# ---- tag_pool_flat ----
Figure 1. Routing congestion map (tag_pool_flat).
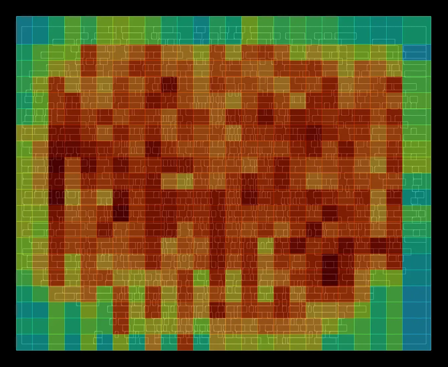
Figure 2. Metal layers overlaid (tag_pool_flat).
(2 px per µm)
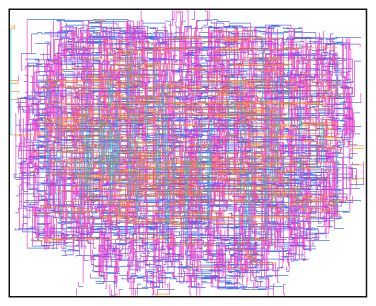
Figure 3. I/O pins on the die edge (tag_pool_flat).
(1.5 px per µm) Pins as bars across the die edge, other pins in gray.
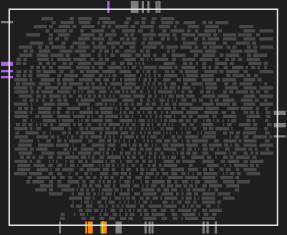
$ cat config.mk
export PLATFORM = sky130hd
export DESIGN_NAME = tag_pool_flat
export DESIGN_NICKNAME = d
export VERILOG_FILES = /design/src/rtl/tag_pool_if.sv /design/src/rtl/tag_pool.sv /design/src/flat_wrapper.sv
export SDC_FILE = /design/constraint.sdc
export NUM_CORES = 1
export LEC_CHECK = 0
export ABC_CLOCK_PERIOD_IN_PS = 23200
export CELL_PAD_IN_SITES_DETAIL_PLACEMENT = 1
export CELL_PAD_IN_SITES_GLOBAL_PLACEMENT = 1
export CORE_ASPECT_RATIO = 0.8
export CORE_MARGIN = 2
export CORE_UTILIZATION = 55
export CTS_CLUSTER_SIZE = 12
export DETAILED_ROUTE_END_ITERATION = 10
export MAX_ROUTING_LAYER = met4
export PLACE_DENSITY = 0.94
export SLEW_MARGIN = 20
export SYNTH_ARGS = -nofsm -noshare
export SYNTH_HDL_FRONTEND = slang
export SYNTH_SLANG_ARGS = --single-unit
$ cat constraint.sdc
create_clock -name clock -period 23.2 [get_ports clock]
set_clock_uncertainty 0.15 [all_clocks]
set_input_delay 3.48 -clock clock [delete_from_list [all_inputs] [get_ports clock]]
set_output_delay 3.48 -clock clock [all_outputs]
set_load 0.01 [all_outputs]
$ cat src/rtl/tag_pool_if.sv
// Bus bundle for the free-tag pool: dispatch allocation port, retire free port,
// branch checkpoint controls and pool status.
interface tag_pool_if #(
  parameter int TAG_W = 5
);
  localparam int PTR_W = TAG_W + 1;

  // Handshake: dispatch raises alloc_en0 (and alloc_en1 for a second tag) and
  // reads alloc_tag0/1 in the same cycle; the tags are consumed on the rising
  // edge when alloc_stall is low, otherwise nothing is consumed. Frees have no
  // back-pressure: a free_valid tag is taken on the edge (or dropped with
  // overflow_err set if it would overfill the pool).
  logic             alloc_en0;
  logic             alloc_en1;
  logic [TAG_W-1:0] alloc_tag0;
  logic [TAG_W-1:0] alloc_tag1;
  logic             alloc_stall;
  logic             free_valid0;
  logic             free_valid1;
  logic [TAG_W-1:0] free_tag0;
  logic [TAG_W-1:0] free_tag1;
  logic             ckpt_save;
  logic             ckpt_restore;
  logic             ckpt_valid;
  logic [PTR_W-1:0] count;
  logic             full;
  logic             empty;
  logic             overflow_err;

  modport master (
    output alloc_en0, alloc_en1, free_valid0, free_valid1, free_tag0, free_tag1,
           ckpt_save, ckpt_restore,
    input  alloc_tag0, alloc_tag1, alloc_stall, ckpt_valid, count, full, empty,
           overflow_err
  );

  modport slave (
    input  alloc_en0, alloc_en1, free_valid0, free_valid1, free_tag0, free_tag1,
           ckpt_save, ckpt_restore,
    output alloc_tag0, alloc_tag1, alloc_stall, ckpt_valid, count, full, empty,
           overflow_err
  );
endinterface

$ cat src/rtl/tag_pool.sv
// Free-tag pool: circular tag store with 2-wide allocate, 2-wide free and a
// single read-pointer checkpoint for branch flush.
module tag_pool #(
  parameter int TAG_W = 5
) (
  input logic       clock,
  input logic       reset,
  tag_pool_if.slave bus
);
  localparam int NUM_TAGS = 1 << TAG_W;
  localparam int PTR_W    = TAG_W + 1;
  localparam logic [PTR_W-1:0] NUM_TAGS_P = PTR_W'(NUM_TAGS);
  localparam logic [PTR_W:0]   NUM_TAGS_X = (PTR_W+1)'(NUM_TAGS);

  logic [TAG_W-1:0] mem [NUM_TAGS];
  logic [PTR_W-1:0] rptr, wptr, ckpt_ptr;
  logic             ckpt_valid_q;
  logic             overflow_q;

  logic [PTR_W-1:0] count_w, rptr_grant, wptr_next, restore_span;
  logic [TAG_W-1:0] ridx0, ridx1, widx0, widx1;
  logic [1:0]       req, grant, nfree, nfree_ok;
  logic [PTR_W:0]   occ_next;
  logic             free_drop, restore_ok, restore_bad;

  assign count_w = wptr - rptr;
  assign ridx0   = rptr[TAG_W-1:0];
  assign ridx1   = ridx0 + TAG_W'(1);
  assign widx0   = wptr[TAG_W-1:0];
  assign widx1   = widx0 + TAG_W'(1);

  assign req   = bus.alloc_en0 ? (bus.alloc_en1 ? 2'd2 : 2'd1) : 2'd0;
  // Grant is all-or-nothing against the registered count; frees landing this
  // cycle are not visible until the next one.
  assign grant = (({{(PTR_W-2){1'b0}}, req} <= count_w) && !bus.ckpt_restore)
                 ? req : 2'd0;
  assign nfree = {1'b0, bus.free_valid0} + {1'b0, bus.free_valid1};

  assign occ_next   = {1'b0, count_w} - (PTR_W+1)'(grant) + (PTR_W+1)'(nfree);
  assign free_drop  = occ_next > NUM_TAGS_X;
  assign nfree_ok   = free_drop ? 2'd0 : nfree;
  assign wptr_next  = wptr + PTR_W'(nfree_ok);
  assign rptr_grant = rptr + PTR_W'(grant);

  // A rollback that would leave more than NUM_TAGS tags outstanding in the pool
  // means the checkpoint is stale; refuse it rather than corrupt the ring.
  assign restore_span = wptr_next - ckpt_ptr;
  assign restore_ok   = bus.ckpt_restore && ckpt_valid_q && (restore_span <= NUM_TAGS_P);
  assign restore_bad  = bus.ckpt_restore && !restore_ok;

  assign bus.alloc_tag0   = mem[ridx0];
  assign bus.alloc_tag1   = mem[ridx1];
  assign bus.alloc_stall  = (req != 2'd0) && (grant == 2'd0);
  assign bus.count        = count_w;
  assign bus.full         = (count_w == NUM_TAGS_P);
  assign bus.empty        = (count_w == '0);
  assign bus.ckpt_valid   = ckpt_valid_q;
  assign bus.overflow_err = overflow_q;

  always_ff @(posedge clock or posedge reset) begin
    if (reset) begin
      for (int i = 0; i < NUM_TAGS; i++) begin
        mem[i] <= TAG_W'(i);
      end
      rptr         <= '0;
      wptr         <= NUM_TAGS_P;
      ckpt_ptr     <= '0;
      ckpt_valid_q <= 1'b0;
      overflow_q   <= 1'b0;
    end else begin
      if (!free_drop) begin
        if (bus.free_valid0) mem[widx0] <= bus.free_tag0;
        if (bus.free_valid1) mem[bus.free_valid0 ? widx1 : widx0] <= bus.free_tag1;
      end
      wptr <= wptr_next;

      // Save alongside a valid restore keeps the restored pointer as the snapshot.
      if (restore_ok) begin
        rptr         <= ckpt_ptr;
        ckpt_valid_q <= bus.ckpt_save;
      end else begin
        rptr <= rptr_grant;
        if (bus.ckpt_save) begin
          ckpt_ptr     <= rptr_grant;
          ckpt_valid_q <= 1'b1;
        end
      end

      if (free_drop || restore_bad) overflow_q <= 1'b1;
    end
  end
endmodule

$ cat src/flat_wrapper.sv
// flat-port wrapper written by rule: the top's interface ports become plain ports
module tag_pool_flat 
#(
  parameter int TAG_W = 5
)
  (clock, reset, bus_alloc_en0, bus_alloc_en1, bus_free_valid0, bus_free_valid1, bus_free_tag0, bus_free_tag1, bus_ckpt_save, bus_ckpt_restore, bus_alloc_tag0, bus_alloc_tag1, bus_alloc_stall, bus_ckpt_valid, bus_count, bus_full, bus_empty, bus_overflow_err);
  tag_pool_if #(.TAG_W(TAG_W)) bus_i ();
  input logic clock;
  input logic reset;
  input wire logic [$bits(bus_i.alloc_en0)-1:0] bus_alloc_en0;
  input wire logic [$bits(bus_i.alloc_en1)-1:0] bus_alloc_en1;
  input wire logic [$bits(bus_i.free_valid0)-1:0] bus_free_valid0;
  input wire logic [$bits(bus_i.free_valid1)-1:0] bus_free_valid1;
  input wire logic [$bits(bus_i.free_tag0)-1:0] bus_free_tag0;
  input wire logic [$bits(bus_i.free_tag1)-1:0] bus_free_tag1;
  input wire logic [$bits(bus_i.ckpt_save)-1:0] bus_ckpt_save;
  input wire logic [$bits(bus_i.ckpt_restore)-1:0] bus_ckpt_restore;
  output wire logic [$bits(bus_i.alloc_tag0)-1:0] bus_alloc_tag0;
  output wire logic [$bits(bus_i.alloc_tag1)-1:0] bus_alloc_tag1;
  output wire logic [$bits(bus_i.alloc_stall)-1:0] bus_alloc_stall;
  output wire logic [$bits(bus_i.ckpt_valid)-1:0] bus_ckpt_valid;
  output wire logic [$bits(bus_i.count)-1:0] bus_count;
  output wire logic [$bits(bus_i.full)-1:0] bus_full;
  output wire logic [$bits(bus_i.empty)-1:0] bus_empty;
  output wire logic [$bits(bus_i.overflow_err)-1:0] bus_overflow_err;
  assign bus_i.alloc_en0 = bus_alloc_en0;
  assign bus_i.alloc_en1 = bus_alloc_en1;
  assign bus_i.free_valid0 = bus_free_valid0;
  assign bus_i.free_valid1 = bus_free_valid1;
  assign bus_i.free_tag0 = bus_free_tag0;
  assign bus_i.free_tag1 = bus_free_tag1;
  assign bus_i.ckpt_save = bus_ckpt_save;
  assign bus_i.ckpt_restore = bus_ckpt_restore;
  assign bus_alloc_tag0 = bus_i.alloc_tag0;
  assign bus_alloc_tag1 = bus_i.alloc_tag1;
  assign bus_alloc_stall = bus_i.alloc_stall;
  assign bus_ckpt_valid = bus_i.ckpt_valid;
  assign bus_count = bus_i.count;
  assign bus_full = bus_i.full;
  assign bus_empty = bus_i.empty;
  assign bus_overflow_err = bus_i.overflow_err;
  tag_pool #(.TAG_W(TAG_W)) u_core (.clock(clock), .reset(reset), .bus(bus_i));
endmodule
==> impl_metrics.json <==
{
  "worstReg2RegStart": "u_core.rptr[1]",
  "xor_share_pct": 1.42,
  "warnings": 32,
  "maxCapViolations": 0,
  "common_cells": "mux4_2, dfrtp_1, nand2_1",
  "status": "finished, final reports clean",
  "synth-edff-count": 0,
  "ys_sh_adder_pct": 3.92,
  "hold_viol": 0,
  "rsz0062_at_grt": "no",
  "whs_endpoint": "u_core.bus.overflow_err",
  "ys_area_mm2": 0.0133,
  "syn_area_per_cell_um2": 11.2,
  "crit_path_top_delay_cell": "or3_1",
  "crit_buf_inv": 4
}
## Picture notes: Figure 1
met1 global-route usage: 56.0%
GRT met2 Usage: 64.2%
GR Layer Usage met3: 14.3%
fin util: 61.2%
post-DR wirelength/cell: 35.6 µm

## Picture notes: Figure 2
[cyan] met4 | wire length: 2960 µm
[orange] met3 | wire length: 7400 µm
[magenta] met2 | wire length: 23.4 mm
[blue] met1 | wire length: 19000 µm
routed vias: 12200
Total Routing Usage GR: 44.2%

## Picture notes: Figure 3
[orange] `bus_count` | pins: 6 | direction: output | edge: bottom
[yellow] `bus_empty` | pins: 1 | direction: output | edge: bottom
[purple] `bus_free_tag1` | pins: 5 | direction: input | edge: 4 left, 1 top
all pins by edge: 19 bottom, 10 top, 5 right, 5 left
chip width: 178 µm
port bufs: 38
chip height: 143 µm

## metrics by stage
| step | hold WS [ns] | instances | util (%) |
|---|---|---|---|
| global placement | 0.318 | 1449 | 58.5 |
| global route | 0.352 | 1484 | 61.2 |
| detailed placement | 0.309 | 1449 | 58.5 |
| CTS | 0.327 | 1481 | 61.1 |
| finish | 0.322 | 1484 | 61.2 |
| floorplan | 0.317 | 1184 | - |

# ---- pwm_ramp_ctrl ----
Figure 4. The metal 2 layer (pwm_ramp_ctrl).
(3 px per µm)
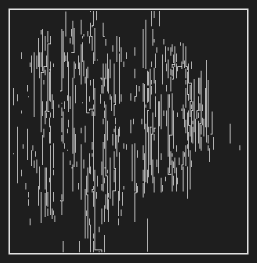
Figure 5. Port wiring (pwm_ramp_ctrl).
(4 px per µm)
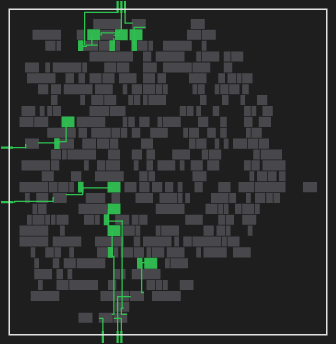
`config.mk`:
```
export PLATFORM = sky130hd
export DESIGN_NAME = pwm_ramp_ctrl
export DESIGN_NICKNAME = d
export VERILOG_FILES = /design/src/rtl/pwm_ctrl_pkg.sv /design/src/rtl/pwm_tick_gen.sv /design/src/rtl/pwm_ramp_ctrl.sv
export SDC_FILE = /design/constraint.sdc
export NUM_CORES = 1
export LEC_CHECK = 0
export CAP_MARGIN = 15
export CORE_AREA = 2 2 77 79
export CTS_CLUSTER_DIAMETER = 100
export DETAILED_ROUTE_END_ITERATION = 10
export DIE_AREA = 0 0 79 81
export GPL_ROUTABILITY_DRIVEN = 1
export PLACE_DENSITY_LB_ADDON = 0.25
export SLEW_MARGIN = 20
export SYNTH_ARGS = -nofsm -noshare
export SYNTH_HDL_FRONTEND = slang
export SYNTH_SLANG_ARGS = --single-unit
export TNS_END_PERCENT = 50
```
`constraint.sdc`:
```
create_clock -name clk -period 12.2 [get_ports clk]
set_input_delay 1.83 -clock clk [delete_from_list [all_inputs] [get_ports clk]]
set_output_delay 1.83 -clock clk [all_outputs]
set_load 0.05 [all_outputs]
```
`src/rtl/pwm_ctrl_pkg.sv`:
```
// Shared types and defaults for the PWM duty-ramp controller.
package pwm_ctrl_pkg;

   localparam int unsigned DUTY_W_DEF = 8;

   typedef enum logic {
      IDLE = 1'b0,
      RAMP = 1'b1
   } state_e;

endpackage

```
`src/rtl/pwm_tick_gen.sv`:
```
// Update prescaler: counts 0..TICK_DIV-1 while enabled, held at 0 otherwise.
module pwm_tick_gen #(
   parameter int unsigned TICK_DIV = 256
) (
   input  logic clk,
   input  logic rst,
   input  logic en,
   output logic tick
);
   localparam int unsigned CNT_W = (TICK_DIV > 1) ? $clog2(TICK_DIV) : 1;

   logic [CNT_W-1:0] cnt_q, cnt_d;

   assign tick = en && (cnt_q == CNT_W'(TICK_DIV - 1));

   always_comb begin
      cnt_d = cnt_q;
      if (!en || tick) begin
         cnt_d = '0;
      end else begin
         cnt_d = cnt_q + CNT_W'(1);
      end
   end

   always_ff @(posedge clk) begin
      if (!rst) begin
         cnt_q <= '0;
      end else begin
         cnt_q <= cnt_d;
      end
   end

endmodule

```
`src/rtl/pwm_ramp_ctrl.sv`:
```
// Ramps the PWM duty word toward a requested target by STEP every TICK_DIV clocks.
// Optional soft-stop (ramp to zero on stop) enabled by macro PWM_RAMP_SOFTSTOP_EN.
module pwm_ramp_ctrl
   import pwm_ctrl_pkg::*;
#(
   parameter int unsigned DUTY_W   = DUTY_W_DEF,
   parameter int unsigned STEP     = 4,
   parameter int unsigned TICK_DIV = 256
) (
   input  logic              clk,
   input  logic              rst,
   input  logic              req_valid,
   input  logic [DUTY_W-1:0] req_duty,
`ifdef PWM_RAMP_SOFTSTOP_EN
   input  logic              stop,
`endif
   output logic              req_ready,
   output logic [DUTY_W-1:0] duty,
   output logic              busy,
   output logic              done
);
   localparam int unsigned DIFF_W = DUTY_W + 1;

   state_e            state_q, state_d;
   logic [DUTY_W-1:0] duty_q, duty_d;
   logic [DUTY_W-1:0] target_q, target_d;
   logic              done_q, done_d;
   logic              tick;
   logic              req_ready_c;
   logic [DUTY_W-1:0] target_eff;
   logic [DIFF_W-1:0] diff, mag;
   logic [DUTY_W-1:0] delta, step_duty;
   logic              down;

`ifdef PWM_RAMP_SOFTSTOP_EN
   logic stop_q;

   assign target_eff  = stop ? '0 : target_q;
   assign req_ready_c = (state_q == IDLE) && !stop;
`else
   assign target_eff  = target_q;
   assign req_ready_c = (state_q == IDLE);
`endif

   pwm_tick_gen #(
      .TICK_DIV (TICK_DIV)
   ) u_tick_gen (
      .clk  (clk),
      .rst  (rst),
      .en   (state_q == RAMP),
      .tick (tick)
   );

   // Saturating step toward target; difference at DUTY_W+1 bits so sign is exact.
   always_comb begin
      diff = {1'b0, target_eff} - {1'b0, duty_q};
      down = diff[DIFF_W-1];
      mag  = down ? (DIFF_W'(0) - diff) : diff;
      if (mag > DIFF_W'(STEP)) begin
         delta = DUTY_W'(STEP);
      end else begin
         delta = DUTY_W'(mag);
      end
      step_duty = down ? (duty_q - delta) : (duty_q + delta);
   end

   always_comb begin
      state_d  = state_q;
      duty_d   = duty_q;
      target_d = target_eff;
      done_d   = 1'b0;
      case (state_q)
         IDLE: begin
            if (req_valid && req_ready_c) begin
               target_d = req_duty;
               if (req_duty == duty_q) begin
                  done_d = 1'b1;
               end else begin
                  state_d = RAMP;
               end
            end
`ifdef PWM_RAMP_SOFTSTOP_EN
            else if (stop && !stop_q && (duty_q != '0)) begin
               state_d = RAMP;
            end
`endif
         end
         RAMP: begin
            if (tick) begin
               duty_d = step_duty;
               if (step_duty == target_eff) begin
                  state_d = IDLE;
                  done_d  = 1'b1;
               end
            end
         end
      endcase
   end

   always_ff @(posedge clk) begin
      if (!rst) begin
         state_q  <= IDLE;
         duty_q   <= '0;
         target_q <= '0;
         done_q   <= 1'b0;
      end else begin
         state_q  <= state_d;
         duty_q   <= duty_d;
         target_q <= target_d;
         done_q   <= done_d;
      end
   end

`ifdef PWM_RAMP_SOFTSTOP_EN
   always_ff @(posedge clk) begin
      if (!rst) begin
         stop_q <= 1'b0;
      end else begin
         stop_q <= stop;
      end
   end
`endif

   assign req_ready = req_ready_c;
   assign duty      = duty_q;
   assign busy      = (state_q == RAMP);
   assign done      = done_q;

endmodule

```
==> impl_metrics.json <==
{
  "fin_hold_ws_ns": 0.467,
  "core.rowCount": 28,
  "first_iter_violations": 61,
  "max_stage_delay_ns": 0.42,
  "drt-pass1-iter-count": 4,
  "dp_cells": 362,
  "antenna_found_initial": 0,
  "r2r_setup_slack_ns": 6.21,
  "final_area_mm2": 0.00253,
  "ys_dominant_reg_cell": "dfxtp_1",
  "cp_top_family": "AND-OR/OR-AND gates",
  "grt_pass1_wl_um": 8330,
  "p_clk_share_pct": 27.6,
  "crit_type": "register to register",
  "ys_sh_simple_pct": 25.5,
  "status": "finished, final reports clean",
  "gr-usage-all-layers_pct": 16.0,
  "initial_core_util_pct": 38.4,
  "r2r_cells": 24,
  "seq_share_pct": 20.6,
  "clock_skew_ns": 0.00163,
  "fin_tns_setup_ns": 0,
  "rsz0062_at_grt": "no",
  "timing.slew.headroom_pct": 58.1,
  "drive_gt1_share_pct": 5.15,
  "finalSetupViolations": 0
}
About Figure 4:
longest straight run: 27.4 µm
main direction: vertical
share of all routed wire: 47%
wire length on this layer: 2190 µm
GRT met2 Usage: 28.0%
drt total wl: 4650 µm
routed vias: 1858

About Figure 5:
[green] `req_duty` | direction: input | end cells: 16 | wire: 177 µm
port bufs: 21
I/O pins: 22

-- synthesized netlist by cell type, types with 4 or more instances --
master	instances	area share (%)
nand2_1	34	5.8
a21oi_1	11	2.5
o21ai_0	11	2.5
xnor2_1	16	6.4
nor3_1	8	1.8
o21a_1	4	1.4
a21boi_0	8	2.8
nor2b_1	8	2.3
dfxtp_1	26	24
clkbuf_1	5	0.86
nand4_1	4	1.1
xor2_1	19	7.6
nor2_1	21	3.6
a21o_1	7	2.4
nand3_1	7	1.6
and3_1	6	1.7
ha_1	18	10
and2_1	5	1.4
inv_1	16	2.8

# ---- exec_fu_sequencer_flat ----
Figure 6. Sequential cells colored by netlist name (exec_fu_sequencer_flat).
(2 px per µm)
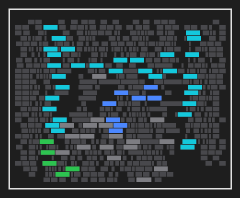
`src/rtl/exec_pkg.sv`:
```
// Shared types and helpers for the execute-stage functional-unit sequencer.
// Unit selects are widened to MAX_FU bits before they reach the helpers.
package exec_pkg;

   localparam int MAX_FU    = 32;
   localparam int MAX_IDX_W = 5;

   typedef enum logic [1:0] {
      ST_IDLE  = 2'd0,
      ST_START = 2'd1,
      ST_WAIT  = 2'd2,
      ST_HOLD  = 2'd3
   } state_e;

   function automatic logic is_onehot(input logic [MAX_FU-1:0] v);
      return (v != '0) && ((v & (v - MAX_FU'(1))) == '0);
   endfunction

   // OR-encoder: the result is only meaningful when v is one-hot.
   function automatic logic [MAX_IDX_W-1:0] onehot_index(input logic [MAX_FU-1:0] v);
      logic [MAX_IDX_W-1:0] idx;
      idx = '0;
      for (int i = 0; i < MAX_FU; i++) begin
         if (v[i]) idx = idx | MAX_IDX_W'(i);
      end
      return idx;
   endfunction

endpackage

```
`src/rtl/exec_fu_sequencer_if.sv`:
```
// Issue, functional-unit and completion signals of the execute-stage sequencer.
// The slave modport is the sequencer; the master modport drives it.
interface exec_fu_sequencer_if #(
   parameter int NUM_FU = 4,
   parameter int DATA_W = 32,
   parameter int TAG_W  = 5
);
   logic                     issue_valid_i;
   logic                     issue_ready_o;
   logic [NUM_FU-1:0]        issue_fu_sel_i;
   logic [TAG_W-1:0]         issue_tag_i;
   logic                     issue_excp_i;
   logic                     flush_i;
   logic [NUM_FU-1:0]        fu_start_o;
   logic [NUM_FU-1:0]        fu_done_i;
   logic [NUM_FU*DATA_W-1:0] fu_result_i;
   logic                     done_valid_o;
   logic                     done_ready_i;
   logic [TAG_W-1:0]         done_tag_o;
   logic [DATA_W-1:0]        done_result_o;
   logic [NUM_FU-1:0]        done_fu_o;
   logic                     done_excp_o;
   logic                     done_timeout_o;
   logic                     busy_o;

   modport slave (
      input  issue_valid_i, issue_fu_sel_i, issue_tag_i, issue_excp_i, flush_i,
             fu_done_i, fu_result_i, done_ready_i,
      output issue_ready_o, fu_start_o, done_valid_o, done_tag_o, done_result_o,
             done_fu_o, done_excp_o, done_timeout_o, busy_o
   );

   modport master (
      output issue_valid_i, issue_fu_sel_i, issue_tag_i, issue_excp_i, flush_i,
             fu_done_i, fu_result_i, done_ready_i,
      input  issue_ready_o, fu_start_o, done_valid_o, done_tag_o, done_result_o,
             done_fu_o, done_excp_o, done_timeout_o, busy_o
   );

endinterface

```
`src/rtl/exec_timeout_counter.sv`:
```
// Watchdog counter: counts enabled cycles since the last clear and flags the
// cycle in which the count reaches TIMEOUT. TIMEOUT = 0 disables expiry.
module exec_timeout_counter #(
   parameter int TIMEOUT = 255,
   parameter int TMO_W   = 8
) (
   input  logic clk,
   input  logic rst,
   input  logic clr_i,
   input  logic en_i,
   output logic expire_o
);
   localparam logic [TMO_W-1:0] LAST = TMO_W'(TIMEOUT - 1);

   logic [TMO_W-1:0] count_q, count_d;

   // Saturate so a disabled watchdog never wraps back into range.
   always_comb begin
      count_d = count_q;
      if (clr_i) begin
         count_d = '0;
      end else if (en_i && (count_q != '1)) begin
         count_d = count_q + 1'b1;
      end
   end

   always_ff @(posedge clk) begin
      if (rst) begin
         count_q <= '0;
      end else begin
         count_q <= count_d;
      end
   end

   assign expire_o = (TIMEOUT != 0) && en_i && (count_q == LAST);

endmodule

```
`src/rtl/exec_fu_sequencer.sv`:
```
// Execute-stage sequencer: issues one instruction to one of NUM_FU units,
// waits for its done (with watchdog), and holds the result on a valid/ready port.
module exec_fu_sequencer
   import exec_pkg::*;
#(
   parameter int NUM_FU  = 4,
   parameter int DATA_W  = 32,
   parameter int TAG_W   = 5,
   parameter int TIMEOUT = 255,
   parameter int TMO_W   = 8
) (
   input  logic               clk,
   input  logic               rst,
   exec_fu_sequencer_if.slave bus
);
   localparam int IDX_W = (NUM_FU > 1) ? $clog2(NUM_FU) : 1;

   state_e              state_q, state_d;
   logic [NUM_FU-1:0]   sel_q, sel_d;
   logic [NUM_FU-1:0]   start_q, start_d;
   logic [NUM_FU-1:0]   fu_q, fu_d;
   logic [TAG_W-1:0]    tag_q, tag_d;
   logic [DATA_W-1:0]   result_q, result_d;
   logic                valid_q, valid_d;
   logic                excp_q, excp_d;
   logic                tmo_q, tmo_d;
   logic                busy_q, busy_d;

   logic [DATA_W-1:0]   res_arr [NUM_FU];
   logic [IDX_W-1:0]    sel_idx;
   logic                issue_ready;
   logic                accept;
   logic                fu_hit;
   logic                sel_onehot;
   logic                cnt_clr;
   logic                cnt_en;
   logic                expire;

   for (genvar gi = 0; gi < NUM_FU; gi++) begin : g_res
      assign res_arr[gi] = bus.fu_result_i[gi*DATA_W +: DATA_W];
   end

   assign sel_idx     = IDX_W'(onehot_index(MAX_FU'(sel_q)));
   assign sel_onehot  = is_onehot(MAX_FU'(bus.issue_fu_sel_i));
   assign fu_hit      = |(bus.fu_done_i & sel_q);
   // A completion being consumed frees the slot in the same cycle.
   assign issue_ready = !rst && !bus.flush_i &&
                        ((state_q == ST_IDLE) ||
                         ((state_q == ST_HOLD) && bus.done_ready_i));
   assign accept      = bus.issue_valid_i && issue_ready;

   exec_timeout_counter #(
      .TIMEOUT (TIMEOUT),
      .TMO_W   (TMO_W)
   ) u_timeout (
      .clk      (clk),
      .rst      (rst),
      .clr_i    (cnt_clr),
      .en_i     (cnt_en),
      .expire_o (expire)
   );

   always_comb begin
      state_d  = state_q;
      sel_d    = sel_q;
      tag_d    = tag_q;
      start_d  = '0;
      valid_d  = valid_q;
      result_d = result_q;
      fu_d     = fu_q;
      excp_d   = excp_q;
      tmo_d    = tmo_q;
      cnt_clr  = 1'b0;
      cnt_en   = 1'b0;

      unique case (state_q)
         ST_START, ST_WAIT: begin
            cnt_en = 1'b1;
            if (fu_hit) begin
               state_d  = ST_HOLD;
               valid_d  = 1'b1;
               result_d = res_arr[sel_idx];
               fu_d     = sel_q;
               excp_d   = 1'b0;
               tmo_d    = 1'b0;
            end else if (expire) begin
               state_d  = ST_HOLD;
               valid_d  = 1'b1;
               result_d = '0;
               fu_d     = sel_q;
               excp_d   = 1'b0;
               tmo_d    = 1'b1;
            end else begin
               state_d  = ST_WAIT;
            end
         end
         ST_HOLD: begin
            if (bus.done_ready_i) begin
               state_d = ST_IDLE;
               valid_d = 1'b0;
            end
         end
         default: ;
      endcase

      if (accept) begin
         tag_d    = bus.issue_tag_i;
         result_d = '0;
         fu_d     = '0;
         tmo_d    = 1'b0;
         if (bus.issue_excp_i || ((bus.issue_fu_sel_i != '0) && !sel_onehot)) begin
            state_d = ST_HOLD;
            valid_d = 1'b1;
            excp_d  = 1'b1;
            sel_d   = '0;
         end else if (bus.issue_fu_sel_i == '0) begin
            state_d = ST_HOLD;
            valid_d = 1'b1;
            excp_d  = 1'b0;
            sel_d   = '0;
         end else begin
            state_d = ST_START;
            valid_d = 1'b0;
            excp_d  = 1'b0;
            sel_d   = bus.issue_fu_sel_i;
            start_d = bus.issue_fu_sel_i;
            cnt_clr = 1'b1;
         end
      end

      if (bus.flush_i) begin
         state_d = ST_IDLE;
         valid_d = 1'b0;
         start_d = '0;
      end

      busy_d = (state_d != ST_IDLE);
   end

   always_ff @(posedge clk) begin
      if (rst) begin
         state_q  <= ST_IDLE;
         sel_q    <= '0;
         tag_q    <= '0;
         start_q  <= '0;
         valid_q  <= 1'b0;
         result_q <= '0;
         fu_q     <= '0;
         excp_q   <= 1'b0;
         tmo_q    <= 1'b0;
         busy_q   <= 1'b0;
      end else begin
         state_q  <= state_d;
         sel_q    <= sel_d;
         tag_q    <= tag_d;
         start_q  <= start_d;
         valid_q  <= valid_d;
         result_q <= result_d;
         fu_q     <= fu_d;
         excp_q   <= excp_d;
         tmo_q    <= tmo_d;
         busy_q   <= busy_d;
      end
   end

   // The start pulse is registered but still squashed by a same-cycle flush.
   assign bus.fu_start_o     = start_q & {NUM_FU{!bus.flush_i && !rst}};
   assign bus.issue_ready_o  = issue_ready;
   assign bus.done_valid_o   = valid_q;
   assign bus.done_tag_o     = tag_q;
   assign bus.done_result_o  = result_q;
   assign bus.done_fu_o      = fu_q;
   assign bus.done_excp_o    = excp_q;
   assign bus.done_timeout_o = tmo_q;
   assign bus.busy_o         = busy_q;

endmodule

```
`src/flat_wrapper.sv`:
```
// flat-port wrapper written by rule: the top's interface ports become plain ports
module exec_fu_sequencer_flat import exec_pkg::*;
#(
   parameter int NUM_FU  = 4,
   parameter int DATA_W  = 32,
   parameter int TAG_W   = 5,
   parameter int TIMEOUT = 255,
   parameter int TMO_W   = 8
)
  (clk, rst, bus_issue_valid_i, bus_issue_fu_sel_i, bus_issue_tag_i, bus_issue_excp_i, bus_flush_i, bus_fu_done_i, bus_fu_result_i, bus_done_ready_i, bus_issue_ready_o, bus_fu_start_o, bus_done_valid_o, bus_done_tag_o, bus_done_result_o, bus_done_fu_o, bus_done_excp_o, bus_done_timeout_o, bus_busy_o);
  exec_fu_sequencer_if #(.NUM_FU(NUM_FU), .DATA_W(DATA_W), .TAG_W(TAG_W)) bus_i ();
  input  logic clk;
  input  logic rst;
  input wire logic [$bits(bus_i.issue_valid_i)-1:0] bus_issue_valid_i;
  input wire logic [$bits(bus_i.issue_fu_sel_i)-1:0] bus_issue_fu_sel_i;
  input wire logic [$bits(bus_i.issue_tag_i)-1:0] bus_issue_tag_i;
  input wire logic [$bits(bus_i.issue_excp_i)-1:0] bus_issue_excp_i;
  input wire logic [$bits(bus_i.flush_i)-1:0] bus_flush_i;
  input wire logic [$bits(bus_i.fu_done_i)-1:0] bus_fu_done_i;
  input wire logic [$bits(bus_i.fu_result_i)-1:0] bus_fu_result_i;
  input wire logic [$bits(bus_i.done_ready_i)-1:0] bus_done_ready_i;
  output wire logic [$bits(bus_i.issue_ready_o)-1:0] bus_issue_ready_o;
  output wire logic [$bits(bus_i.fu_start_o)-1:0] bus_fu_start_o;
  output wire logic [$bits(bus_i.done_valid_o)-1:0] bus_done_valid_o;
  output wire logic [$bits(bus_i.done_tag_o)-1:0] bus_done_tag_o;
  output wire logic [$bits(bus_i.done_result_o)-1:0] bus_done_result_o;
  output wire logic [$bits(bus_i.done_fu_o)-1:0] bus_done_fu_o;
  output wire logic [$bits(bus_i.done_excp_o)-1:0] bus_done_excp_o;
  output wire logic [$bits(bus_i.done_timeout_o)-1:0] bus_done_timeout_o;
  output wire logic [$bits(bus_i.busy_o)-1:0] bus_busy_o;
  assign bus_i.issue_valid_i = bus_issue_valid_i;
  assign bus_i.issue_fu_sel_i = bus_issue_fu_sel_i;
  assign bus_i.issue_tag_i = bus_issue_tag_i;
  assign bus_i.issue_excp_i = bus_issue_excp_i;
  assign bus_i.flush_i = bus_flush_i;
  assign bus_i.fu_done_i = bus_fu_done_i;
  assign bus_i.fu_result_i = bus_fu_result_i;
  assign bus_i.done_ready_i = bus_done_ready_i;
  assign bus_issue_ready_o = bus_i.issue_ready_o;
  assign bus_fu_start_o = bus_i.fu_start_o;
  assign bus_done_valid_o = bus_i.done_valid_o;
  assign bus_done_tag_o = bus_i.done_tag_o;
  assign bus_done_result_o = bus_i.done_result_o;
  assign bus_done_fu_o = bus_i.done_fu_o;
  assign bus_done_excp_o = bus_i.done_excp_o;
  assign bus_done_timeout_o = bus_i.done_timeout_o;
  assign bus_busy_o = bus_i.busy_o;
  exec_fu_sequencer #(.NUM_FU(NUM_FU), .DATA_W(DATA_W), .TAG_W(TAG_W), .TIMEOUT(TIMEOUT), .TMO_W(TMO_W)) u_core (.clk(clk), .rst(rst), .bus(bus_i));
endmodule
```
`config.mk`:
```
export PLATFORM = sky130hd
export DESIGN_NAME = exec_fu_sequencer_flat
export DESIGN_NICKNAME = d
export VERILOG_FILES = /design/src/rtl/exec_pkg.sv /design/src/rtl/exec_fu_sequencer_if.sv /design/src/rtl/exec_timeout_counter.sv /design/src/rtl/exec_fu_sequencer.sv /design/src/flat_wrapper.sv
export SDC_FILE = /design/constraint.sdc
export NUM_CORES = 1
export LEC_CHECK = 0
export CAP_MARGIN = 20
export CORE_ASPECT_RATIO = 0.8
export CORE_MARGIN = 2
export CORE_UTILIZATION = 39
export DETAILED_ROUTE_END_ITERATION = 16
export PLACE_DENSITY = 0.89
export SYNTH_ARGS = -nofsm -noshare
export SYNTH_HDL_FRONTEND = slang
export SYNTH_SLANG_ARGS = --single-unit
```
`constraint.sdc`:
```
create_clock -name clk -period 1.8 [get_ports clk]
set_input_delay 0.36 -clock clk [delete_from_list [all_inputs] [get_ports clk]]
set_output_delay 0.36 -clock clk [all_outputs]
set_load 0.02 [all_outputs]
```
==> impl_metrics.json <==
{
  "dieArea_mm2": 0.00980,
  "common_cells": "nand2_1, dfxtp_1, nor2_1",
  "power_density_mw_per_mm2": 642,
  "final_area_mm2": 0.00615,
  "initial_core_util_pct": 40.8,
  "syn_area_mm2": 0.00352,
  "place_area_mm2": 0.00577,
  "clock_path_buffers": 2,
  "status": "finished, final reports clean",
  "final_cells": 767,
  "register_area_mm2": 0.00126,
  "xor_share_pct": 0.996,
  "synthArstFlopShare_pct": 0,
  "syn_area_per_cell_um2": 7.94,
  "slew_viol_final": 0,
  "clk_share_pct": 5.41,
  "final_common_cell": "clkdlybuf4s50_1",
  "core.rowCount": 30,
  "crit_chain": "clkdlybuf4s50_1, nor2_4, and2_1, clkdlybuf4s15_2",
  "crit_path_top_delay_cell": "clkdlybuf4s50_1",
  "grt_use_met1_pct": 27.8
}
About Figure 6:
[green] `u_core.bus.done_tag_o` | sequential cells: 5 | where: bottom left
[blue] `u_core.u_timeout.count_q` | sequential cells: 8 | where: middle
[cyan] `u_core.bus.done_result_o` | sequential cells: 32
fin util: 71.2%
Seq. pwr: 1.42 mW

==> power groups by stage <==
stage	Combinational (mW)	Sequential (mW)	Clock (mW)
2_1_floorplan	0.194	1.46	0
5_1_grt	0.681	1.42	1.98
4_1_cts	0.626	1.42	1.92
6_report	0.632	1.42	1.90
3_3_place_gp	0.604	1.45	0
3_5_place_dp	0.617	1.45	0

# ---- pll_lock_supervisor_flat ----
Figure 7. Sequential cells colored by netlist name (pll_lock_supervisor_flat).
(4 px per µm)
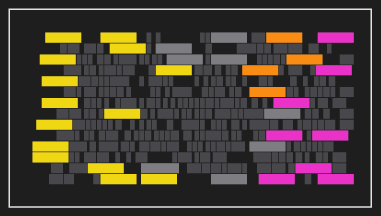
Figure 8. I/O pins on the die edge (pll_lock_supervisor_flat).
(4 px per µm) Pins as bars across the die edge, other pins in gray.
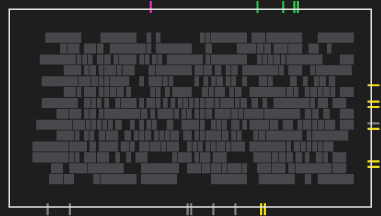
File: config.mk
export PLATFORM = sky130hd
export DESIGN_NAME = pll_lock_supervisor_flat
export DESIGN_NICKNAME = d
export VERILOG_FILES = /design/src/rtl/pll_lock_supervisor_if.sv /design/src/rtl/pll_lock_supervisor.sv /design/src/flat_wrapper.sv
export SDC_FILE = /design/constraint.sdc
export NUM_CORES = 1
export LEC_CHECK = 0
export ABC_AREA = 1
export CAP_MARGIN = 20
export CORE_ASPECT_RATIO = 0.5
export CORE_MARGIN = 4
export CORE_UTILIZATION = 61
export DETAILED_ROUTE_END_ITERATION = 16
export HOLD_SLACK_MARGIN = 0.12
export MAX_ROUTING_LAYER = met4
export PLACE_DENSITY = 0.93
export SLEW_MARGIN = 20
export SYNTH_ARGS = -nofsm -noshare
export SYNTH_HDL_FRONTEND = slang
export SYNTH_SLANG_ARGS = --single-unit
File: constraint.sdc
create_clock -name inclk0 -period 3 [get_ports inclk0]
set_clock_uncertainty 0.1 [all_clocks]
set_input_delay 0.6 -clock inclk0 [delete_from_list [all_inputs] [get_ports inclk0]]
set_output_delay 0.6 -clock inclk0 [all_outputs]
set_load 0.01 [all_outputs]
File: src/rtl/pll_lock_supervisor_if.sv
// Signal bundle between the PLL lock supervisor and its surroundings:
// PLL status/control, domain resets and status readback.
`timescale 1ns/1ps
interface pll_lock_supervisor_if #(
  parameter int CNT_W = 8
);
  logic             pll_locked;
  logic             sw_restart;
  logic             err_clr;
  logic             pll_areset;
  logic [3:0]       domain_rst_n;
  logic             ready;
  logic [CNT_W-1:0] lock_loss_cnt;
  logic             timeout_err;

  modport master (
    output pll_locked, sw_restart, err_clr,
    input  pll_areset, domain_rst_n, ready, lock_loss_cnt, timeout_err
  );

  modport slave (
    input  pll_locked, sw_restart, err_clr,
    output pll_areset, domain_rst_n, ready, lock_loss_cnt, timeout_err
  );
endinterface

File: src/rtl/pll_lock_supervisor.sv
// PLL reset/lock sequencer: pulses the PLL reset, qualifies lock, then
// releases the four output-clock domain resets in staggered order.
//
// state       | meaning
// RESET_PLL   | pll_areset high for ARESET_CYCLES, all domains held
// WAIT_LOCK   | waiting for synchronized lock, bounded by RELOCK_TIMEOUT
// STABLE      | counting consecutive locked cycles
// RELEASE     | raising domain_rst_n bits 0..3, RST_STAGGER apart
// RUN         | all domains released, ready high
`timescale 1ns/1ps
module pll_lock_supervisor #(
  parameter int LOCK_STABLE_CYCLES = 1000,
  parameter int ARESET_CYCLES      = 10,
  parameter int RELOCK_TIMEOUT     = 10000,
  parameter int RST_STAGGER        = 16,
  parameter int CNT_W              = 8
) (
  input  logic inclk0,
  input  logic rst_n,
  pll_lock_supervisor_if.slave bus
);

  localparam int M1   = (ARESET_CYCLES > RELOCK_TIMEOUT) ? ARESET_CYCLES : RELOCK_TIMEOUT;
  localparam int M2   = (LOCK_STABLE_CYCLES > RST_STAGGER) ? LOCK_STABLE_CYCLES : RST_STAGGER;
  localparam int MAXC = (M1 > M2) ? M1 : M2;
  localparam int CW   = $clog2(MAXC + 1);

  typedef enum logic [2:0] {
    S_RESET_PLL,
    S_WAIT_LOCK,
    S_STABLE,
    S_RELEASE,
    S_RUN
  } state_t;

  state_t           state, state_nx;
  logic [CW-1:0]    cnt, cnt_nx;
  logic             sync1, lk_s;
  logic             areset_q, areset_nx;
  logic [3:0]       dom_q, dom_nx;
  logic             ready_q, ready_nx;
  logic [CNT_W-1:0] loss_q, loss_nx;
  logic             to_q, to_nx;
  logic             lost, restart, loss_inc, to_set;

  // pll_locked comes from the PLL's own domain
  always_ff @(posedge inclk0 or negedge rst_n) begin
    if (!rst_n) begin
      sync1 <= 1'b0;
      lk_s  <= 1'b0;
    end else begin
      sync1 <= bus.pll_locked;
      lk_s  <= sync1;
    end
  end

  always_ff @(posedge inclk0 or negedge rst_n) begin
    if (!rst_n) begin
      state    <= S_RESET_PLL;
      cnt      <= '0;
      areset_q <= 1'b1;
      dom_q    <= 4'b0000;
      ready_q  <= 1'b0;
      loss_q   <= '0;
      to_q     <= 1'b0;
    end else begin
      state    <= state_nx;
      cnt      <= cnt_nx;
      areset_q <= areset_nx;
      dom_q    <= dom_nx;
      ready_q  <= ready_nx;
      loss_q   <= loss_nx;
      to_q     <= to_nx;
    end
  end

  always_comb begin
    state_nx  = state;
    cnt_nx    = cnt;
    areset_nx = areset_q;
    dom_nx    = dom_q;
    ready_nx  = ready_q;
    loss_inc  = 1'b0;
    to_set    = 1'b0;
    lost      = ((state == S_RELEASE) || (state == S_RUN)) && !lk_s;
    restart   = bus.sw_restart && (state != S_RESET_PLL);

    if (lost || restart) begin
      state_nx  = S_RESET_PLL;
      cnt_nx    = '0;
      areset_nx = 1'b1;
      dom_nx    = 4'b0000;
      ready_nx  = 1'b0;
      loss_inc  = lost;
    end else begin
      unique case (state)
        S_RESET_PLL: begin
          if (cnt == CW'(ARESET_CYCLES - 1)) begin
            state_nx  = S_WAIT_LOCK;
            cnt_nx    = '0;
            areset_nx = 1'b0;
          end else begin
            cnt_nx = cnt + CW'(1);
          end
        end
        S_WAIT_LOCK: begin
          if (lk_s) begin
            state_nx = S_STABLE;
            cnt_nx   = '0;
          end else if (cnt == CW'(RELOCK_TIMEOUT - 1)) begin
            state_nx  = S_RESET_PLL;
            cnt_nx    = '0;
            areset_nx = 1'b1;
            to_set    = 1'b1;
          end else begin
            cnt_nx = cnt + CW'(1);
          end
        end
        S_STABLE: begin
          if (!lk_s) begin
            state_nx = S_WAIT_LOCK;
            cnt_nx   = '0;
          end else if (cnt == CW'(LOCK_STABLE_CYCLES - 1)) begin
            state_nx = S_RELEASE;
            cnt_nx   = '0;
            dom_nx   = 4'b0001;
          end else begin
            cnt_nx = cnt + CW'(1);
          end
        end
        S_RELEASE: begin
          // one more stagger interval after bit 3 before declaring ready
          if (cnt == CW'(RST_STAGGER - 1)) begin
            cnt_nx = '0;
            if (dom_q == 4'b1111) begin
              state_nx = S_RUN;
              ready_nx = 1'b1;
            end else begin
              dom_nx = {dom_q[2:0], 1'b1};
            end
          end else begin
            cnt_nx = cnt + CW'(1);
          end
        end
        S_RUN: begin
          ready_nx = 1'b1;
        end
        default: begin
          state_nx  = S_RESET_PLL;
          cnt_nx    = '0;
          areset_nx = 1'b1;
          dom_nx    = 4'b0000;
          ready_nx  = 1'b0;
        end
      endcase
    end

    if (loss_inc) begin
      if (bus.err_clr)       loss_nx = CNT_W'(1);
      else if (&loss_q)      loss_nx = loss_q;
      else                   loss_nx = loss_q + CNT_W'(1);
    end else if (bus.err_clr) begin
      loss_nx = '0;
    end else begin
      loss_nx = loss_q;
    end

    if (to_set)            to_nx = 1'b1;
    else if (bus.err_clr)  to_nx = 1'b0;
    else                   to_nx = to_q;
  end

  assign bus.pll_areset    = areset_q;
  assign bus.domain_rst_n  = dom_q;
  assign bus.ready         = ready_q;
  assign bus.lock_loss_cnt = loss_q;
  assign bus.timeout_err   = to_q;

endmodule

File: src/flat_wrapper.sv
// flat-port wrapper written by rule: the top's interface ports become plain ports
module pll_lock_supervisor_flat 
#(
  parameter int LOCK_STABLE_CYCLES = 1000,
  parameter int ARESET_CYCLES      = 10,
  parameter int RELOCK_TIMEOUT     = 10000,
  parameter int RST_STAGGER        = 16,
  parameter int CNT_W              = 8
)
  (inclk0, rst_n, bus_pll_locked, bus_sw_restart, bus_err_clr, bus_pll_areset, bus_domain_rst_n, bus_ready, bus_lock_loss_cnt, bus_timeout_err);
  pll_lock_supervisor_if #(.CNT_W(CNT_W)) bus_i ();
  input  logic inclk0;
  input  logic rst_n;
  input wire logic [$bits(bus_i.pll_locked)-1:0] bus_pll_locked;
  input wire logic [$bits(bus_i.sw_restart)-1:0] bus_sw_restart;
  input wire logic [$bits(bus_i.err_clr)-1:0] bus_err_clr;
  output wire logic [$bits(bus_i.pll_areset)-1:0] bus_pll_areset;
  output wire logic [$bits(bus_i.domain_rst_n)-1:0] bus_domain_rst_n;
  output wire logic [$bits(bus_i.ready)-1:0] bus_ready;
  output wire logic [$bits(bus_i.lock_loss_cnt)-1:0] bus_lock_loss_cnt;
  output wire logic [$bits(bus_i.timeout_err)-1:0] bus_timeout_err;
  assign bus_i.pll_locked = bus_pll_locked;
  assign bus_i.sw_restart = bus_sw_restart;
  assign bus_i.err_clr = bus_err_clr;
  assign bus_pll_areset = bus_i.pll_areset;
  assign bus_domain_rst_n = bus_i.domain_rst_n;
  assign bus_ready = bus_i.ready;
  assign bus_lock_loss_cnt = bus_i.lock_loss_cnt;
  assign bus_timeout_err = bus_i.timeout_err;
  pll_lock_supervisor #(.LOCK_STABLE_CYCLES(LOCK_STABLE_CYCLES), .ARESET_CYCLES(ARESET_CYCLES), .RELOCK_TIMEOUT(RELOCK_TIMEOUT), .RST_STAGGER(RST_STAGGER), .CNT_W(CNT_W)) u_core (.inclk0(inclk0), .rst_n(rst_n), .bus(bus_i));
endmodule
==> impl_metrics.json <==
{
  "max_stage_delay_ns": 0.53,
  "dp.final_hpwl_um": 3270,
  "power.share.sequential_pct": 37.9,
  "cts_sinks": 34,
  "clk_share_pct": 3.83,
  "warnings": 27,
  "n_all_buffers": 21,
  "cts.clk_slew.worst_paths_ns": 0.07,
  "status": "finished, final reports clean",
  "synth_warnings": 0,
  "fill_cells": 212,
  "largest_reg_flops": 14,
  "p_clk_share_pct": 22.2,
  "ys_sh_aoi_pct": 14.9,
  "use_met2_pct": 38.4
}
Notes on Figure 7 above:
[yellow] `u_core.cnt` | sequential cells: 14
[orange] `u_core.bus.domain_rst_n` | sequential cells: 4 | where: top right
[magenta] `u_core.bus.lock_loss_cnt` | sequential cells: 8
not colored: 8
Seq. pwr: 0.594 mW
Flop area: 852 µm²
fin util: 76.4%

Notes on Figure 8 above:
[yellow] `bus_lock_loss_cnt` | pins: 8 | direction: output | edge: 6 right, 2 bottom
[magenta] `bus_pll_locked` | pins: 1 | direction: input | edge: top
[green] `bus_domain_rst_n` | pins: 4 | direction: output | edge: top
all pins by edge: 8 bottom, 7 right, 5 top
chip height: 49.1 µm
port bufs: 19

per-stage QoR:
stage / hold WS (ns) / power [mW] / instances / setup slack (ns)
2_1_floorplan: 0.204 / 1.09 / 269 / 1.29
3_3_place_gp: 0.239 / 1.20 / 327 / 0.910
3_5_place_dp: 0.244 / 1.22 / 327 / 0.822
5_1_grt: 0.268 / 1.68 / 335 / 0.770
4_1_cts: 0.259 / 1.57 / 335 / 0.958
6_report: 0.257 / 1.57 / 335 / 0.967

# ---- redundancy_voter ----
Figure 9. I/O pins on the die edge (redundancy_voter).
(1 px per µm) Pins as bars across the die edge, other pins in gray.
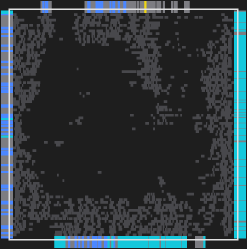
Figure 10. Sequential cells colored by netlist name (redundancy_voter).
(1 px per µm)
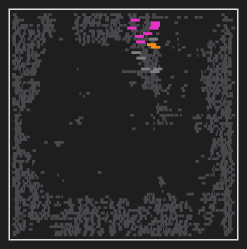
## src/rtl/eros_obi_pkg.sv

```systemverilog
// OBI request channel as seen between a hart and the bus.
package eros_obi_pkg;

  typedef struct packed {
    logic        req;
    logic [31:0] addr;
    logic        we;
    logic [3:0]  be;
    logic [31:0] wdata;
  } obi_req_t;

endpackage

```

## src/rtl/eros_pkg.sv

```systemverilog
// Shared voter definitions: FSM states and the supported range of redundant harts.
package eros_pkg;

  localparam int NHARTS_MIN = 2;
  localparam int NHARTS_MAX = 3;

  typedef enum logic [1:0] {
    ST_RUN,
    ST_DEGRADED,
    ST_RECOVERY,
    ST_HALT
  } voter_state_e;

endpackage

```

## src/rtl/obi_pair_cmp.sv

```systemverilog
// Compares the instruction and data requests of two harts; fields that the bus
// ignores (addr without req, wdata without we) do not count as disagreement.
module obi_pair_cmp
  import eros_obi_pkg::*;
(
  input  obi_req_t instr_a,
  input  obi_req_t instr_b,
  input  obi_req_t data_a,
  input  obi_req_t data_b,
  output logic     equal
);

  function automatic logic bus_eq(input obi_req_t a, input obi_req_t b);
    logic eq;
    eq = (a.req == b.req) && (a.we == b.we) && (a.be == b.be);
    if (a.req && b.req && (a.addr != b.addr)) eq = 1'b0;
    if (a.we && b.we && (a.wdata != b.wdata)) eq = 1'b0;
    return eq;
  endfunction

  assign equal = bus_eq(instr_a, instr_b) && bus_eq(data_a, data_b);

endmodule

```

## src/rtl/redundancy_voter.sv

```systemverilog
// Lock-step voter for 2 or 3 redundant harts: forwards the agreed OBI requests,
// tracks which hart went wrong and runs the recovery handshake.
module redundancy_voter
  import eros_pkg::*;
  import eros_obi_pkg::*;
#(
  parameter int NHARTS = 3,
  parameter int CNT_W  = 8
) (
  input  logic              clk_i,
  input  logic              rst_ni,
  input  logic              mode_i,
  input  obi_req_t          core_instr_req_i [NHARTS],
  input  obi_req_t          core_data_req_i  [NHARTS],
  output obi_req_t          voted_instr_req_o,
  output obi_req_t          voted_data_req_o,
  output logic              error_o,
  output logic              uncorrectable_o,
  output logic [NHARTS-1:0] faulty_hart_o,
  output logic [CNT_W-1:0]  mismatch_cnt_o,
  output logic              recovery_req_o,
  input  logic              recovery_ack_i
);

  localparam logic TMR_CAPABLE = (NHARTS == NHARTS_MAX);

  obi_req_t instr_h [3];
  obi_req_t data_h  [3];
  logic     eq01, eq02, eq12;

  // Absent harts read as idle so the voting logic below is written once for three.
  for (genvar h = 0; h < 3; h++) begin : g_hart
    if (h < NHARTS) begin : g_present
      assign instr_h[h] = core_instr_req_i[h];
      assign data_h[h]  = core_data_req_i[h];
    end else begin : g_absent
      assign instr_h[h] = '0;
      assign data_h[h]  = '0;
    end
  end

  obi_pair_cmp u_cmp_01 (
    .instr_a (instr_h[0]),
    .instr_b (instr_h[1]),
    .data_a  (data_h[0]),
    .data_b  (data_h[1]),
    .equal   (eq01)
  );

  if (TMR_CAPABLE) begin : g_tmr_cmp
    obi_pair_cmp u_cmp_02 (
      .instr_a (instr_h[0]),
      .instr_b (instr_h[2]),
      .data_a  (data_h[0]),
      .data_b  (data_h[2]),
      .equal   (eq02)
    );
    obi_pair_cmp u_cmp_12 (
      .instr_a (instr_h[1]),
      .instr_b (instr_h[2]),
      .data_a  (data_h[1]),
      .data_b  (data_h[2]),
      .equal   (eq12)
    );
  end else begin : g_dmr_only
    assign eq02 = 1'b1;
    assign eq12 = 1'b1;
  end

  voter_state_e     state_q, state_d;
  logic             tmr;
  logic             surv_eq;
  logic [1:0]       sel;
  logic             gate;
  logic             mismatch;
  logic             new_fault;
  logic [1:0]       new_fault_idx;
  logic             faulty_vld_q;
  logic [1:0]       faulty_idx_q;
  logic             error_q, uncorr_q, rec_req_q;
  logic [CNT_W-1:0] cnt_q;

  assign tmr = TMR_CAPABLE && mode_i;

  // Mode is only consulted in RUN; once degraded, the surviving pair is voted DMR-style.
  always_comb begin
    state_d       = state_q;
    sel           = 2'd0;
    gate          = 1'b0;
    mismatch      = 1'b0;
    new_fault     = 1'b0;
    new_fault_idx = 2'd0;
    surv_eq       = 1'b1;
    unique case (state_q)
      ST_RUN: begin
        if (!tmr) begin
          if (!eq01) begin
            mismatch = 1'b1;
            gate     = 1'b1;
            state_d  = ST_HALT;
          end
        end else if (!(eq01 && eq02 && eq12)) begin
          mismatch = 1'b1;
          if (eq12 && !eq01 && !eq02) begin
            sel           = 2'd1;
            new_fault     = 1'b1;
            new_fault_idx = 2'd0;
            state_d       = ST_DEGRADED;
          end else if (eq02 && !eq01 && !eq12) begin
            new_fault     = 1'b1;
            new_fault_idx = 2'd1;
            state_d       = ST_DEGRADED;
          end else if (eq01 && !eq02 && !eq12) begin
            new_fault     = 1'b1;
            new_fault_idx = 2'd2;
            state_d       = ST_DEGRADED;
          end else begin
            gate    = 1'b1;
            state_d = ST_HALT;
          end
        end
      end
      ST_DEGRADED, ST_RECOVERY: begin
        case (faulty_idx_q)
          2'd0:    surv_eq = eq12;
          2'd1:    surv_eq = eq02;
          default: surv_eq = eq01;
        endcase
        sel = (faulty_idx_q == 2'd0) ? 2'd1 : 2'd0;
        if (!surv_eq) begin
          mismatch = 1'b1;
          gate     = 1'b1;
          state_d  = ST_HALT;
        end else if (state_q == ST_DEGRADED) begin
          state_d = ST_RECOVERY;
        end else if (recovery_ack_i) begin
          state_d = ST_RUN;
        end
      end
      ST_HALT: begin
        gate = 1'b1;
        if (recovery_ack_i) state_d = ST_RUN;
      end
      default: begin
        gate    = 1'b1;
        state_d = ST_RUN;
      end
    endcase
  end

  assign voted_instr_req_o = (gate || !rst_ni) ? '0 : instr_h[sel];
  assign voted_data_req_o  = (gate || !rst_ni) ? '0 : data_h[sel];

  always_ff @(posedge clk_i or negedge rst_ni) begin
    if (!rst_ni) begin
      state_q      <= ST_RUN;
      error_q      <= 1'b0;
      uncorr_q     <= 1'b0;
      rec_req_q    <= 1'b0;
      cnt_q        <= '0;
      faulty_vld_q <= 1'b0;
      faulty_idx_q <= 2'd0;
    end else begin
      state_q   <= state_d;
      uncorr_q  <= (state_d == ST_HALT);
      rec_req_q <= (state_d == ST_RECOVERY) || (state_d == ST_HALT);
      if (mismatch) error_q <= 1'b1;
      if (mismatch && (cnt_q != {CNT_W{1'b1}})) cnt_q <= cnt_q + 1'b1;
      if (new_fault) begin
        faulty_vld_q <= 1'b1;
        faulty_idx_q <= new_fault_idx;
      end else if ((state_d == ST_RUN) && (state_q != ST_RUN)) begin
        faulty_vld_q <= 1'b0;
        faulty_idx_q <= 2'd0;
      end
    end
  end

  always_comb begin
    faulty_hart_o = '0;
    if (faulty_vld_q) faulty_hart_o[faulty_idx_q] = 1'b1;
  end

  assign error_o         = error_q;
  assign uncorrectable_o = uncorr_q;
  assign recovery_req_o  = rec_req_q;
  assign mismatch_cnt_o  = cnt_q;

endmodule

```

## config.mk

```make
export PLATFORM = sky130hd
export DESIGN_NAME = redundancy_voter
export DESIGN_NICKNAME = d
export VERILOG_FILES = /design/src/rtl/eros_obi_pkg.sv /design/src/rtl/eros_pkg.sv /design/src/rtl/obi_pair_cmp.sv /design/src/rtl/redundancy_voter.sv
export SDC_FILE = /design/constraint.sdc
export NUM_CORES = 1
export LEC_CHECK = 0
export CORE_AREA = 2 2 225 227
export DETAILED_ROUTE_END_ITERATION = 10
export DIE_AREA = 0 0 227 229
export GPL_ROUTABILITY_DRIVEN = 0
export HOLD_SLACK_MARGIN = 0.12
export SETUP_SLACK_MARGIN = 0.1
export SLEW_MARGIN = 20
export SYNTH_ARGS = -nofsm -noshare
export SYNTH_HDL_FRONTEND = slang
export SYNTH_SLANG_ARGS = --single-unit
```

## constraint.sdc

```tcl
create_clock -name clk_i -period 8.08 [get_ports clk_i]
set_input_delay 0.808 -clock clk_i [delete_from_list [all_inputs] [get_ports clk_i]]
set_output_delay 0.808 -clock clk_i [all_outputs]
set_load 0.005 [all_outputs]
```

==> impl_metrics.json <==
{
  "dieArea_mm2": 0.0520,
  "cts.clk_slew.worst_paths_ns": 0.05,
  "syn_area_per_cell_um2": 6.69,
  "xor_share_pct": 47.6,
  "synthesis.nets": 1587,
  "fin_hold_ws_ns": 0.478,
  "postCtsSetupBuffers": 0,
  "syn_inst": 1147,
  "status": "finished, final reports clean",
  "hold_viol": 0,
  "whs_endpoint": "error_o",
  "ys_sh_adder_pct": 2.61,
  "dp.final_hpwl_um": 45000,
  "routed_wl_um": 52400,
  "vias_per_cell": 4.52
}
About Figure 9:
[blue] `voted_instr_req_o` | pins: 70 | direction: output | edge: 42 left, 15 top, 13 bottom
[yellow] `rst_ni` | pins: 1 | direction: input | edge: top
[cyan] `core_data_req_i` | pins: 210 | direction: input | edge: 137 right, 69 bottom, 4 left
all pins by edge: 167 right, 167 left, 153 bottom, 91 top
chip height: 229 µm
chip width: 227 µm
port bufs: 577

About Figure 10:
[orange] `state_q` | sequential cells: 2
[magenta] `mismatch_cnt_o` | sequential cells: 8 | where: top middle
Seq area share: 2.81%
fin util: 28.7%

worst max-delay path, cell delays in order:
cell and delay, ns:
clkdlybuf4s50_1 0.54, xor2_1 0.22, nor4_1 0.54, nand4_1 0.21
o21ai_0 0.40, nand4_1 0.28, nor2_1 0.70, o32ai_1 0.39
nor4b_1 0.52, nor3_4 0.10, buf_12 0.21, a21oi_1 0.28
clkdlybuf4s50_1 0.55
power by group:
part           total, mW  internal, mW  switching (mW)
sequential         0.138         0.108          0.0292
clock              0.106        0.0752          0.0310
combinational       2.39          1.06            1.34

# ---- pwm_gen ----
==> config.mk <==
export PLATFORM = sky130hd
export DESIGN_NAME = pwm_gen
export DESIGN_NICKNAME = d
export VERILOG_FILES = /design/src/rtl/pwm_pkg.sv /design/src/rtl/pwm_tick_gen.sv /design/src/rtl/pwm_gen.sv
export SDC_FILE = /design/constraint.sdc
export NUM_CORES = 1
export LEC_CHECK = 0
export CAP_MARGIN = 20
export CORE_MARGIN = 3
export CORE_UTILIZATION = 48
export DETAILED_ROUTE_END_ITERATION = 10
export GPL_TIMING_DRIVEN = 1
export PLACE_DENSITY = 0.84
export SETUP_SLACK_MARGIN = 0.05
export SYNTH_ARGS = -nofsm -noshare
export SYNTH_HDL_FRONTEND = slang
export SYNTH_SLANG_ARGS = --single-unit
==> constraint.sdc <==
create_clock -name clk -period 2.9 [get_ports clk]
set_input_delay 0.29 -clock clk [delete_from_list [all_inputs] [get_ports clk]]
set_output_delay 0.29 -clock clk [all_outputs]
set_load 0.01 [all_outputs]
==> src/rtl/pwm_pkg.sv <==
// pwm_pkg -- shared constants, types and helpers for the LED PWM generator.
//   DUTY_MAX   : largest legal duty in percent
//   N_SLOTS    : duty slots per PWM period
//   duty_t     : 7-bit unsigned duty / slot value (0..100)
//   clamp_duty : saturates a signed 32-bit request into 0..DUTY_MAX
package pwm_pkg;

  localparam int DUTY_MAX = 100;
  localparam int N_SLOTS  = 100;

  typedef logic [6:0] duty_t;

  // Negative requests mean "off", anything above 100 % means "full on".
  function automatic duty_t clamp_duty(input logic signed [31:0] d);
    if (d < 0)
      return '0;
    else if (d > DUTY_MAX)
      return duty_t'(DUTY_MAX);
    else
      return duty_t'(d[6:0]);
  endfunction

endpackage

==> src/rtl/pwm_tick_gen.sv <==
// pwm_tick_gen -- prescaler producing one tick every PRESCALE clocks.
//   clk   : system clock
//   rst_n : asynchronous active-low reset
//   clear : synchronous hold of the count at zero (no tick while high)
//   tick  : high on the last clock of each prescale interval
module pwm_tick_gen #(
  parameter int unsigned PRESCALE = 120
) (
  input  logic clk,
  input  logic rst_n,
  input  logic clear,
  output logic tick
);

  localparam int          CW   = (PRESCALE > 1) ? $clog2(PRESCALE) : 1;
  localparam logic [CW-1:0] LAST = CW'(PRESCALE - 1);

  logic [CW-1:0] pre_cnt;

  always_ff @(posedge clk or negedge rst_n) begin
    if (!rst_n)
      pre_cnt <= '0;
    else if (clear || pre_cnt == LAST)
      pre_cnt <= '0;
    else
      pre_cnt <= pre_cnt + 1'b1;
  end

  // Gated by clear so a PRESCALE of 1 does not tick while the block is held.
  assign tick = !clear && (pre_cnt == LAST);

endmodule

==> src/rtl/pwm_gen.sv <==
// pwm_gen -- 100-slot LED PWM generator with clamped, shadowed duty.
//   clk          : system clock
//   rst_n        : asynchronous active-low reset
//   en           : run enable; low holds counters at zero and output inactive
//   duty         : requested duty in percent (signed, clamped to 0..100)
//   pwm_out      : registered LED drive (polarity set by ACTIVE_LOW)
//   period_start : one-clock pulse aligned with the first slot-0 output clock
//   duty_active  : shadow duty currently applied
// Build option: define PWM_SHADOW_EN to update the shadow only at period
// boundaries; otherwise the shadow follows the clamped duty every clock.
module pwm_gen
  import pwm_pkg::*;
#(
  parameter int unsigned PRESCALE   = 120,
  parameter bit          ACTIVE_LOW = 1'b1
) (
  input  logic               clk,
  input  logic               rst_n,
  input  logic               en,
  input  logic signed [31:0] duty,
  output logic               pwm_out,
  output logic               period_start,
  output logic [6:0]         duty_active
);

  localparam logic  ON        = ACTIVE_LOW ? 1'b0 : 1'b1;
  localparam logic  OFF       = ~ON;
  localparam duty_t SLOT_LAST = duty_t'(N_SLOTS - 1);

  logic  tick;
  logic  wrap;
  logic  load;
  logic  at_start;
  duty_t slot;
  duty_t shadow;
  duty_t duty_c;

  pwm_tick_gen #(.PRESCALE(PRESCALE)) u_tick (
    .clk   (clk),
    .rst_n (rst_n),
    .clear (!en),
    .tick  (tick)
  );

  assign duty_c = clamp_duty(duty);
  assign wrap   = tick && (slot == SLOT_LAST);

`ifdef PWM_SHADOW_EN
  // Period-aligned load; while stopped the shadow tracks the input so a
  // restart begins with the current request.
  assign load = !en || wrap;
`else
  assign load = 1'b1;
`endif

  always_ff @(posedge clk or negedge rst_n) begin
    if (!rst_n)
      slot <= '0;
    else if (!en)
      slot <= '0;
    else if (tick)
      slot <= (slot == SLOT_LAST) ? '0 : slot + 1'b1;
  end

  always_ff @(posedge clk or negedge rst_n) begin
    if (!rst_n)
      shadow <= '0;
    else if (load)
      shadow <= duty_c;
  end

  // at_start marks that the counters now sit at (0,0) -- the first clock of a
  // period.  The pulse is emitted one clock later, lining up with the
  // registered output of slot 0.
  always_ff @(posedge clk or negedge rst_n) begin
    if (!rst_n) begin
      at_start     <= 1'b1;
      period_start <= 1'b0;
    end else begin
      at_start     <= !en || wrap;
      period_start <= en && at_start;
    end
  end

  // shadow==0 never satisfies slot<shadow and shadow==100 always does, so the
  // extremes are constant with no wrap glitch.
  always_ff @(posedge clk or negedge rst_n) begin
    if (!rst_n)
      pwm_out <= OFF;
    else if (!en)
      pwm_out <= OFF;
    else
      pwm_out <= (slot < shadow) ? ON : OFF;
  end

  assign duty_active = shadow;

endmodule

==> impl_metrics.json <==
{
  "status": "finished, final reports clean",
  "crit_type": "register to register",
  "flops": 24,
  "p_clk_share_pct": 35.1,
  "syn_area_mm2": 0.00125,
  "maxCapViolations": 0,
  "wl_met1_um": 1270,
  "p_total_mw": 0.673,
  "total_leakage_power_nw": 0.770,
  "top_usage_layer": "met2",
  "tritoncts": "yes",
  "ys_sh_aoi_pct": 12.6,
  "grt_use_met1_pct": 25.0,
  "ys_cells": 128,
  "cts-htree-levels": 1,
  "postCtsSetupBuffers": 0,
  "p_int_mw": 0.539,
  "r2r_cells": 5,
  "synthTopCellsByArea": "dfrtp_1, ha_1, nor2_1, dfstp_2, inv_1",
  "cts_sinks": 24,
  "gr-usage-all-layers_pct": 20.2,
  "syn_inst": 128,
  "initial_core_util_pct": 53.6,
  "drive_gt1_share_pct": 5.11,
  "postCtsHoldBufs": 0,
  "final_cells": 204
}
-- worst max-delay path by stage --
stage                                 start             end  cells after the start
final                     u_tick.pre_cnt[0]         slot[0]                      5
after global routing      u_tick.pre_cnt[0]         slot[5]                      5
after CTS                 u_tick.pre_cnt[0]         slot[0]                      5
after detailed placement                 en         slot[5]                      4
after global placement             duty[31]  duty_active[2]                      5
after floorplan           u_tick.pre_cnt[0]         slot[5]                      5
-- critical path, cell delays in order, from the launching register on --
cell and delay, ns:
dfrtp_1 0.39, ha_1 0.26, nand4_4 0.19, o21ai_1 0.49
o21ai_0 0.17, o21a_1 0.14
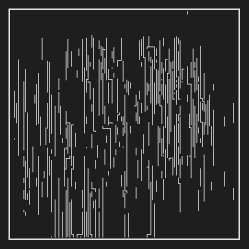
Figure 11: pwm_gen, the metal 2 layer.
(4 px per µm)
longest straight run: 24.0 µm
wire length on this layer: 1530 µm
share of all routed wire: 51%
nets with wire on the layer: 178
main direction: vertical
routed vias: 1136
drt total wl: 3020 µm
GRT met2 Usage: 33.1%

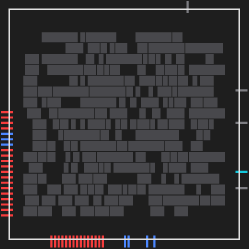
Figure 12: pwm_gen, I/O pins on the die edge.
(4 px per µm) Pins as bars across the die edge, other pins in gray.
[red] `duty` | pins: 32 | direction: input | edge: 17 left, 15 bottom
[blue] `duty_active` | pins: 7 | direction: output | edge: 4 bottom, 3 left
[cyan] `pwm_out` | pins: 1 | direction: output | edge: right
chip width: 57.1 µm
chip height: 57.1 µm
port bufs: 43


# ---- axi_master_v4_write ----
Figure 13. I/O pins on the die edge (axi_master_v4_write).
(2 px per µm) Pins as bars across the die edge, other pins in gray.
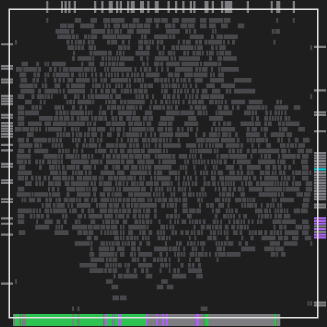
<file path="src/rtl/axi_pkg.sv">
// ============================================================================
// Module   : axi_pkg
// Brief    : Shared AXI4 constants, FSM encoding and sizing helper
// Revision : 1.0
// ============================================================================
`default_nettype none

package axi_pkg;

    localparam logic [1:0] AXI_BURST_INCR  = 2'b01;

    localparam logic [1:0] AXI_RESP_OKAY   = 2'b00;
    localparam logic [1:0] AXI_RESP_EXOKAY = 2'b01;
    localparam logic [1:0] AXI_RESP_SLVERR = 2'b10;
    localparam logic [1:0] AXI_RESP_DECERR = 2'b11;

    localparam int AXI_4KB = 4096;

    typedef logic [1:0] axi_state_t;

    localparam axi_state_t ST_IDLE = 2'd0;
    localparam axi_state_t ST_ADDR = 2'd1;
    localparam axi_state_t ST_DATA = 2'd2;
    localparam axi_state_t ST_RESP = 2'd3;

    function automatic int axi_clog2(input int value);
        int result;
        result = 0;
        for (int i = 0; i < 31; i++) begin
            if ((1 << i) < value) begin
                result = i + 1;
            end
        end
        return result;
    endfunction

endpackage

`default_nettype wire

</file>
<file path="src/rtl/axi_burst_split.sv">
// ============================================================================
// Module   : axi_burst_split
// Brief    : Combinational burst sizer: min(remaining, MAX_BURST, beats to 4KB)
// Revision : 1.0
// ============================================================================
`default_nettype none

module axi_burst_split
    import axi_pkg::*;
#(
    parameter int D_WIDTH   = 64,
    parameter int MAX_BURST = 16,
    parameter int CNT_W     = 16
) (
    input  logic [11:0]      i_addr_lo,
    input  logic [CNT_W-1:0] i_remaining,
    output logic [CNT_W-1:0] o_beats
);

    localparam int              c_size      = axi_clog2(D_WIDTH / 8);
    localparam logic [CNT_W-1:0] c_max_beats = CNT_W'(MAX_BURST);

    logic [12:0]      w_room_bytes;
    logic [CNT_W-1:0] w_room_beats;
    logic [CNT_W-1:0] w_capped;

    // Room is 1..4096 bytes, so 13 bits always holds it.
    assign w_room_bytes = 13'(AXI_4KB) - {1'b0, i_addr_lo};
    assign w_room_beats = CNT_W'(w_room_bytes >> c_size);

    always_comb begin
        w_capped = i_remaining;
        if (w_capped > c_max_beats) begin
            w_capped = c_max_beats;
        end
        o_beats = w_capped;
        if (w_capped > w_room_beats) begin
            o_beats = w_room_beats;
        end
    end

endmodule

`default_nettype wire

</file>
<file path="src/rtl/axi_master_v4_write.sv">
// ============================================================================
// Module   : axi_master_v4_write
// Brief    : AXI4 INCR write master, one burst in flight, W pass-through
// Revision : 1.0
// ============================================================================
`default_nettype none

module axi_master_v4_write
    import axi_pkg::*;
#(
    parameter int D_WIDTH   = 64,
    parameter int MAX_BURST = 16,
    parameter int LEN_W     = 16
) (
    input  logic                 sys_clock,
    input  logic                 async_reset,
    input  logic [31:0]          i_cmd_addr,
    input  logic [LEN_W-1:0]     i_cmd_beats,
    input  logic                 i_cmd_valid,
    output logic                 or_cmd_ready,
    input  logic [D_WIDTH-1:0]   i_data,
    input  logic                 i_data_valid,
    output logic                 o_data_ready,
    output logic                 or_done,
    output logic                 or_err,
    output logic [31:0]          or_aw_addr,
    output logic [7:0]           or_aw_len,
    output logic [2:0]           o_aw_size,
    output logic [1:0]           o_aw_burst,
    output logic                 or_aw_valid,
    input  logic                 i_aw_ready,
    output logic [D_WIDTH-1:0]   o_w_data,
    output logic [D_WIDTH/8-1:0] o_w_strb,
    output logic                 or_w_last,
    output logic                 o_w_valid,
    input  logic                 i_w_ready,
    input  logic [1:0]           i_b_resp,
    input  logic                 i_b_valid,
    output logic                 or_b_ready
);

    localparam int          c_bytes     = D_WIDTH / 8;
    localparam int          c_size      = axi_clog2(c_bytes);
    localparam int          c_cnt_w     = (LEN_W > 13) ? LEN_W : 13;
    localparam logic [31:0] c_addr_mask = ~32'(c_bytes - 1);

    axi_state_t         r_state_q,     w_state_d;
    logic [31:0]        r_addr_q,      w_addr_d;
    logic [c_cnt_w-1:0] r_rem_q,       w_rem_d;
    logic [c_cnt_w-1:0] r_burst_n_q,   w_burst_n_d;
    logic [7:0]         r_beat_q,      w_beat_d;
    logic [31:0]        r_aw_addr_q,   w_aw_addr_d;
    logic [7:0]         r_aw_len_q,    w_aw_len_d;
    logic               r_aw_valid_q,  w_aw_valid_d;
    logic               r_b_ready_q,   w_b_ready_d;
    logic               r_cmd_ready_q, w_cmd_ready_d;
    logic               r_done_q,      w_done_d;
    logic               r_err_q,       w_err_d;
    logic               r_w_last_q,    w_w_last_d;

    logic [31:0]        w_cmd_addr;
    logic [c_cnt_w-1:0] w_cmd_beats;
    logic [31:0]        w_addr_next;
    logic [c_cnt_w-1:0] w_rem_next;
    logic [31:0]        w_split_addr;
    logic [c_cnt_w-1:0] w_split_rem;
    logic [c_cnt_w-1:0] w_split_n;
    logic               w_in_data;
    logic               w_w_hs;
    logic               w_resp_err;
    logic               w_load;

    assign w_cmd_addr  = i_cmd_addr & c_addr_mask;
    assign w_cmd_beats = c_cnt_w'(i_cmd_beats);
    assign w_addr_next = r_addr_q + (32'(r_burst_n_q) << c_size);
    assign w_rem_next  = r_rem_q - r_burst_n_q;

    // The next burst is sized from whichever address/remaining pair is about to be latched.
    assign w_split_addr = (r_state_q == ST_IDLE) ? w_cmd_addr  : w_addr_next;
    assign w_split_rem  = (r_state_q == ST_IDLE) ? w_cmd_beats : w_rem_next;

    axi_burst_split #(
        .D_WIDTH   (D_WIDTH),
        .MAX_BURST (MAX_BURST),
        .CNT_W     (c_cnt_w)
    ) u_burst_split (
        .i_addr_lo   (w_split_addr[11:0]),
        .i_remaining (w_split_rem),
        .o_beats     (w_split_n)
    );

    assign w_in_data  = (r_state_q == ST_DATA);
    assign w_w_hs     = w_in_data && i_data_valid && i_w_ready;
    assign w_resp_err = (i_b_resp == AXI_RESP_SLVERR) || (i_b_resp == AXI_RESP_DECERR);

    always_comb begin
        w_state_d     = r_state_q;
        w_addr_d      = r_addr_q;
        w_rem_d       = r_rem_q;
        w_burst_n_d   = r_burst_n_q;
        w_beat_d      = r_beat_q;
        w_aw_addr_d   = r_aw_addr_q;
        w_aw_len_d    = r_aw_len_q;
        w_aw_valid_d  = r_aw_valid_q;
        w_b_ready_d   = r_b_ready_q;
        w_cmd_ready_d = r_cmd_ready_q;
        w_err_d       = r_err_q;
        w_w_last_d    = r_w_last_q;
        w_done_d      = 1'b0;
        w_load        = 1'b0;

        case (r_state_q)
            ST_IDLE: begin
                if (i_cmd_valid && r_cmd_ready_q) begin
                    if (w_cmd_beats == '0) begin
                        w_done_d = 1'b1;
                    end else begin
                        w_addr_d  = w_cmd_addr;
                        w_rem_d   = w_cmd_beats;
                        w_err_d   = 1'b0;
                        w_load    = 1'b1;
                        w_state_d = ST_ADDR;
                    end
                end
            end
            ST_ADDR: begin
                if (i_aw_ready) begin
                    w_aw_valid_d = 1'b0;
                    w_beat_d     = '0;
                    w_w_last_d   = (r_aw_len_q == 8'd0);
                    w_state_d    = ST_DATA;
                end
            end
            ST_DATA: begin
                if (w_w_hs) begin
                    if (r_w_last_q) begin
                        w_w_last_d  = 1'b0;
                        w_b_ready_d = 1'b1;
                        w_state_d   = ST_RESP;
                    end else begin
                        w_beat_d   = r_beat_q + 8'd1;
                        w_w_last_d = ((r_beat_q + 8'd1) == r_aw_len_q);
                    end
                end
            end
            ST_RESP: begin
                if (i_b_valid) begin
                    w_err_d     = r_err_q | w_resp_err;
                    w_addr_d    = w_addr_next;
                    w_rem_d     = w_rem_next;
                    w_b_ready_d = 1'b0;
                    if (w_rem_next == '0) begin
                        w_done_d      = 1'b1;
                        w_cmd_ready_d = 1'b1;
                        w_state_d     = ST_IDLE;
                    end else begin
                        w_load    = 1'b1;
                        w_state_d = ST_ADDR;
                    end
                end
            end
            default: begin
                w_state_d     = ST_IDLE;
                w_cmd_ready_d = 1'b1;
            end
        endcase

        if (w_load) begin
            w_burst_n_d   = w_split_n;
            w_aw_len_d    = 8'(w_split_n - c_cnt_w'(1));
            w_aw_addr_d   = w_split_addr;
            w_aw_valid_d  = 1'b1;
            w_cmd_ready_d = 1'b0;
        end
    end

    always_ff @(posedge sys_clock) begin
        if (async_reset) begin
            r_state_q     <= ST_IDLE;
            r_addr_q      <= '0;
            r_rem_q       <= '0;
            r_burst_n_q   <= '0;
            r_beat_q      <= '0;
            r_aw_addr_q   <= '0;
            r_aw_len_q    <= '0;
            r_aw_valid_q  <= 1'b0;
            r_b_ready_q   <= 1'b0;
            r_cmd_ready_q <= 1'b1;
            r_done_q      <= 1'b0;
            r_err_q       <= 1'b0;
            r_w_last_q    <= 1'b0;
        end else begin
            r_state_q     <= w_state_d;
            r_addr_q      <= w_addr_d;
            r_rem_q       <= w_rem_d;
            r_burst_n_q   <= w_burst_n_d;
            r_beat_q      <= w_beat_d;
            r_aw_addr_q   <= w_aw_addr_d;
            r_aw_len_q    <= w_aw_len_d;
            r_aw_valid_q  <= w_aw_valid_d;
            r_b_ready_q   <= w_b_ready_d;
            r_cmd_ready_q <= w_cmd_ready_d;
            r_done_q      <= w_done_d;
            r_err_q       <= w_err_d;
            r_w_last_q    <= w_w_last_d;
        end
    end

    assign or_cmd_ready = r_cmd_ready_q;
    assign or_done      = r_done_q;
    assign or_err       = r_err_q;
    assign or_aw_addr   = r_aw_addr_q;
    assign or_aw_len    = r_aw_len_q;
    assign or_aw_valid  = r_aw_valid_q;
    assign or_w_last    = r_w_last_q;
    assign or_b_ready   = r_b_ready_q;
    assign o_aw_size    = 3'(c_size);
    assign o_aw_burst   = AXI_BURST_INCR;

    // Data path is a straight wire; only the handshake is gated by state.
    assign o_w_data     = i_data;
    assign o_w_strb     = '1;
    assign o_w_valid    = w_in_data && i_data_valid;
    assign o_data_ready = w_in_data && i_w_ready;

endmodule

`default_nettype wire

</file>
<file path="config.mk">
export PLATFORM = sky130hd
export DESIGN_NAME = axi_master_v4_write
export DESIGN_NICKNAME = d
export VERILOG_FILES = /design/src/rtl/axi_pkg.sv /design/src/rtl/axi_burst_split.sv /design/src/rtl/axi_master_v4_write.sv
export SDC_FILE = /design/constraint.sdc
export NUM_CORES = 1
export LEC_CHECK = 0
export ABC_AREA = 1
export ABC_CLOCK_PERIOD_IN_PS = 4200
export CORE_MARGIN = 2
export CORE_UTILIZATION = 40
export DETAILED_ROUTE_END_ITERATION = 10
export PLACE_DENSITY = 0.71
export REMOVE_ABC_BUFFERS = 1
export SKIP_CTS_REPAIR_TIMING = 1
export SLEW_MARGIN = 20
export SYNTH_ARGS = -nofsm -noshare
export SYNTH_HDL_FRONTEND = slang
export SYNTH_SLANG_ARGS = --single-unit
</file>
<file path="constraint.sdc">
create_clock -name sys_clock -period 4.2 [get_ports sys_clock]
set_input_delay 0.42 -clock sys_clock [delete_from_list [all_inputs] [get_ports sys_clock]]
set_output_delay 0.42 -clock sys_clock [all_outputs]
set_load 0.03 [all_outputs]
</file>
==> impl_metrics.json <==
{
  "status": "complete, but fails checks",
  "failed_checks": "setup timing",
  "final.min_clock_period_ns": 4.25,
  "clk_root_buffer_cell": "clkbuf_16",
  "ys_cells": 1397,
  "critPathRequiredTime_ns": 4.52,
  "final_common_cell": "nand2_1",
  "clock_skew_ns": 0.00854,
  "fin_hold_ws_ns": 0.466,
  "final.setup.worst_slack_ns": -0.0490,
  "cts_sinks": 115,
  "crit_path_end": "or_aw_len[7]",
  "n_all_buffers": 190,
  "muxShareOfSynthArea_pct": 0,
  "finish.utilization_pct": 50.9,
  "maxCapViolations": 0,
  "r2r_setup_slack_ns": -0.05,
  "path_max_fanout": 5,
  "power.share.sequential_pct": 16.9,
  "nClkBuffers": 18,
  "power_density_mw_per_mm2": 963,
  "crit_path_frequent_cell": "nand2_1",
  "finalSetupViolations": 2,
  "grt_start_max_net_pins": 59,
  "wl_met1_um": 14400
}
About Figure 13:
[green] `i_data` | pins: 64 | direction: input | edge: bottom
[purple] `i_cmd_beats` | pins: 16 | direction: input | edge: 10 bottom, 6 right
[cyan] `i_w_ready` | pins: 1 | direction: input | edge: right
all pins by edge: 145 bottom, 37 top, 35 right, 29 left
chip width: 153 µm
port bufs: 100
chip height: 153 µm

-- synth_stat cells (16+ instances only) --
cell and n:
nor3_1 17, buf_4 80, nand3_1 73, nand4_1 16, inv_1 150, o21ai_0 94, xor2_1 22, dfxtp_1 115
nor2_1 110, nand2_1 342, ha_1 49, a21oi_1 150, clkbuf_1 30
-- worst max-delay path, delay by kind of cell (launching register included) --
family / cells / cell delay [ns]
adders and majority gates: 3 / 0.86
buffers and inverters: 6 / 0.45
DFF: 1 / 0.32
and+or+nand+nor: 19 / 1.86
AOI/OAI and AO/OA: 6 / 0.68

# ---- instr_fetch_unit ----
Figure 14. Routing congestion map (instr_fetch_unit).
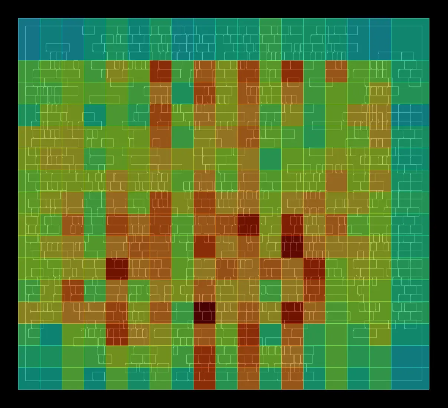
Figure 15. Sequential cells colored by netlist name (instr_fetch_unit).
(2 px per µm)
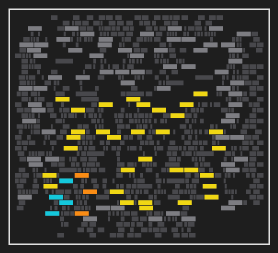
Figure 16. Port wiring (instr_fetch_unit).
(3 px per µm)
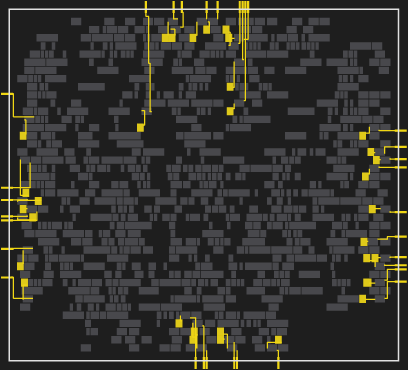
[config.mk]
export PLATFORM = sky130hd
export DESIGN_NAME = instr_fetch_unit
export DESIGN_NICKNAME = d
export VERILOG_FILES = /design/src/rtl/instr_fetch_unit.sv
export SDC_FILE = /design/constraint.sdc
export NUM_CORES = 1
export LEC_CHECK = 0
export CORE_ASPECT_RATIO = 0.9
export CORE_MARGIN = 2
export CORE_UTILIZATION = 35
export CTS_CLUSTER_SIZE = 8
export DETAILED_ROUTE_END_ITERATION = 8
export GPL_TIMING_DRIVEN = 1
export PLACE_DENSITY = 0.67
export REMOVE_ABC_BUFFERS = 1
export SYNTH_ARGS = -nofsm -noshare
export SYNTH_HDL_FRONTEND = slang
export SYNTH_SLANG_ARGS = --single-unit
[constraint.sdc]
create_clock -name clk -period 4.46 [get_ports clk]
set_input_delay 0.446 -clock clk [delete_from_list [all_inputs] [get_ports clk]]
set_output_delay 0.446 -clock clk [all_outputs]
set_load 0.03 [all_outputs]
[src/rtl/instr_fetch_unit.sv]
// Instruction fetch stage: owns the PC, issues one-word reads to instruction memory,
// captures the returned word and reports misaligned or timed-out fetches as faults.
module instr_fetch_unit #(
  parameter logic [31:0] RESET_PC = 32'h0000_0000,
  parameter int unsigned TIMEOUT  = 16
) (
  input  logic        clk,
  input  logic        reset,
  input  logic        fetch_req,
  input  logic        pc_load,
  input  logic [31:0] pc_load_val,
  output logic        imem_req,
  output logic [31:0] imem_addr,
  input  logic [31:0] imem_rdata,
  input  logic        imem_rvalid,
  output logic [31:0] instruction_out,
  output logic [31:0] instr_pc,
  output logic [31:0] pc_out,
  output logic        fetch_done,
  output logic        fetch_fault,
  output logic        fault_misaligned,
  output logic        busy
);

  localparam int unsigned CNT_W = (TIMEOUT > 1) ? $clog2(TIMEOUT) : 1;
  localparam logic [CNT_W-1:0] CNT_LAST = CNT_W'(TIMEOUT - 1);
  localparam logic [31:0] NOP_INSTR = 32'h0000_0013;

  typedef enum logic [2:0] {
    S_IDLE  = 3'd0,
    S_REQ   = 3'd1,
    S_WAIT  = 3'd2,
    S_DONE  = 3'd3,
    S_FAULT = 3'd4
  } state_e;

  state_e           state_q, state_d;
  logic [31:0]      pc_q, pc_d;
  logic [31:0]      ir_q, ir_d;
  logic [31:0]      instr_pc_q, instr_pc_d;
  logic [CNT_W-1:0] wait_cnt_q, wait_cnt_d;
  logic             fault_mis_q, fault_mis_d;
  logic [31:0]      eff_pc;
  logic             eff_misaligned;

  // A fetch requested together with a load targets the freshly loaded address.
  assign eff_pc         = pc_load ? pc_load_val : pc_q;
  assign eff_misaligned = (eff_pc[1:0] != 2'b00);

  always_ff @(posedge clk) begin
    if (!reset) begin
      state_q <= S_IDLE;
    end else begin
      state_q <= state_d;
    end
  end

  always_ff @(posedge clk) begin
    if (!reset) begin
      pc_q        <= RESET_PC;
      ir_q        <= NOP_INSTR;
      instr_pc_q  <= RESET_PC;
      wait_cnt_q  <= '0;
      fault_mis_q <= 1'b0;
    end else begin
      pc_q        <= pc_d;
      ir_q        <= ir_d;
      instr_pc_q  <= instr_pc_d;
      wait_cnt_q  <= wait_cnt_d;
      fault_mis_q <= fault_mis_d;
    end
  end

  always_comb begin
    state_d = state_q;
    unique case (state_q)
      S_IDLE: begin
        if (fetch_req) begin
          state_d = eff_misaligned ? S_FAULT : S_REQ;
        end
      end
      S_REQ: state_d = S_WAIT;
      S_WAIT: begin
        // A response on the final allowed cycle beats the timeout.
        if (imem_rvalid) begin
          state_d = S_DONE;
        end else if (wait_cnt_q == CNT_LAST) begin
          state_d = S_FAULT;
        end
      end
      S_DONE:  state_d = S_IDLE;
      S_FAULT: state_d = S_IDLE;
      default: state_d = S_IDLE;
    endcase
  end

  always_comb begin
    pc_d        = pc_q;
    ir_d        = ir_q;
    instr_pc_d  = instr_pc_q;
    wait_cnt_d  = wait_cnt_q;
    fault_mis_d = fault_mis_q;
    unique case (state_q)
      S_IDLE: begin
        if (pc_load) begin
          pc_d = pc_load_val;
        end
        if (fetch_req && eff_misaligned) begin
          fault_mis_d = 1'b1;
        end
      end
      S_REQ: wait_cnt_d = '0;
      S_WAIT: begin
        if (imem_rvalid) begin
          ir_d       = imem_rdata;
          instr_pc_d = pc_q;
          pc_d       = pc_q + 32'd4;
        end else if (wait_cnt_q == CNT_LAST) begin
          fault_mis_d = 1'b0;
        end else begin
          wait_cnt_d = wait_cnt_q + CNT_W'(1);
        end
      end
      default: ;
    endcase
  end

  always_comb begin
    imem_req         = (state_q == S_REQ);
    imem_addr        = (state_q == S_REQ) ? pc_q : 32'h0;
    fetch_done       = (state_q == S_DONE);
    fetch_fault      = (state_q == S_FAULT);
    busy             = (state_q != S_IDLE);
    instruction_out  = ir_q;
    instr_pc         = instr_pc_q;
    pc_out           = pc_q;
    fault_misaligned = fault_mis_q;
  end

endmodule

==> impl_metrics.json <==
{
  "crit_type": "register to output port",
  "path_max_fanout": 27,
  "ant_nets": 0,
  "ys_area_mm2": 0.00494,
  "final.setup.worst_slack_ns": 1.23,
  "synth-edff-count": 0,
  "worstReg2RegStart": "state_q[2]",
  "wl_per_cell_um": 15.9,
  "finalSetupViolations": 0,
  "clock_latency_ns": 0.35,
  "maxCapViolations": 0,
  "power.share.sequential_pct": 45.3,
  "status": "finished, final reports clean",
  "logic_area_mm2": 0.00259,
  "whs_endpoint": "instruction_out[12]",
  "ys.flops": 104,
  "ys_sh_aoi_pct": 19.4,
  "first_iter_violations": 332,
  "final.min_clock_period_ns": 3.23,
  "core.rowCount": 41,
  "final_cell_mix": "clkdlybuf4s50_1, nand2_1, dfxtp_1, a21oi_1, and2_1",
  "drive_gt1_share_pct": 5.94,
  "common_cells": "nand2_1, dfxtp_1, a21oi_1",
  "fin_hold_ws_ns": 0.452
}
## Picture notes: Figure 14
met1 global-route usage: 26.3%
most crowded layer after global routing: met2

## Picture notes: Figure 15
[orange] `state_q` | sequential cells: 3
[yellow] `pc_out` | sequential cells: 32
[cyan] `wait_cnt_q` | sequential cells: 4 | where: bottom left
Flop area: 0.00208 mm²
fin util: 52.6%
Seq area share: 28.5%
Seq. pwr: 1.04 mW

## Picture notes: Figure 16
[yellow] `imem_addr` | direction: output | end cells: 32 | wire: 418 µm
port bufs: 201
I/O pins: 202

-- layer usage --
metal	part of all wire, %	wire length (µm)
met5	0	0
met4	2.6	409
met3	8.4	1340
met2	46	7280
met1	43	6880
-- flip-flops by register name (all words and copies together), names as in the netlist --
| register | flops |
|---|---|
| instr_pc | 32 |
| instruction_out | 32 |
| wait_cnt_q | 4 |
| fault_misaligned | 1 |
| state_q | 3 |
| pc_out | 32 |
-- cell type report --
cell class,instances,share of cell area (%)
clock inverters,5,0.771
well taps,193,3.30
repair buffers,210,28.5
multi-input cells,474,35.4
inverters,4,0.205
flip-flops and latches,104,28.5
clock buffers,11,3.32

# ---- sevenseg_mux ----
<file path="src/rtl/sevenseg_mux.sv">
// Two-digit multiplexed seven-segment driver: DEAD1 -> DIGIT1 -> DEAD2 -> DIGIT2, all outputs registered.
// Outputs change on the edge entering a state; free-running, no backpressure; digit values latched on entry.
module sevenseg_mux #(
   parameter int REFRESH_CYCLES = 24000,
   parameter int DEAD_CYCLES    = 240
) (
   input  logic       clk,
   input  logic       reset,
   input  logic [3:0] s1,
   input  logic [3:0] s2,
   output logic [6:0] seg,
   output logic       an1,
   output logic       an2,
   output logic       frame
);

   localparam int MAXC = (REFRESH_CYCLES > DEAD_CYCLES) ? REFRESH_CYCLES : DEAD_CYCLES;
   localparam int CW   = (MAXC > 1) ? $clog2(MAXC) : 1;
   localparam logic [CW-1:0] REF_LAST  = CW'(REFRESH_CYCLES - 1);
   localparam logic [CW-1:0] DEAD_LAST = CW'(DEAD_CYCLES - 1);

   typedef enum logic [1:0] {DEAD1, DIGIT1, DEAD2, DIGIT2} state_t;

   state_t        state, state_nxt;
   logic [CW-1:0] cnt, cnt_nxt;
   logic [3:0]    d1, d2, d1_nxt, d2_nxt;
   logic [6:0]    seg_nxt;
   logic          an1_nxt, an2_nxt, frame_nxt;
   logic          last;

   function automatic logic [6:0] decode(input logic [3:0] v);
      logic [6:0] c;
      case (v)
         4'h0:    c = 7'b1000000;
         4'h1:    c = 7'b1111001;
         4'h2:    c = 7'b0100100;
         4'h3:    c = 7'b0110000;
         4'h4:    c = 7'b0011001;
         4'h5:    c = 7'b0010010;
         4'h6:    c = 7'b0000010;
         4'h7:    c = 7'b1111000;
         4'h8:    c = 7'b0000000;
         4'h9:    c = 7'b0010000;
         4'hA:    c = 7'b0001000;
         4'hB:    c = 7'b0000011;
         4'hC:    c = 7'b1000110;
         4'hD:    c = 7'b0100001;
         4'hE:    c = 7'b0000110;
         default: c = 7'b0001110;
      endcase
      return c;
   endfunction

   always_comb begin
      state_nxt = state;
      cnt_nxt   = cnt + 1'b1;
      d1_nxt    = d1;
      d2_nxt    = d2;
      last      = 1'b0;
      seg_nxt   = 7'b1111111;
      an1_nxt   = 1'b1;
      an2_nxt   = 1'b1;
      frame_nxt = 1'b0;

      case (state)
         DIGIT1, DIGIT2: last = (cnt == REF_LAST);
         default:        last = (cnt == DEAD_LAST);
      endcase

      if (last) begin
         cnt_nxt = '0;
         case (state)
            DEAD1: begin
               state_nxt = DIGIT1;
               d1_nxt    = s1;
            end
            DIGIT1: state_nxt = DEAD2;
            DEAD2: begin
               state_nxt = DIGIT2;
               d2_nxt    = s2;
            end
            default: state_nxt = DEAD1;
         endcase
      end

      // Outputs are computed from the upcoming state so the registers line up with it.
      case (state_nxt)
         DIGIT1: begin
            an1_nxt = 1'b0;
            seg_nxt = decode(d1_nxt);
         end
         DIGIT2: begin
            an2_nxt   = 1'b0;
            seg_nxt   = decode(d2_nxt);
            frame_nxt = (cnt_nxt == REF_LAST);
         end
         default: ;
      endcase
   end

   always_ff @(posedge clk or negedge reset) begin
      if (!reset) begin
         state <= DEAD1;
         cnt   <= '0;
         d1    <= 4'h0;
         d2    <= 4'h0;
         seg   <= 7'b1111111;
         an1   <= 1'b1;
         an2   <= 1'b1;
         frame <= 1'b0;
      end else begin
         state <= state_nxt;
         cnt   <= cnt_nxt;
         d1    <= d1_nxt;
         d2    <= d2_nxt;
         seg   <= seg_nxt;
         an1   <= an1_nxt;
         an2   <= an2_nxt;
         frame <= frame_nxt;
      end
   end

endmodule

</file>
<file path="config.mk">
export PLATFORM = sky130hd
export DESIGN_NAME = sevenseg_mux
export DESIGN_NICKNAME = d
export VERILOG_FILES = /design/src/rtl/sevenseg_mux.sv
export SDC_FILE = /design/constraint.sdc
export NUM_CORES = 1
export LEC_CHECK = 0
export ABC_AREA = 0
export CELL_PAD_IN_SITES_DETAIL_PLACEMENT = 1
export CELL_PAD_IN_SITES_GLOBAL_PLACEMENT = 1
export CORE_AREA = 2 2 81 83
export DETAILED_ROUTE_END_ITERATION = 8
export DIE_AREA = 0 0 83 85
export PLACE_DENSITY = 0.74
export REMOVE_ABC_BUFFERS = 1
export SLEW_MARGIN = 20
export SYNTH_ARGS = -nofsm -noshare
export SYNTH_HDL_FRONTEND = slang
export SYNTH_SLANG_ARGS = --single-unit
</file>
<file path="constraint.sdc">
create_clock -name clk -period 3.1 [get_ports clk]
set_clock_uncertainty 0.15 [all_clocks]
set_input_delay 0.93 -clock clk [delete_from_list [all_inputs] [get_ports clk]]
set_output_delay 0.93 -clock clk [all_outputs]
set_load 0.02 [all_outputs]
</file>
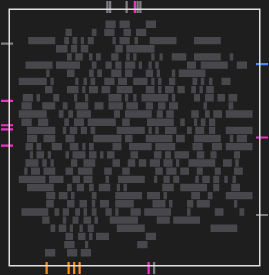
Figure 17: sevenseg_mux, I/O pins on the die edge.
(3 px per µm) Pins as bars across the die edge, other pins in gray.
[blue] `frame` | pins: 1 | direction: output | edge: right
[orange] `s1` | pins: 4 | direction: input | edge: bottom
[magenta] `seg` | pins: 7 | direction: output | edge: 4 left, 1 top, 1 bottom, 1 right
all pins by edge: 6 bottom, 6 top, 5 left, 3 right
chip width: 83 µm
port bufs: 19
chip height: 85 µm

==> impl_metrics.json <==
{
  "wl_met1_um": 3000,
  "final_cell_mix": "nor2_1, dfrtp_1, buf_4, nand2_1, clkdlybuf4s50_1",
  "tritoncts": "yes",
  "ys_dominant_reg_cell": "dfrtp_1",
  "seq_share_pct": 30.9,
  "gp_congestion": 0.897,
  "clk_root_buffer_cell": "clkbuf_8",
  "crit_path_end": "seg[3]",
  "ys_types": 57,
  "r2r-end": "seg[3]",
  "status": "finished, final reports clean",
  "startpoint": "cnt[10]",
  "routed.top_layer": "met4",
  "hold_class": "register to register",
  "dr_wl_met2_um": 3380,
  "maxCapViolations": 0,
  "vias_per_cell": 5.62,
  "ys.flops": 35,
  "endpoint_kind": "register",
  "hold_viol": 0
}
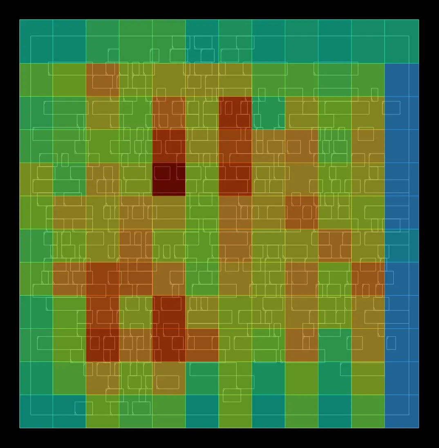
Figure 18: sevenseg_mux, routing congestion map.
GRT met2 Usage: 34.4%
GR Layer Usage met3: 2.92%
fin util: 46.2%

## power by group
| part | total, mW | switching, mW | internal (mW) |
|---|---|---|---|
| sequential | 0.465 | 0.00524 | 0.460 |
| clock | 0.341 | 0.183 | 0.157 |
| combinational | 0.0774 | 0.0448 | 0.0327 |
## logic make-up (layout without fill, tap and decap cells)
logic type                 after synthesis  in the layout  synth area share [%]
adders and majority gates               10             10                  5.26
buffers and inverters                   26             64                  4.21
muxes                                   16             16                  7.94
AOI/OAI and AO/OA                       55             55                  17.6
xor gates and xnor gates                16             16                  5.89
and+or+nand+nor                        100            100                  21.8
DFF                                     35             35                  37.3

# ---- shift_deserializer ----
==> src/rtl/shift_deserializer.sv <==
// Serial-to-parallel receiver for a shift register's serial output. It assembles WIDTH bits
// MSB- or LSB-first and presents the word with a valid/ack handshake and a sticky overrun flag.
module shift_deserializer #(
    parameter int unsigned WIDTH = 8,
    parameter int unsigned CNT_W = 4
) (
    input  logic             clk_i,
    input  logic             reset_i,
    input  logic             start_i,
    input  logic             msb_first_i,
    input  logic             shift_en_i,
    input  logic             shift_in_i,
    input  logic             data_ack_i,
    input  logic             clear_err_i,
    output logic [WIDTH-1:0] data_out_o,
    output logic             data_valid_o,
    output logic             busy_o,
    output logic [CNT_W-1:0] bit_count_o,
    output logic             overrun_o
);

    typedef enum logic [1:0] {StIdle, StCollect, StDone} state_e;

    state_e             state_q;
    logic [WIDTH-1:0]   sreg_q;
    logic [WIDTH-1:0]   sreg_d;
    logic [CNT_W-1:0]   cnt_q;
    logic               order_q;
    logic [WIDTH-1:0]   data_q;
    logic               valid_q;
    logic               busy_q;
    logic               overrun_q;

    localparam logic [CNT_W-1:0] LastBit = CNT_W'(WIDTH - 1);

    always_comb begin
        sreg_d = sreg_q;
        if (order_q) begin
            sreg_d = {sreg_q[WIDTH-2:0], shift_in_i};
        end else begin
            sreg_d = {shift_in_i, sreg_q[WIDTH-1:1]};
        end
    end

    always_ff @(posedge clk_i or posedge reset_i) begin
        if (reset_i) begin
            state_q   <= StIdle;
            sreg_q    <= '0;
            cnt_q     <= '0;
            order_q   <= 1'b1;
            data_q    <= '0;
            valid_q   <= 1'b0;
            busy_q    <= 1'b0;
            overrun_q <= 1'b0;
        end else begin
            // A set later in this block overrides the clear on the same edge.
            if (clear_err_i) begin
                overrun_q <= 1'b0;
            end
            unique case (state_q)
                StIdle: begin
                    if (start_i) begin
                        state_q <= StCollect;
                        busy_q  <= 1'b1;
                        cnt_q   <= '0;
                        sreg_q  <= '0;
                        order_q <= msb_first_i;
                    end
                end
                StCollect: begin
                    if (start_i) begin
                        cnt_q   <= '0;
                        sreg_q  <= '0;
                        order_q <= msb_first_i;
                    end else if (shift_en_i) begin
                        if (cnt_q == LastBit) begin
                            data_q  <= sreg_d;
                            valid_q <= 1'b1;
                            busy_q  <= 1'b0;
                            cnt_q   <= '0;
                            state_q <= StDone;
                        end else begin
                            sreg_q <= sreg_d;
                            cnt_q  <= cnt_q + 1'b1;
                        end
                    end
                end
                StDone: begin
                    if (data_ack_i) begin
                        valid_q <= 1'b0;
                        if (start_i) begin
                            state_q <= StCollect;
                            busy_q  <= 1'b1;
                            cnt_q   <= '0;
                            sreg_q  <= '0;
                            order_q <= msb_first_i;
                        end else begin
                            state_q <= StIdle;
                        end
                    end else if (start_i || shift_en_i) begin
                        overrun_q <= 1'b1;
                    end
                end
                default: begin
                    state_q <= StIdle;
                    busy_q  <= 1'b0;
                    valid_q <= 1'b0;
                    cnt_q   <= '0;
                end
            endcase
        end
    end

    assign data_out_o   = data_q;
    assign data_valid_o = valid_q;
    assign busy_o       = busy_q;
    assign bit_count_o  = cnt_q;
    assign overrun_o    = overrun_q;

endmodule

==> config.mk <==
export PLATFORM = sky130hd
export DESIGN_NAME = shift_deserializer
export DESIGN_NICKNAME = d
export VERILOG_FILES = /design/src/rtl/shift_deserializer.sv
export SDC_FILE = /design/constraint.sdc
export NUM_CORES = 1
export LEC_CHECK = 0
export CAP_MARGIN = 20
export CELL_PAD_IN_SITES_DETAIL_PLACEMENT = 1
export CELL_PAD_IN_SITES_GLOBAL_PLACEMENT = 1
export CORE_ASPECT_RATIO = 2
export CORE_MARGIN = 5
export CORE_UTILIZATION = 36
export CTS_CLUSTER_SIZE = 40
export DETAILED_ROUTE_END_ITERATION = 16
export PLACE_DENSITY = 0.75
export SYNTH_ARGS = -nofsm -noshare
export SYNTH_HDL_FRONTEND = slang
export SYNTH_SLANG_ARGS = --single-unit
==> constraint.sdc <==
create_clock -name clk_i -period 1.6 [get_ports clk_i]
set_input_delay 0.32 -clock clk_i [delete_from_list [all_inputs] [get_ports clk_i]]
set_output_delay 0.32 -clock clk_i [all_outputs]
set_load 0.02 [all_outputs]
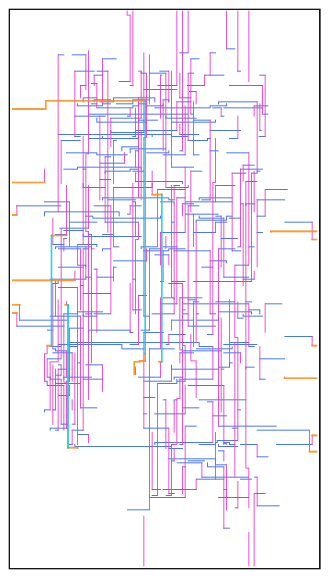
Figure 19: shift_deserializer, metal layers overlaid.
(6 px per µm)
[orange] met3 | wire length: 70.1 µm
[blue] met1 | wire length: 1100 µm
[cyan] met4 | wire length: 112 µm
[magenta] met2 | wire length: 1840 µm
post-DR wirelength/cell: 16.8 µm
Total Routing Usage GR: 15.2%
routed vias: 996
drt total wl: 3130 µm

==> impl_metrics.json <==
{
  "clock_skew_ns": 0.00126,
  "cp_top_family": "buffers and inverters",
  "fill_cells": 384,
  "dieArea_mm2": 0.00479,
  "postCtsHoldBufs": 0,
  "p_total_mw": 1.30,
  "power_density_mw_per_mm2": 770,
  "clock_path_buffers": 2,
  "ys.flops": 26,
  "dr_wl_met2_um": 1840,
  "clk_share_pct": 3.26,
  "status": "finished, final reports clean",
  "finish.utilization_pct": 50.0,
  "tightest_slew_ns": 0.355,
  "grt_pass1_vias": 1176,
  "routed.top_layer": "met4",
  "crit_type": "register to output port",
  "warnings": 26,
  "drt-pass1-iter-count": 3,
  "ys_cells": 110,
  "ant_nets": 0,
  "hold_viol": 0,
  "crit_path_end": "data_valid_o",
  "comb-power_mw": 0.184,
  "n_all_buffers": 45,
  "cts_buffers": 3,
  "ys_seq_share_pct": 52.6,
  "postCtsSetupBuffers": 0
}
## registers in the layout, summed over array words and instances (netlist names)
name	cells
busy_o	1
data_out_o	8
sreg_q	8
state_q	2
order_q	1
bit_count_o	4
data_valid_o	1
overrun_o	1
## cell families after synthesis
group | share of synthesized area (%)
AND-OR/OR-AND | 19.2
AND/OR/NAND/NOR | 14.5
flip-flops | 52.6
multiplexers | 8.38
buffers and inverters | 4.34
adder cells (fa/ha/maj) | 1.01

# ---- parity_arbiter_flat ----
Figure 20. Metal layers overlaid (parity_arbiter_flat).
(10 px per µm)
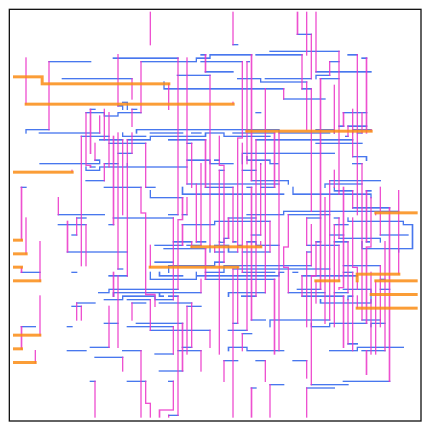
Figure 21. Port wiring (parity_arbiter_flat).
(10 px per µm)
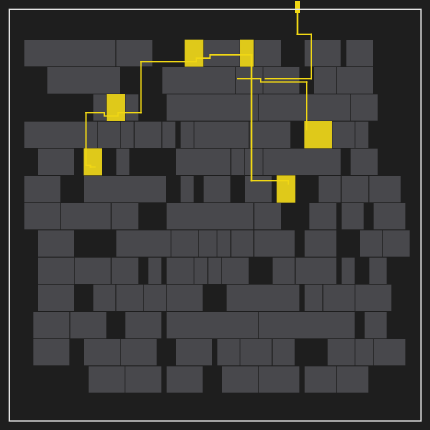
Figure 22. Routing congestion map (parity_arbiter_flat).
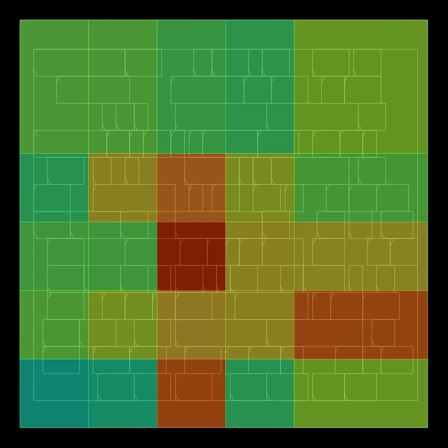
--- config.mk ---
export PLATFORM = sky130hd
export DESIGN_NAME = parity_arbiter_flat
export DESIGN_NICKNAME = d
export VERILOG_FILES = /design/src/rtl/parity_arb_pkg.sv /design/src/rtl/parity_arbiter_if.sv /design/src/rtl/parity_arbiter_design4.sv /design/src/rtl/parity_arbiter.sv /design/src/flat_wrapper.sv
export SDC_FILE = /design/constraint.sdc
export NUM_CORES = 1
export LEC_CHECK = 0
export CORE_UTILIZATION = 34
export CTS_BUF_LIST = sky130_fd_sc_hd__clkbuf_16
export CTS_CLUSTER_SIZE = 10
export DETAILED_ROUTE_END_ITERATION = 12
export PLACE_DENSITY_LB_ADDON = 0.1
export SETUP_SLACK_MARGIN = 0.02
export SYNTH_ARGS = -nofsm -noshare
export SYNTH_HDL_FRONTEND = slang
export SYNTH_HIERARCHICAL = 1
export SYNTH_SLANG_ARGS = --single-unit
--- constraint.sdc ---
create_clock -name clk_i -period 1.9 [get_ports clk_i]
set_clock_uncertainty 0.05 [all_clocks]
set_input_delay 0.285 -clock clk_i [delete_from_list [all_inputs] [get_ports clk_i]]
set_output_delay 0.285 -clock clk_i [all_outputs]
set_load 0.005 [all_outputs]
--- src/rtl/parity_arb_pkg.sv ---
// Shared types and constants for the parity arbiter slice: FSM state, requester limit, counter width.
// Pure declarations; no latency or backpressure of its own.
package parity_arb_pkg;

    localparam int MAX_REQ = 8;
    localparam int CNT_W   = 16;
    localparam int WORD_W  = 3;

    typedef enum logic {
        IDLE = 1'b0,
        RESP = 1'b1
    } state_e;

endpackage

--- src/rtl/parity_arbiter_if.sv ---
// Requester-side valid/ready bundle plus the single response port; slave is the arbiter side.
// Wires only: no latency; backpressure is carried by req_ready_o and rsp_ready_i.
interface parity_arbiter_if
    import parity_arb_pkg::*;
#(
    parameter int NUM_REQ = 4,
    parameter int ID_W    = $clog2(NUM_REQ)
);

    logic [NUM_REQ-1:0]             req_valid_i;
    logic [NUM_REQ-1:0][WORD_W-1:0] req_data_i;
    logic [NUM_REQ-1:0]             req_ready_o;
    logic                           rsp_valid_o;
    logic                           rsp_ready_i;
    logic [ID_W-1:0]                rsp_id_o;
    logic                           rsp_parity_o;

    modport slave (
        input  req_valid_i, req_data_i, rsp_ready_i,
        output req_ready_o, rsp_valid_o, rsp_id_o, rsp_parity_o
    );

    modport master (
        output req_valid_i, req_data_i, rsp_ready_i,
        input  req_ready_o, rsp_valid_o, rsp_id_o, rsp_parity_o
    );

endinterface

--- src/rtl/parity_arbiter_design4.sv ---
// Existing shared 3-bit odd-parity unit (module design4); output is 1 for an odd count of ones.
// Purely combinational, no backpressure; enable is active-low and forces the output low when high.
module design4 (
    input  logic       enable,
    input  logic [2:0] data_in,
    output logic       data_out
);

    assign data_out = ~enable & (^data_in);

endmodule

--- src/rtl/parity_arbiter.sv ---
// Round-robin arbiter sharing one design4 parity unit; 1-cycle grant-to-response latency, 1 result/cycle.
// A held response (rsp_ready_i low) closes the grant window; optional PARITY_ARB_CNT_EN adds done_cnt_o.
module parity_arbiter
    import parity_arb_pkg::*;
#(
    parameter int NUM_REQ = 4,
    parameter int ID_W    = $clog2(NUM_REQ)
) (
    input  logic             clk_i,
    input  logic             rst_ni,
`ifdef PARITY_ARB_CNT_EN
    output logic [CNT_W-1:0] done_cnt_o,
`endif
    parity_arbiter_if.slave  bus
);

    state_e            state_q, state_d;
    logic [ID_W-1:0]   rr_ptr_q, rr_ptr_d;
    logic [ID_W-1:0]   rsp_id_q, rsp_id_d;
    logic              rsp_par_q, rsp_par_d;
    logic [ID_W-1:0]   grant_idx;
    logic              grant;
    logic              unit_en_n;
    logic [WORD_W-1:0] unit_dat;
    logic              unit_par;

    // First valid index at or after ptr, wrapping modulo NUM_REQ.
    function automatic logic [ID_W-1:0] rr_pick(input logic [NUM_REQ-1:0] vld,
                                                input logic [ID_W-1:0]    ptr);
        logic [ID_W-1:0] pick;
        logic [ID_W-1:0] cand;
        logic            found;
        pick  = ptr;
        found = 1'b0;
        for (int k = 0; k < NUM_REQ; k++) begin
            cand = ID_W'((int'(ptr) + k) % NUM_REQ);
            if (!found && vld[cand]) begin
                pick  = cand;
                found = 1'b1;
            end
        end
        return pick;
    endfunction

    assign grant_idx = rr_pick(bus.req_valid_i, rr_ptr_q);
    assign grant     = rst_ni && (|bus.req_valid_i) && ((state_q == IDLE) || bus.rsp_ready_i);

    design4 u_parity (
        .enable   (unit_en_n),
        .data_in  (unit_dat),
        .data_out (unit_par)
    );

    always_ff @(posedge clk_i) begin
        if (!rst_ni) begin
            state_q <= IDLE;
        end else begin
            state_q <= state_d;
        end
    end

    always_comb begin
        state_d = state_q;
        case (state_q)
            IDLE:    if (grant) state_d = RESP;
            RESP:    if (grant) state_d = RESP;
                     else if (bus.rsp_ready_i) state_d = IDLE;
            default: state_d = IDLE;
        endcase
    end

    always_comb begin
        bus.req_ready_o  = '0;
        unit_en_n        = 1'b1;
        unit_dat         = '0;
        if (grant) begin
            bus.req_ready_o[grant_idx] = 1'b1;
            unit_en_n                  = 1'b0;
            unit_dat                   = bus.req_data_i[grant_idx];
        end
        bus.rsp_valid_o  = (state_q == RESP);
        bus.rsp_id_o     = rsp_id_q;
        bus.rsp_parity_o = rsp_par_q;
    end

    always_comb begin
        rsp_id_d  = rsp_id_q;
        rsp_par_d = rsp_par_q;
        rr_ptr_d  = rr_ptr_q;
        if (grant) begin
            rsp_id_d  = grant_idx;
            rsp_par_d = unit_par;
            rr_ptr_d  = (grant_idx == ID_W'(NUM_REQ - 1)) ? '0 : grant_idx + ID_W'(1);
        end
    end

    always_ff @(posedge clk_i) begin
        if (!rst_ni) begin
            rr_ptr_q  <= '0;
            rsp_id_q  <= '0;
            rsp_par_q <= 1'b0;
        end else begin
            rr_ptr_q  <= rr_ptr_d;
            rsp_id_q  <= rsp_id_d;
            rsp_par_q <= rsp_par_d;
        end
    end

`ifdef PARITY_ARB_CNT_EN
    logic [CNT_W-1:0] cnt_q, cnt_d;

    // Counts response handshakes, sticking at all-ones.
    always_comb begin
        cnt_d = cnt_q;
        if ((state_q == RESP) && bus.rsp_ready_i && (cnt_q != '1)) begin
            cnt_d = cnt_q + CNT_W'(1);
        end
    end

    always_ff @(posedge clk_i) begin
        if (!rst_ni) begin
            cnt_q <= '0;
        end else begin
            cnt_q <= cnt_d;
        end
    end

    assign done_cnt_o = cnt_q;
`endif

endmodule

--- src/flat_wrapper.sv ---
// flat-port wrapper written by rule: the top's interface ports become plain ports
module parity_arbiter_flat import parity_arb_pkg::*;
#(
    parameter int NUM_REQ = 4,
    parameter int ID_W    = $clog2(NUM_REQ)
)
  (clk_i, rst_ni, bus_req_valid_i, bus_req_data_i, bus_rsp_ready_i, bus_req_ready_o, bus_rsp_valid_o, bus_rsp_id_o, bus_rsp_parity_o);
  parity_arbiter_if #(.NUM_REQ(NUM_REQ), .ID_W(ID_W)) bus_i ();
  input  logic clk_i;
  input  logic rst_ni;
  input wire logic [$bits(bus_i.req_valid_i)-1:0] bus_req_valid_i;
  input wire logic [$bits(bus_i.req_data_i)-1:0] bus_req_data_i;
  input wire logic [$bits(bus_i.rsp_ready_i)-1:0] bus_rsp_ready_i;
  output wire logic [$bits(bus_i.req_ready_o)-1:0] bus_req_ready_o;
  output wire logic [$bits(bus_i.rsp_valid_o)-1:0] bus_rsp_valid_o;
  output wire logic [$bits(bus_i.rsp_id_o)-1:0] bus_rsp_id_o;
  output wire logic [$bits(bus_i.rsp_parity_o)-1:0] bus_rsp_parity_o;
  assign bus_i.req_valid_i = bus_req_valid_i;
  assign bus_i.req_data_i = bus_req_data_i;
  assign bus_i.rsp_ready_i = bus_rsp_ready_i;
  assign bus_req_ready_o = bus_i.req_ready_o;
  assign bus_rsp_valid_o = bus_i.rsp_valid_o;
  assign bus_rsp_id_o = bus_i.rsp_id_o;
  assign bus_rsp_parity_o = bus_i.rsp_parity_o;
  parity_arbiter #(.NUM_REQ(NUM_REQ), .ID_W(ID_W)) u_core (.clk_i(clk_i), .rst_ni(rst_ni), .bus(bus_i));
endmodule
==> impl_metrics.json <==
{
  "failed_checks": "setup timing",
  "fin_hold_ws_ns": 0.401,
  "logic_gates": 52,
  "die_w_um": 41.0,
  "inverters": 5,
  "common_cells": "nand2_1, dfxtp_1, mux2i_1",
  "ctsResizeCount": 36,
  "n_all_buffers": 44,
  "final.setup.worst_slack_ns": -0.265,
  "startpoint": "u_core/rr_ptr_q[0]",
  "dp_cells": 115,
  "final_common_cell": "clkdlybuf4s50_1",
  "hp-start": "u_core/bus.rsp_parity_o",
  "finalSetupViolations": 5,
  "register_area_um2": 125,
  "dieArea_mm2": 0.00168,
  "antenna_found_initial": 0,
  "tightest_slew_ns": 0.268,
  "top_cell": "nand2_1",
  "drc_errors": 0,
  "status": "complete, but fails checks",
  "core_mm2": 0.00137
}
## Picture notes: Figure 20
[orange] met3 | wire length: 107 µm
[magenta] met2 | wire length: 914 µm
[blue] met1 | wire length: 647 µm
Total Routing Usage GR: 21.6%
drt total wl: 1670 µm
post-DR wirelength/cell: 13.3 µm
routed vias: 640

## Picture notes: Figure 21
[yellow] `rst_ni` | direction: input | end cells: 6 | wire: 70.6 µm
I/O pins: 27
port bufs: 26

## Picture notes: Figure 22
fin util: 76.8%
met1 global-route usage: 20.1%
GRT met2 Usage: 43.4%
GR Layer Usage met3: 8.70%

[where the power goes]
part / leakage (nW) / internal, mW / switching (mW) / total, mW
sequential: 0.0506 / 0.155 / 0.0232 / 0.178
clock: 0.0370 / 0.270 / 0.0713 / 0.342
combinational: 0.388 / 0.275 / 0.185 / 0.460
[metrics by stage]
step | utilization [%] | area, µm²
2_1_floorplan | - | 518
3_3_place_gp | 64.0 | 875
3_5_place_dp | 64.0 | 875
4_1_cts | 76.3 | 1040
5_1_grt | 76.8 | 1050
6_report | 76.8 | 1050

# ---- adpll_phase_detector_flat ----
--- config.mk ---
export PLATFORM = sky130hd
export DESIGN_NAME = adpll_phase_detector_flat
export DESIGN_NICKNAME = d
export VERILOG_FILES = /design/src/rtl/adpll_phase_detector_if.sv /design/src/rtl/adpll_phase_detector.sv /design/src/flat_wrapper.sv
export SDC_FILE = /design/constraint.sdc
export NUM_CORES = 1
export LEC_CHECK = 0
export ABC_AREA = 0
export CORE_MARGIN = 10
export CORE_UTILIZATION = 40
export DETAILED_ROUTE_END_ITERATION = 8
export PLACE_DENSITY_LB_ADDON = 0.1
export SLEW_MARGIN = 20
export SYNTH_ARGS = -nofsm -noshare
export SYNTH_HDL_FRONTEND = slang
export SYNTH_SLANG_ARGS = --single-unit
--- constraint.sdc ---
create_clock -name fpga_clk_i -period 2.9 [get_ports fpga_clk_i]
set_clock_uncertainty 0.15 [all_clocks]
set_input_delay 0.725 -clock fpga_clk_i [delete_from_list [all_inputs] [get_ports fpga_clk_i]]
set_output_delay 0.725 -clock fpga_clk_i [all_outputs]
set_load 0.1 [all_outputs]
--- src/rtl/adpll_phase_detector_if.sv ---
// Phase-detector pin bundle: async clock inputs in, count instruction and status out.
// The master side drives the clocks; the detector sits on the slave side.
interface adpll_phase_detector_if #(parameter int WIDTH_BITS = 16);
   logic                  ref_clk_i;
   logic                  fb_clk_i;
   logic [1:0]            count_instr_o;
   logic [WIDTH_BITS-1:0] last_width_o;
   logic                  lock_o;

   modport master (output ref_clk_i, fb_clk_i,
                   input  count_instr_o, last_width_o, lock_o);
   modport slave  (input  ref_clk_i, fb_clk_i,
                   output count_instr_o, last_width_o, lock_o);
endinterface

--- src/rtl/adpll_phase_detector.sv ---
// ADPLL phase-frequency detector: synchronizes ref/fb and emits UP/DOWN/DISABLE.
// Also measures error-pulse width and tracks lock.
module adpll_phase_detector #(
   parameter int SYNC_STAGES = 2,
   parameter int WIDTH_BITS  = 16,
   parameter int LOCK_TOL    = 4,
   parameter int LOCK_COUNT  = 8
) (
   input logic                  fpga_clk_i,
   input logic                  reset_n_i,
   adpll_phase_detector_if.slave pd
);
   localparam int HOLD = SYNC_STAGES + 1;
   localparam int HW   = $clog2(HOLD + 1);
   localparam int LW   = $clog2(LOCK_COUNT + 1);
   localparam logic [HW-1:0]         HOLD_V = HW'(HOLD);
   localparam logic [LW-1:0]         LC_MAX = LW'(LOCK_COUNT);
   localparam logic [WIDTH_BITS-1:0] TOL_V  = WIDTH_BITS'(LOCK_TOL);
   localparam logic [WIDTH_BITS-1:0] W_MAX  = '1;

   typedef enum logic [1:0] {IDLE = 2'b00, UP = 2'b01, DOWN = 2'b10} state_t;

   logic [SYNC_STAGES-1:0] ref_sync_q, ref_sync_d, fb_sync_q, fb_sync_d;
   logic                   ref_hist_q, fb_hist_q;
   logic                   ref_rise_q, ref_rise_d, fb_rise_q, fb_rise_d;
   logic [HW-1:0]          hold_q, hold_d;
   state_t                 state_q, state_d;
   logic [WIDTH_BITS-1:0]  width_q, width_d, last_q, last_d;
   logic [WIDTH_BITS-1:0]  width_inc, done_w;
   logic                   done;
   logic [LW-1:0]          lock_cnt_q, lock_cnt_d;
   logic                   lock_q, lock_d;

   // Rises are masked until the synchronizers have flushed after reset.
   always_comb begin
      ref_sync_d = {ref_sync_q[SYNC_STAGES-2:0], pd.ref_clk_i};
      fb_sync_d  = {fb_sync_q[SYNC_STAGES-2:0], pd.fb_clk_i};
      hold_d     = (hold_q == HOLD_V) ? hold_q : hold_q + 1'b1;
      ref_rise_d = ref_sync_q[SYNC_STAGES-1] & ~ref_hist_q & (hold_q == HOLD_V);
      fb_rise_d  = fb_sync_q[SYNC_STAGES-1] & ~fb_hist_q & (hold_q == HOLD_V);
   end

   always_comb begin
      state_d    = state_q;
      width_d    = width_q;
      last_d     = last_q;
      lock_cnt_d = lock_cnt_q;
      done       = 1'b0;
      done_w     = '0;
      width_inc  = (width_q == W_MAX) ? width_q : width_q + 1'b1;
      case (state_q)
         IDLE: begin
            if (ref_rise_q && fb_rise_q) begin
               done = 1'b1;
            end else if (ref_rise_q) begin
               state_d = UP;
               width_d = '0;
            end else if (fb_rise_q) begin
               state_d = DOWN;
               width_d = '0;
            end
         end
         UP: begin
            if (fb_rise_q) begin
               done    = 1'b1;
               done_w  = width_inc;
               width_d = '0;
               if (!ref_rise_q) state_d = IDLE;
            end else begin
               width_d = width_inc;
            end
         end
         DOWN: begin
            if (ref_rise_q) begin
               done    = 1'b1;
               done_w  = width_inc;
               width_d = '0;
               if (!fb_rise_q) state_d = IDLE;
            end else begin
               width_d = width_inc;
            end
         end
         default: state_d = IDLE;
      endcase
      if (done) begin
         last_d = done_w;
         if (done_w <= TOL_V)
            lock_cnt_d = (lock_cnt_q == LC_MAX) ? lock_cnt_q : lock_cnt_q + 1'b1;
         else
            lock_cnt_d = '0;
      end
      lock_d = (lock_cnt_d == LC_MAX);
   end

   always_ff @(posedge fpga_clk_i) begin
      if (!reset_n_i) begin
         ref_sync_q <= '0;
         fb_sync_q  <= '0;
         ref_hist_q <= 1'b0;
         fb_hist_q  <= 1'b0;
         ref_rise_q <= 1'b0;
         fb_rise_q  <= 1'b0;
         hold_q     <= '0;
         state_q    <= IDLE;
         width_q    <= '0;
         last_q     <= '0;
         lock_cnt_q <= '0;
         lock_q     <= 1'b0;
      end else begin
         ref_sync_q <= ref_sync_d;
         fb_sync_q  <= fb_sync_d;
         ref_hist_q <= ref_sync_q[SYNC_STAGES-1];
         fb_hist_q  <= fb_sync_q[SYNC_STAGES-1];
         ref_rise_q <= ref_rise_d;
         fb_rise_q  <= fb_rise_d;
         hold_q     <= hold_d;
         state_q    <= state_d;
         width_q    <= width_d;
         last_q     <= last_d;
         lock_cnt_q <= lock_cnt_d;
         lock_q     <= lock_d;
      end
   end

   assign pd.count_instr_o = state_q;
   assign pd.last_width_o  = last_q;
   assign pd.lock_o        = lock_q;
endmodule
--- src/flat_wrapper.sv ---
// flat-port wrapper written by rule: the top's interface ports become plain ports
module adpll_phase_detector_flat 
#(
   parameter int SYNC_STAGES = 2,
   parameter int WIDTH_BITS  = 16,
   parameter int LOCK_TOL    = 4,
   parameter int LOCK_COUNT  = 8
)
  (fpga_clk_i, reset_n_i, pd_ref_clk_i, pd_fb_clk_i, pd_count_instr_o, pd_last_width_o, pd_lock_o);
  adpll_phase_detector_if #(.WIDTH_BITS(WIDTH_BITS)) pd_i ();
  input logic fpga_clk_i;
  input logic reset_n_i;
  input wire logic [$bits(pd_i.ref_clk_i)-1:0] pd_ref_clk_i;
  input wire logic [$bits(pd_i.fb_clk_i)-1:0] pd_fb_clk_i;
  output wire logic [$bits(pd_i.count_instr_o)-1:0] pd_count_instr_o;
  output wire logic [$bits(pd_i.last_width_o)-1:0] pd_last_width_o;
  output wire logic [$bits(pd_i.lock_o)-1:0] pd_lock_o;
  assign pd_i.ref_clk_i = pd_ref_clk_i;
  assign pd_i.fb_clk_i = pd_fb_clk_i;
  assign pd_count_instr_o = pd_i.count_instr_o;
  assign pd_last_width_o = pd_i.last_width_o;
  assign pd_lock_o = pd_i.lock_o;
  adpll_phase_detector #(.SYNC_STAGES(SYNC_STAGES), .WIDTH_BITS(WIDTH_BITS), .LOCK_TOL(LOCK_TOL), .LOCK_COUNT(LOCK_COUNT)) u_core (.fpga_clk_i(fpga_clk_i), .reset_n_i(reset_n_i), .pd(pd_i));
endmodule
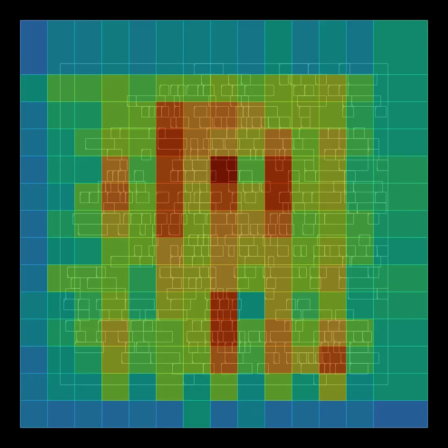
Figure 23: adpll_phase_detector_flat, routing congestion map.
met1 global-route usage: 18.1%
GR Layer Usage met3: 2.72%
fin util: 47.0%

==> impl_metrics.json <==
{
  "dr_wl_met2_um": 2780,
  "clk_share_pct": 2.82,
  "worstReg2RegStart": "u_core.width_q[0]",
  "ctsResizeCount": 0,
  "muxShareOfSynthArea_pct": 0.359,
  "overflow": 0,
  "cts_sinks": 49,
  "synth-edff-count": 0,
  "r2r_setup_slack_ns": 0.14,
  "cts.clk_slew.worst_paths_ns": 0.10,
  "bufAreaShareNonClock_pct": 11.5,
  "routed.top_layer": "met4",
  "p_int_mw": 0.893,
  "status": "finished, final reports clean",
  "whs_endpoint": "u_core.fb_sync_q[1]"
}
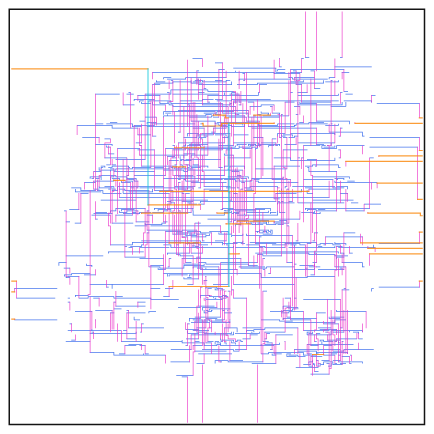
Figure 24: adpll_phase_detector_flat, metal layers overlaid.
(4 px per µm)
[blue] met1 | wire length: 3390 µm
[orange] met3 | wire length: 304 µm
[cyan] met4 | wire length: 74.8 µm
[magenta] met2 | wire length: 2780 µm
post-DR wirelength/cell: 14.3 µm
Total Routing Usage GR: 12.6%
routed vias: 2420
drt total wl: 6550 µm

how the worst max path moves through the flow:
stage / startpoint / end / slack (ns) / depth (start not counted)
global placement: u_core.width_q[0] / u_core.pd.lock_o / 0.12 / 9
detailed placement: u_core.width_q[0] / u_core.pd.lock_o / 0.05 / 9
finish: u_core.width_q[0] / u_core.pd.lock_o / 0.14 / 9
CTS: u_core.width_q[0] / u_core.pd.lock_o / 0.03 / 9
floorplan: u_core.width_q[1] / u_core.pd.lock_o / 0.11 / 11
global route: u_core.width_q[0] / u_core.pd.lock_o / 0.03 / 9


==> layout pictures side by side <==
Port wiring.
shot_01.png
(4 px per µm)
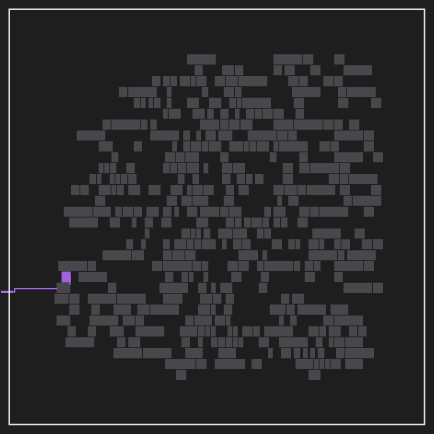
shot_02.png
(6 px per µm)
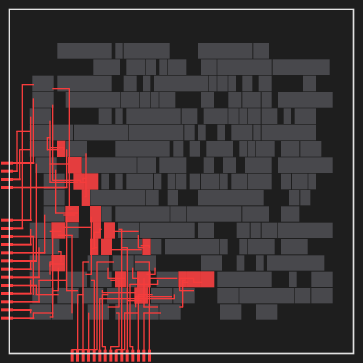
shot_03.png
(4 px per µm)
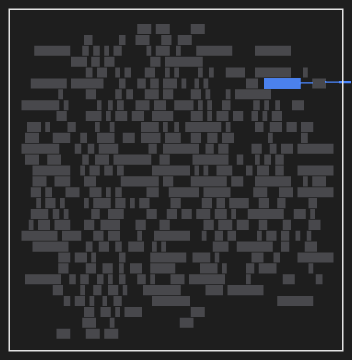
shot_04.png
(2 px per µm)
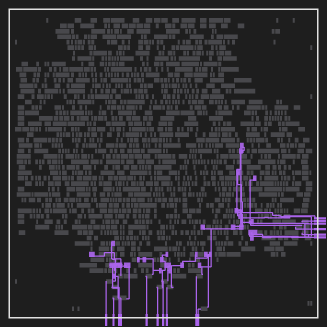
shot_05.png
(6 px per µm)
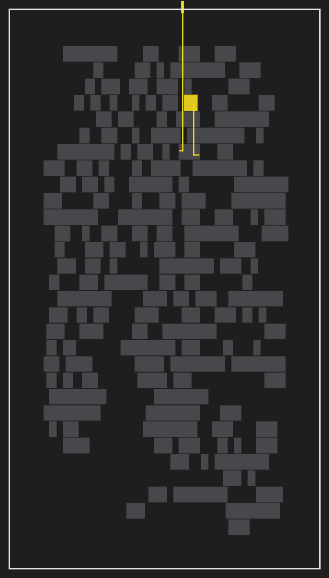
shot_06.png
(1.5 px per µm)
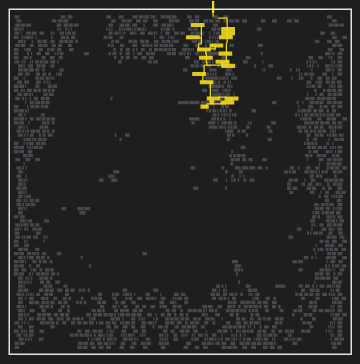
For shift_deserializer, see shot_05.png.
For sevenseg_mux, see shot_03.png.
For redundancy_voter, see shot_06.png.
For pwm_gen, see shot_02.png.
For axi_master_v4_write, see shot_04.png.
For adpll_phase_detector_flat, see shot_01.png.
The one with the most cells is shot_06.png.

Key to shot_01.png:
[purple] `pd_ref_clk_i` | direction: input | end cells: 1 | wire: 15.1 µm


==> notes/layouts.md <==
Pictures saved along the way, in no particular order.

Routing congestion map.
image #1
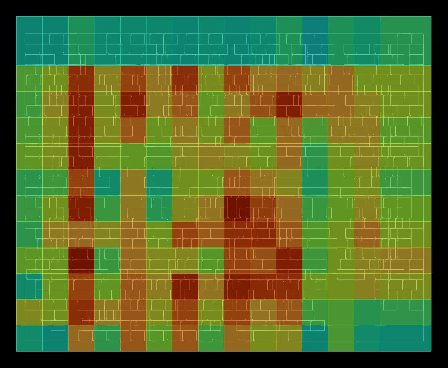
image #2
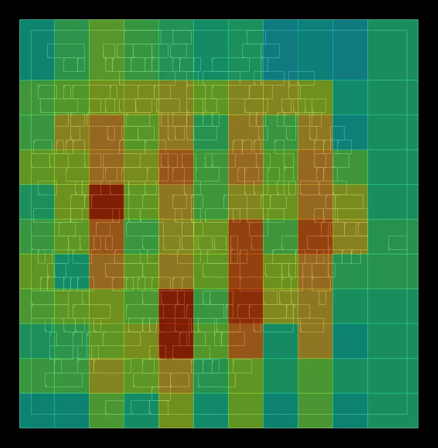
image #3
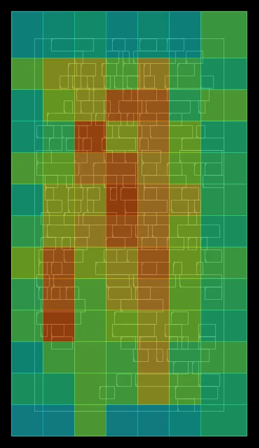
image #4
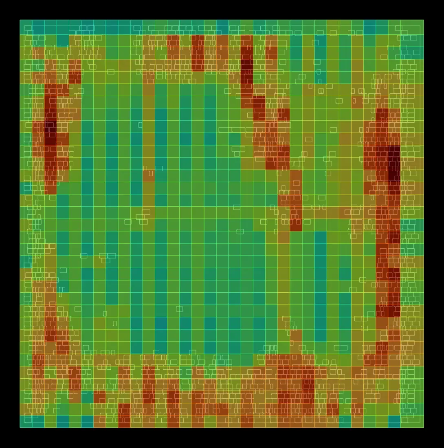
image #5
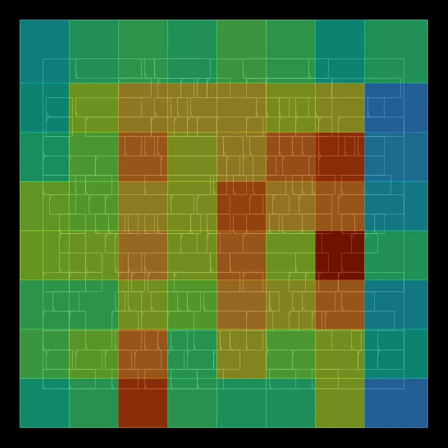
image #6
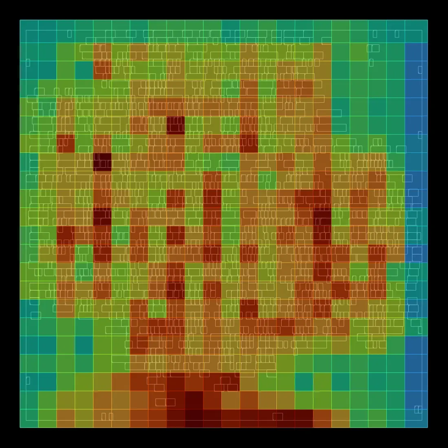
| picture | from |
|---|---|
| image #6 | axi_master_v4_write |
| image #2 | pwm_ramp_ctrl |
| image #4 | redundancy_voter |
| image #3 | shift_deserializer |
| image #5 | pwm_gen |
| image #1 | exec_fu_sequencer_flat |
The one with the lowest utilization is image #4.
The one with the most wire per cell is image #4.

Power and IR drop assume default switching activity.
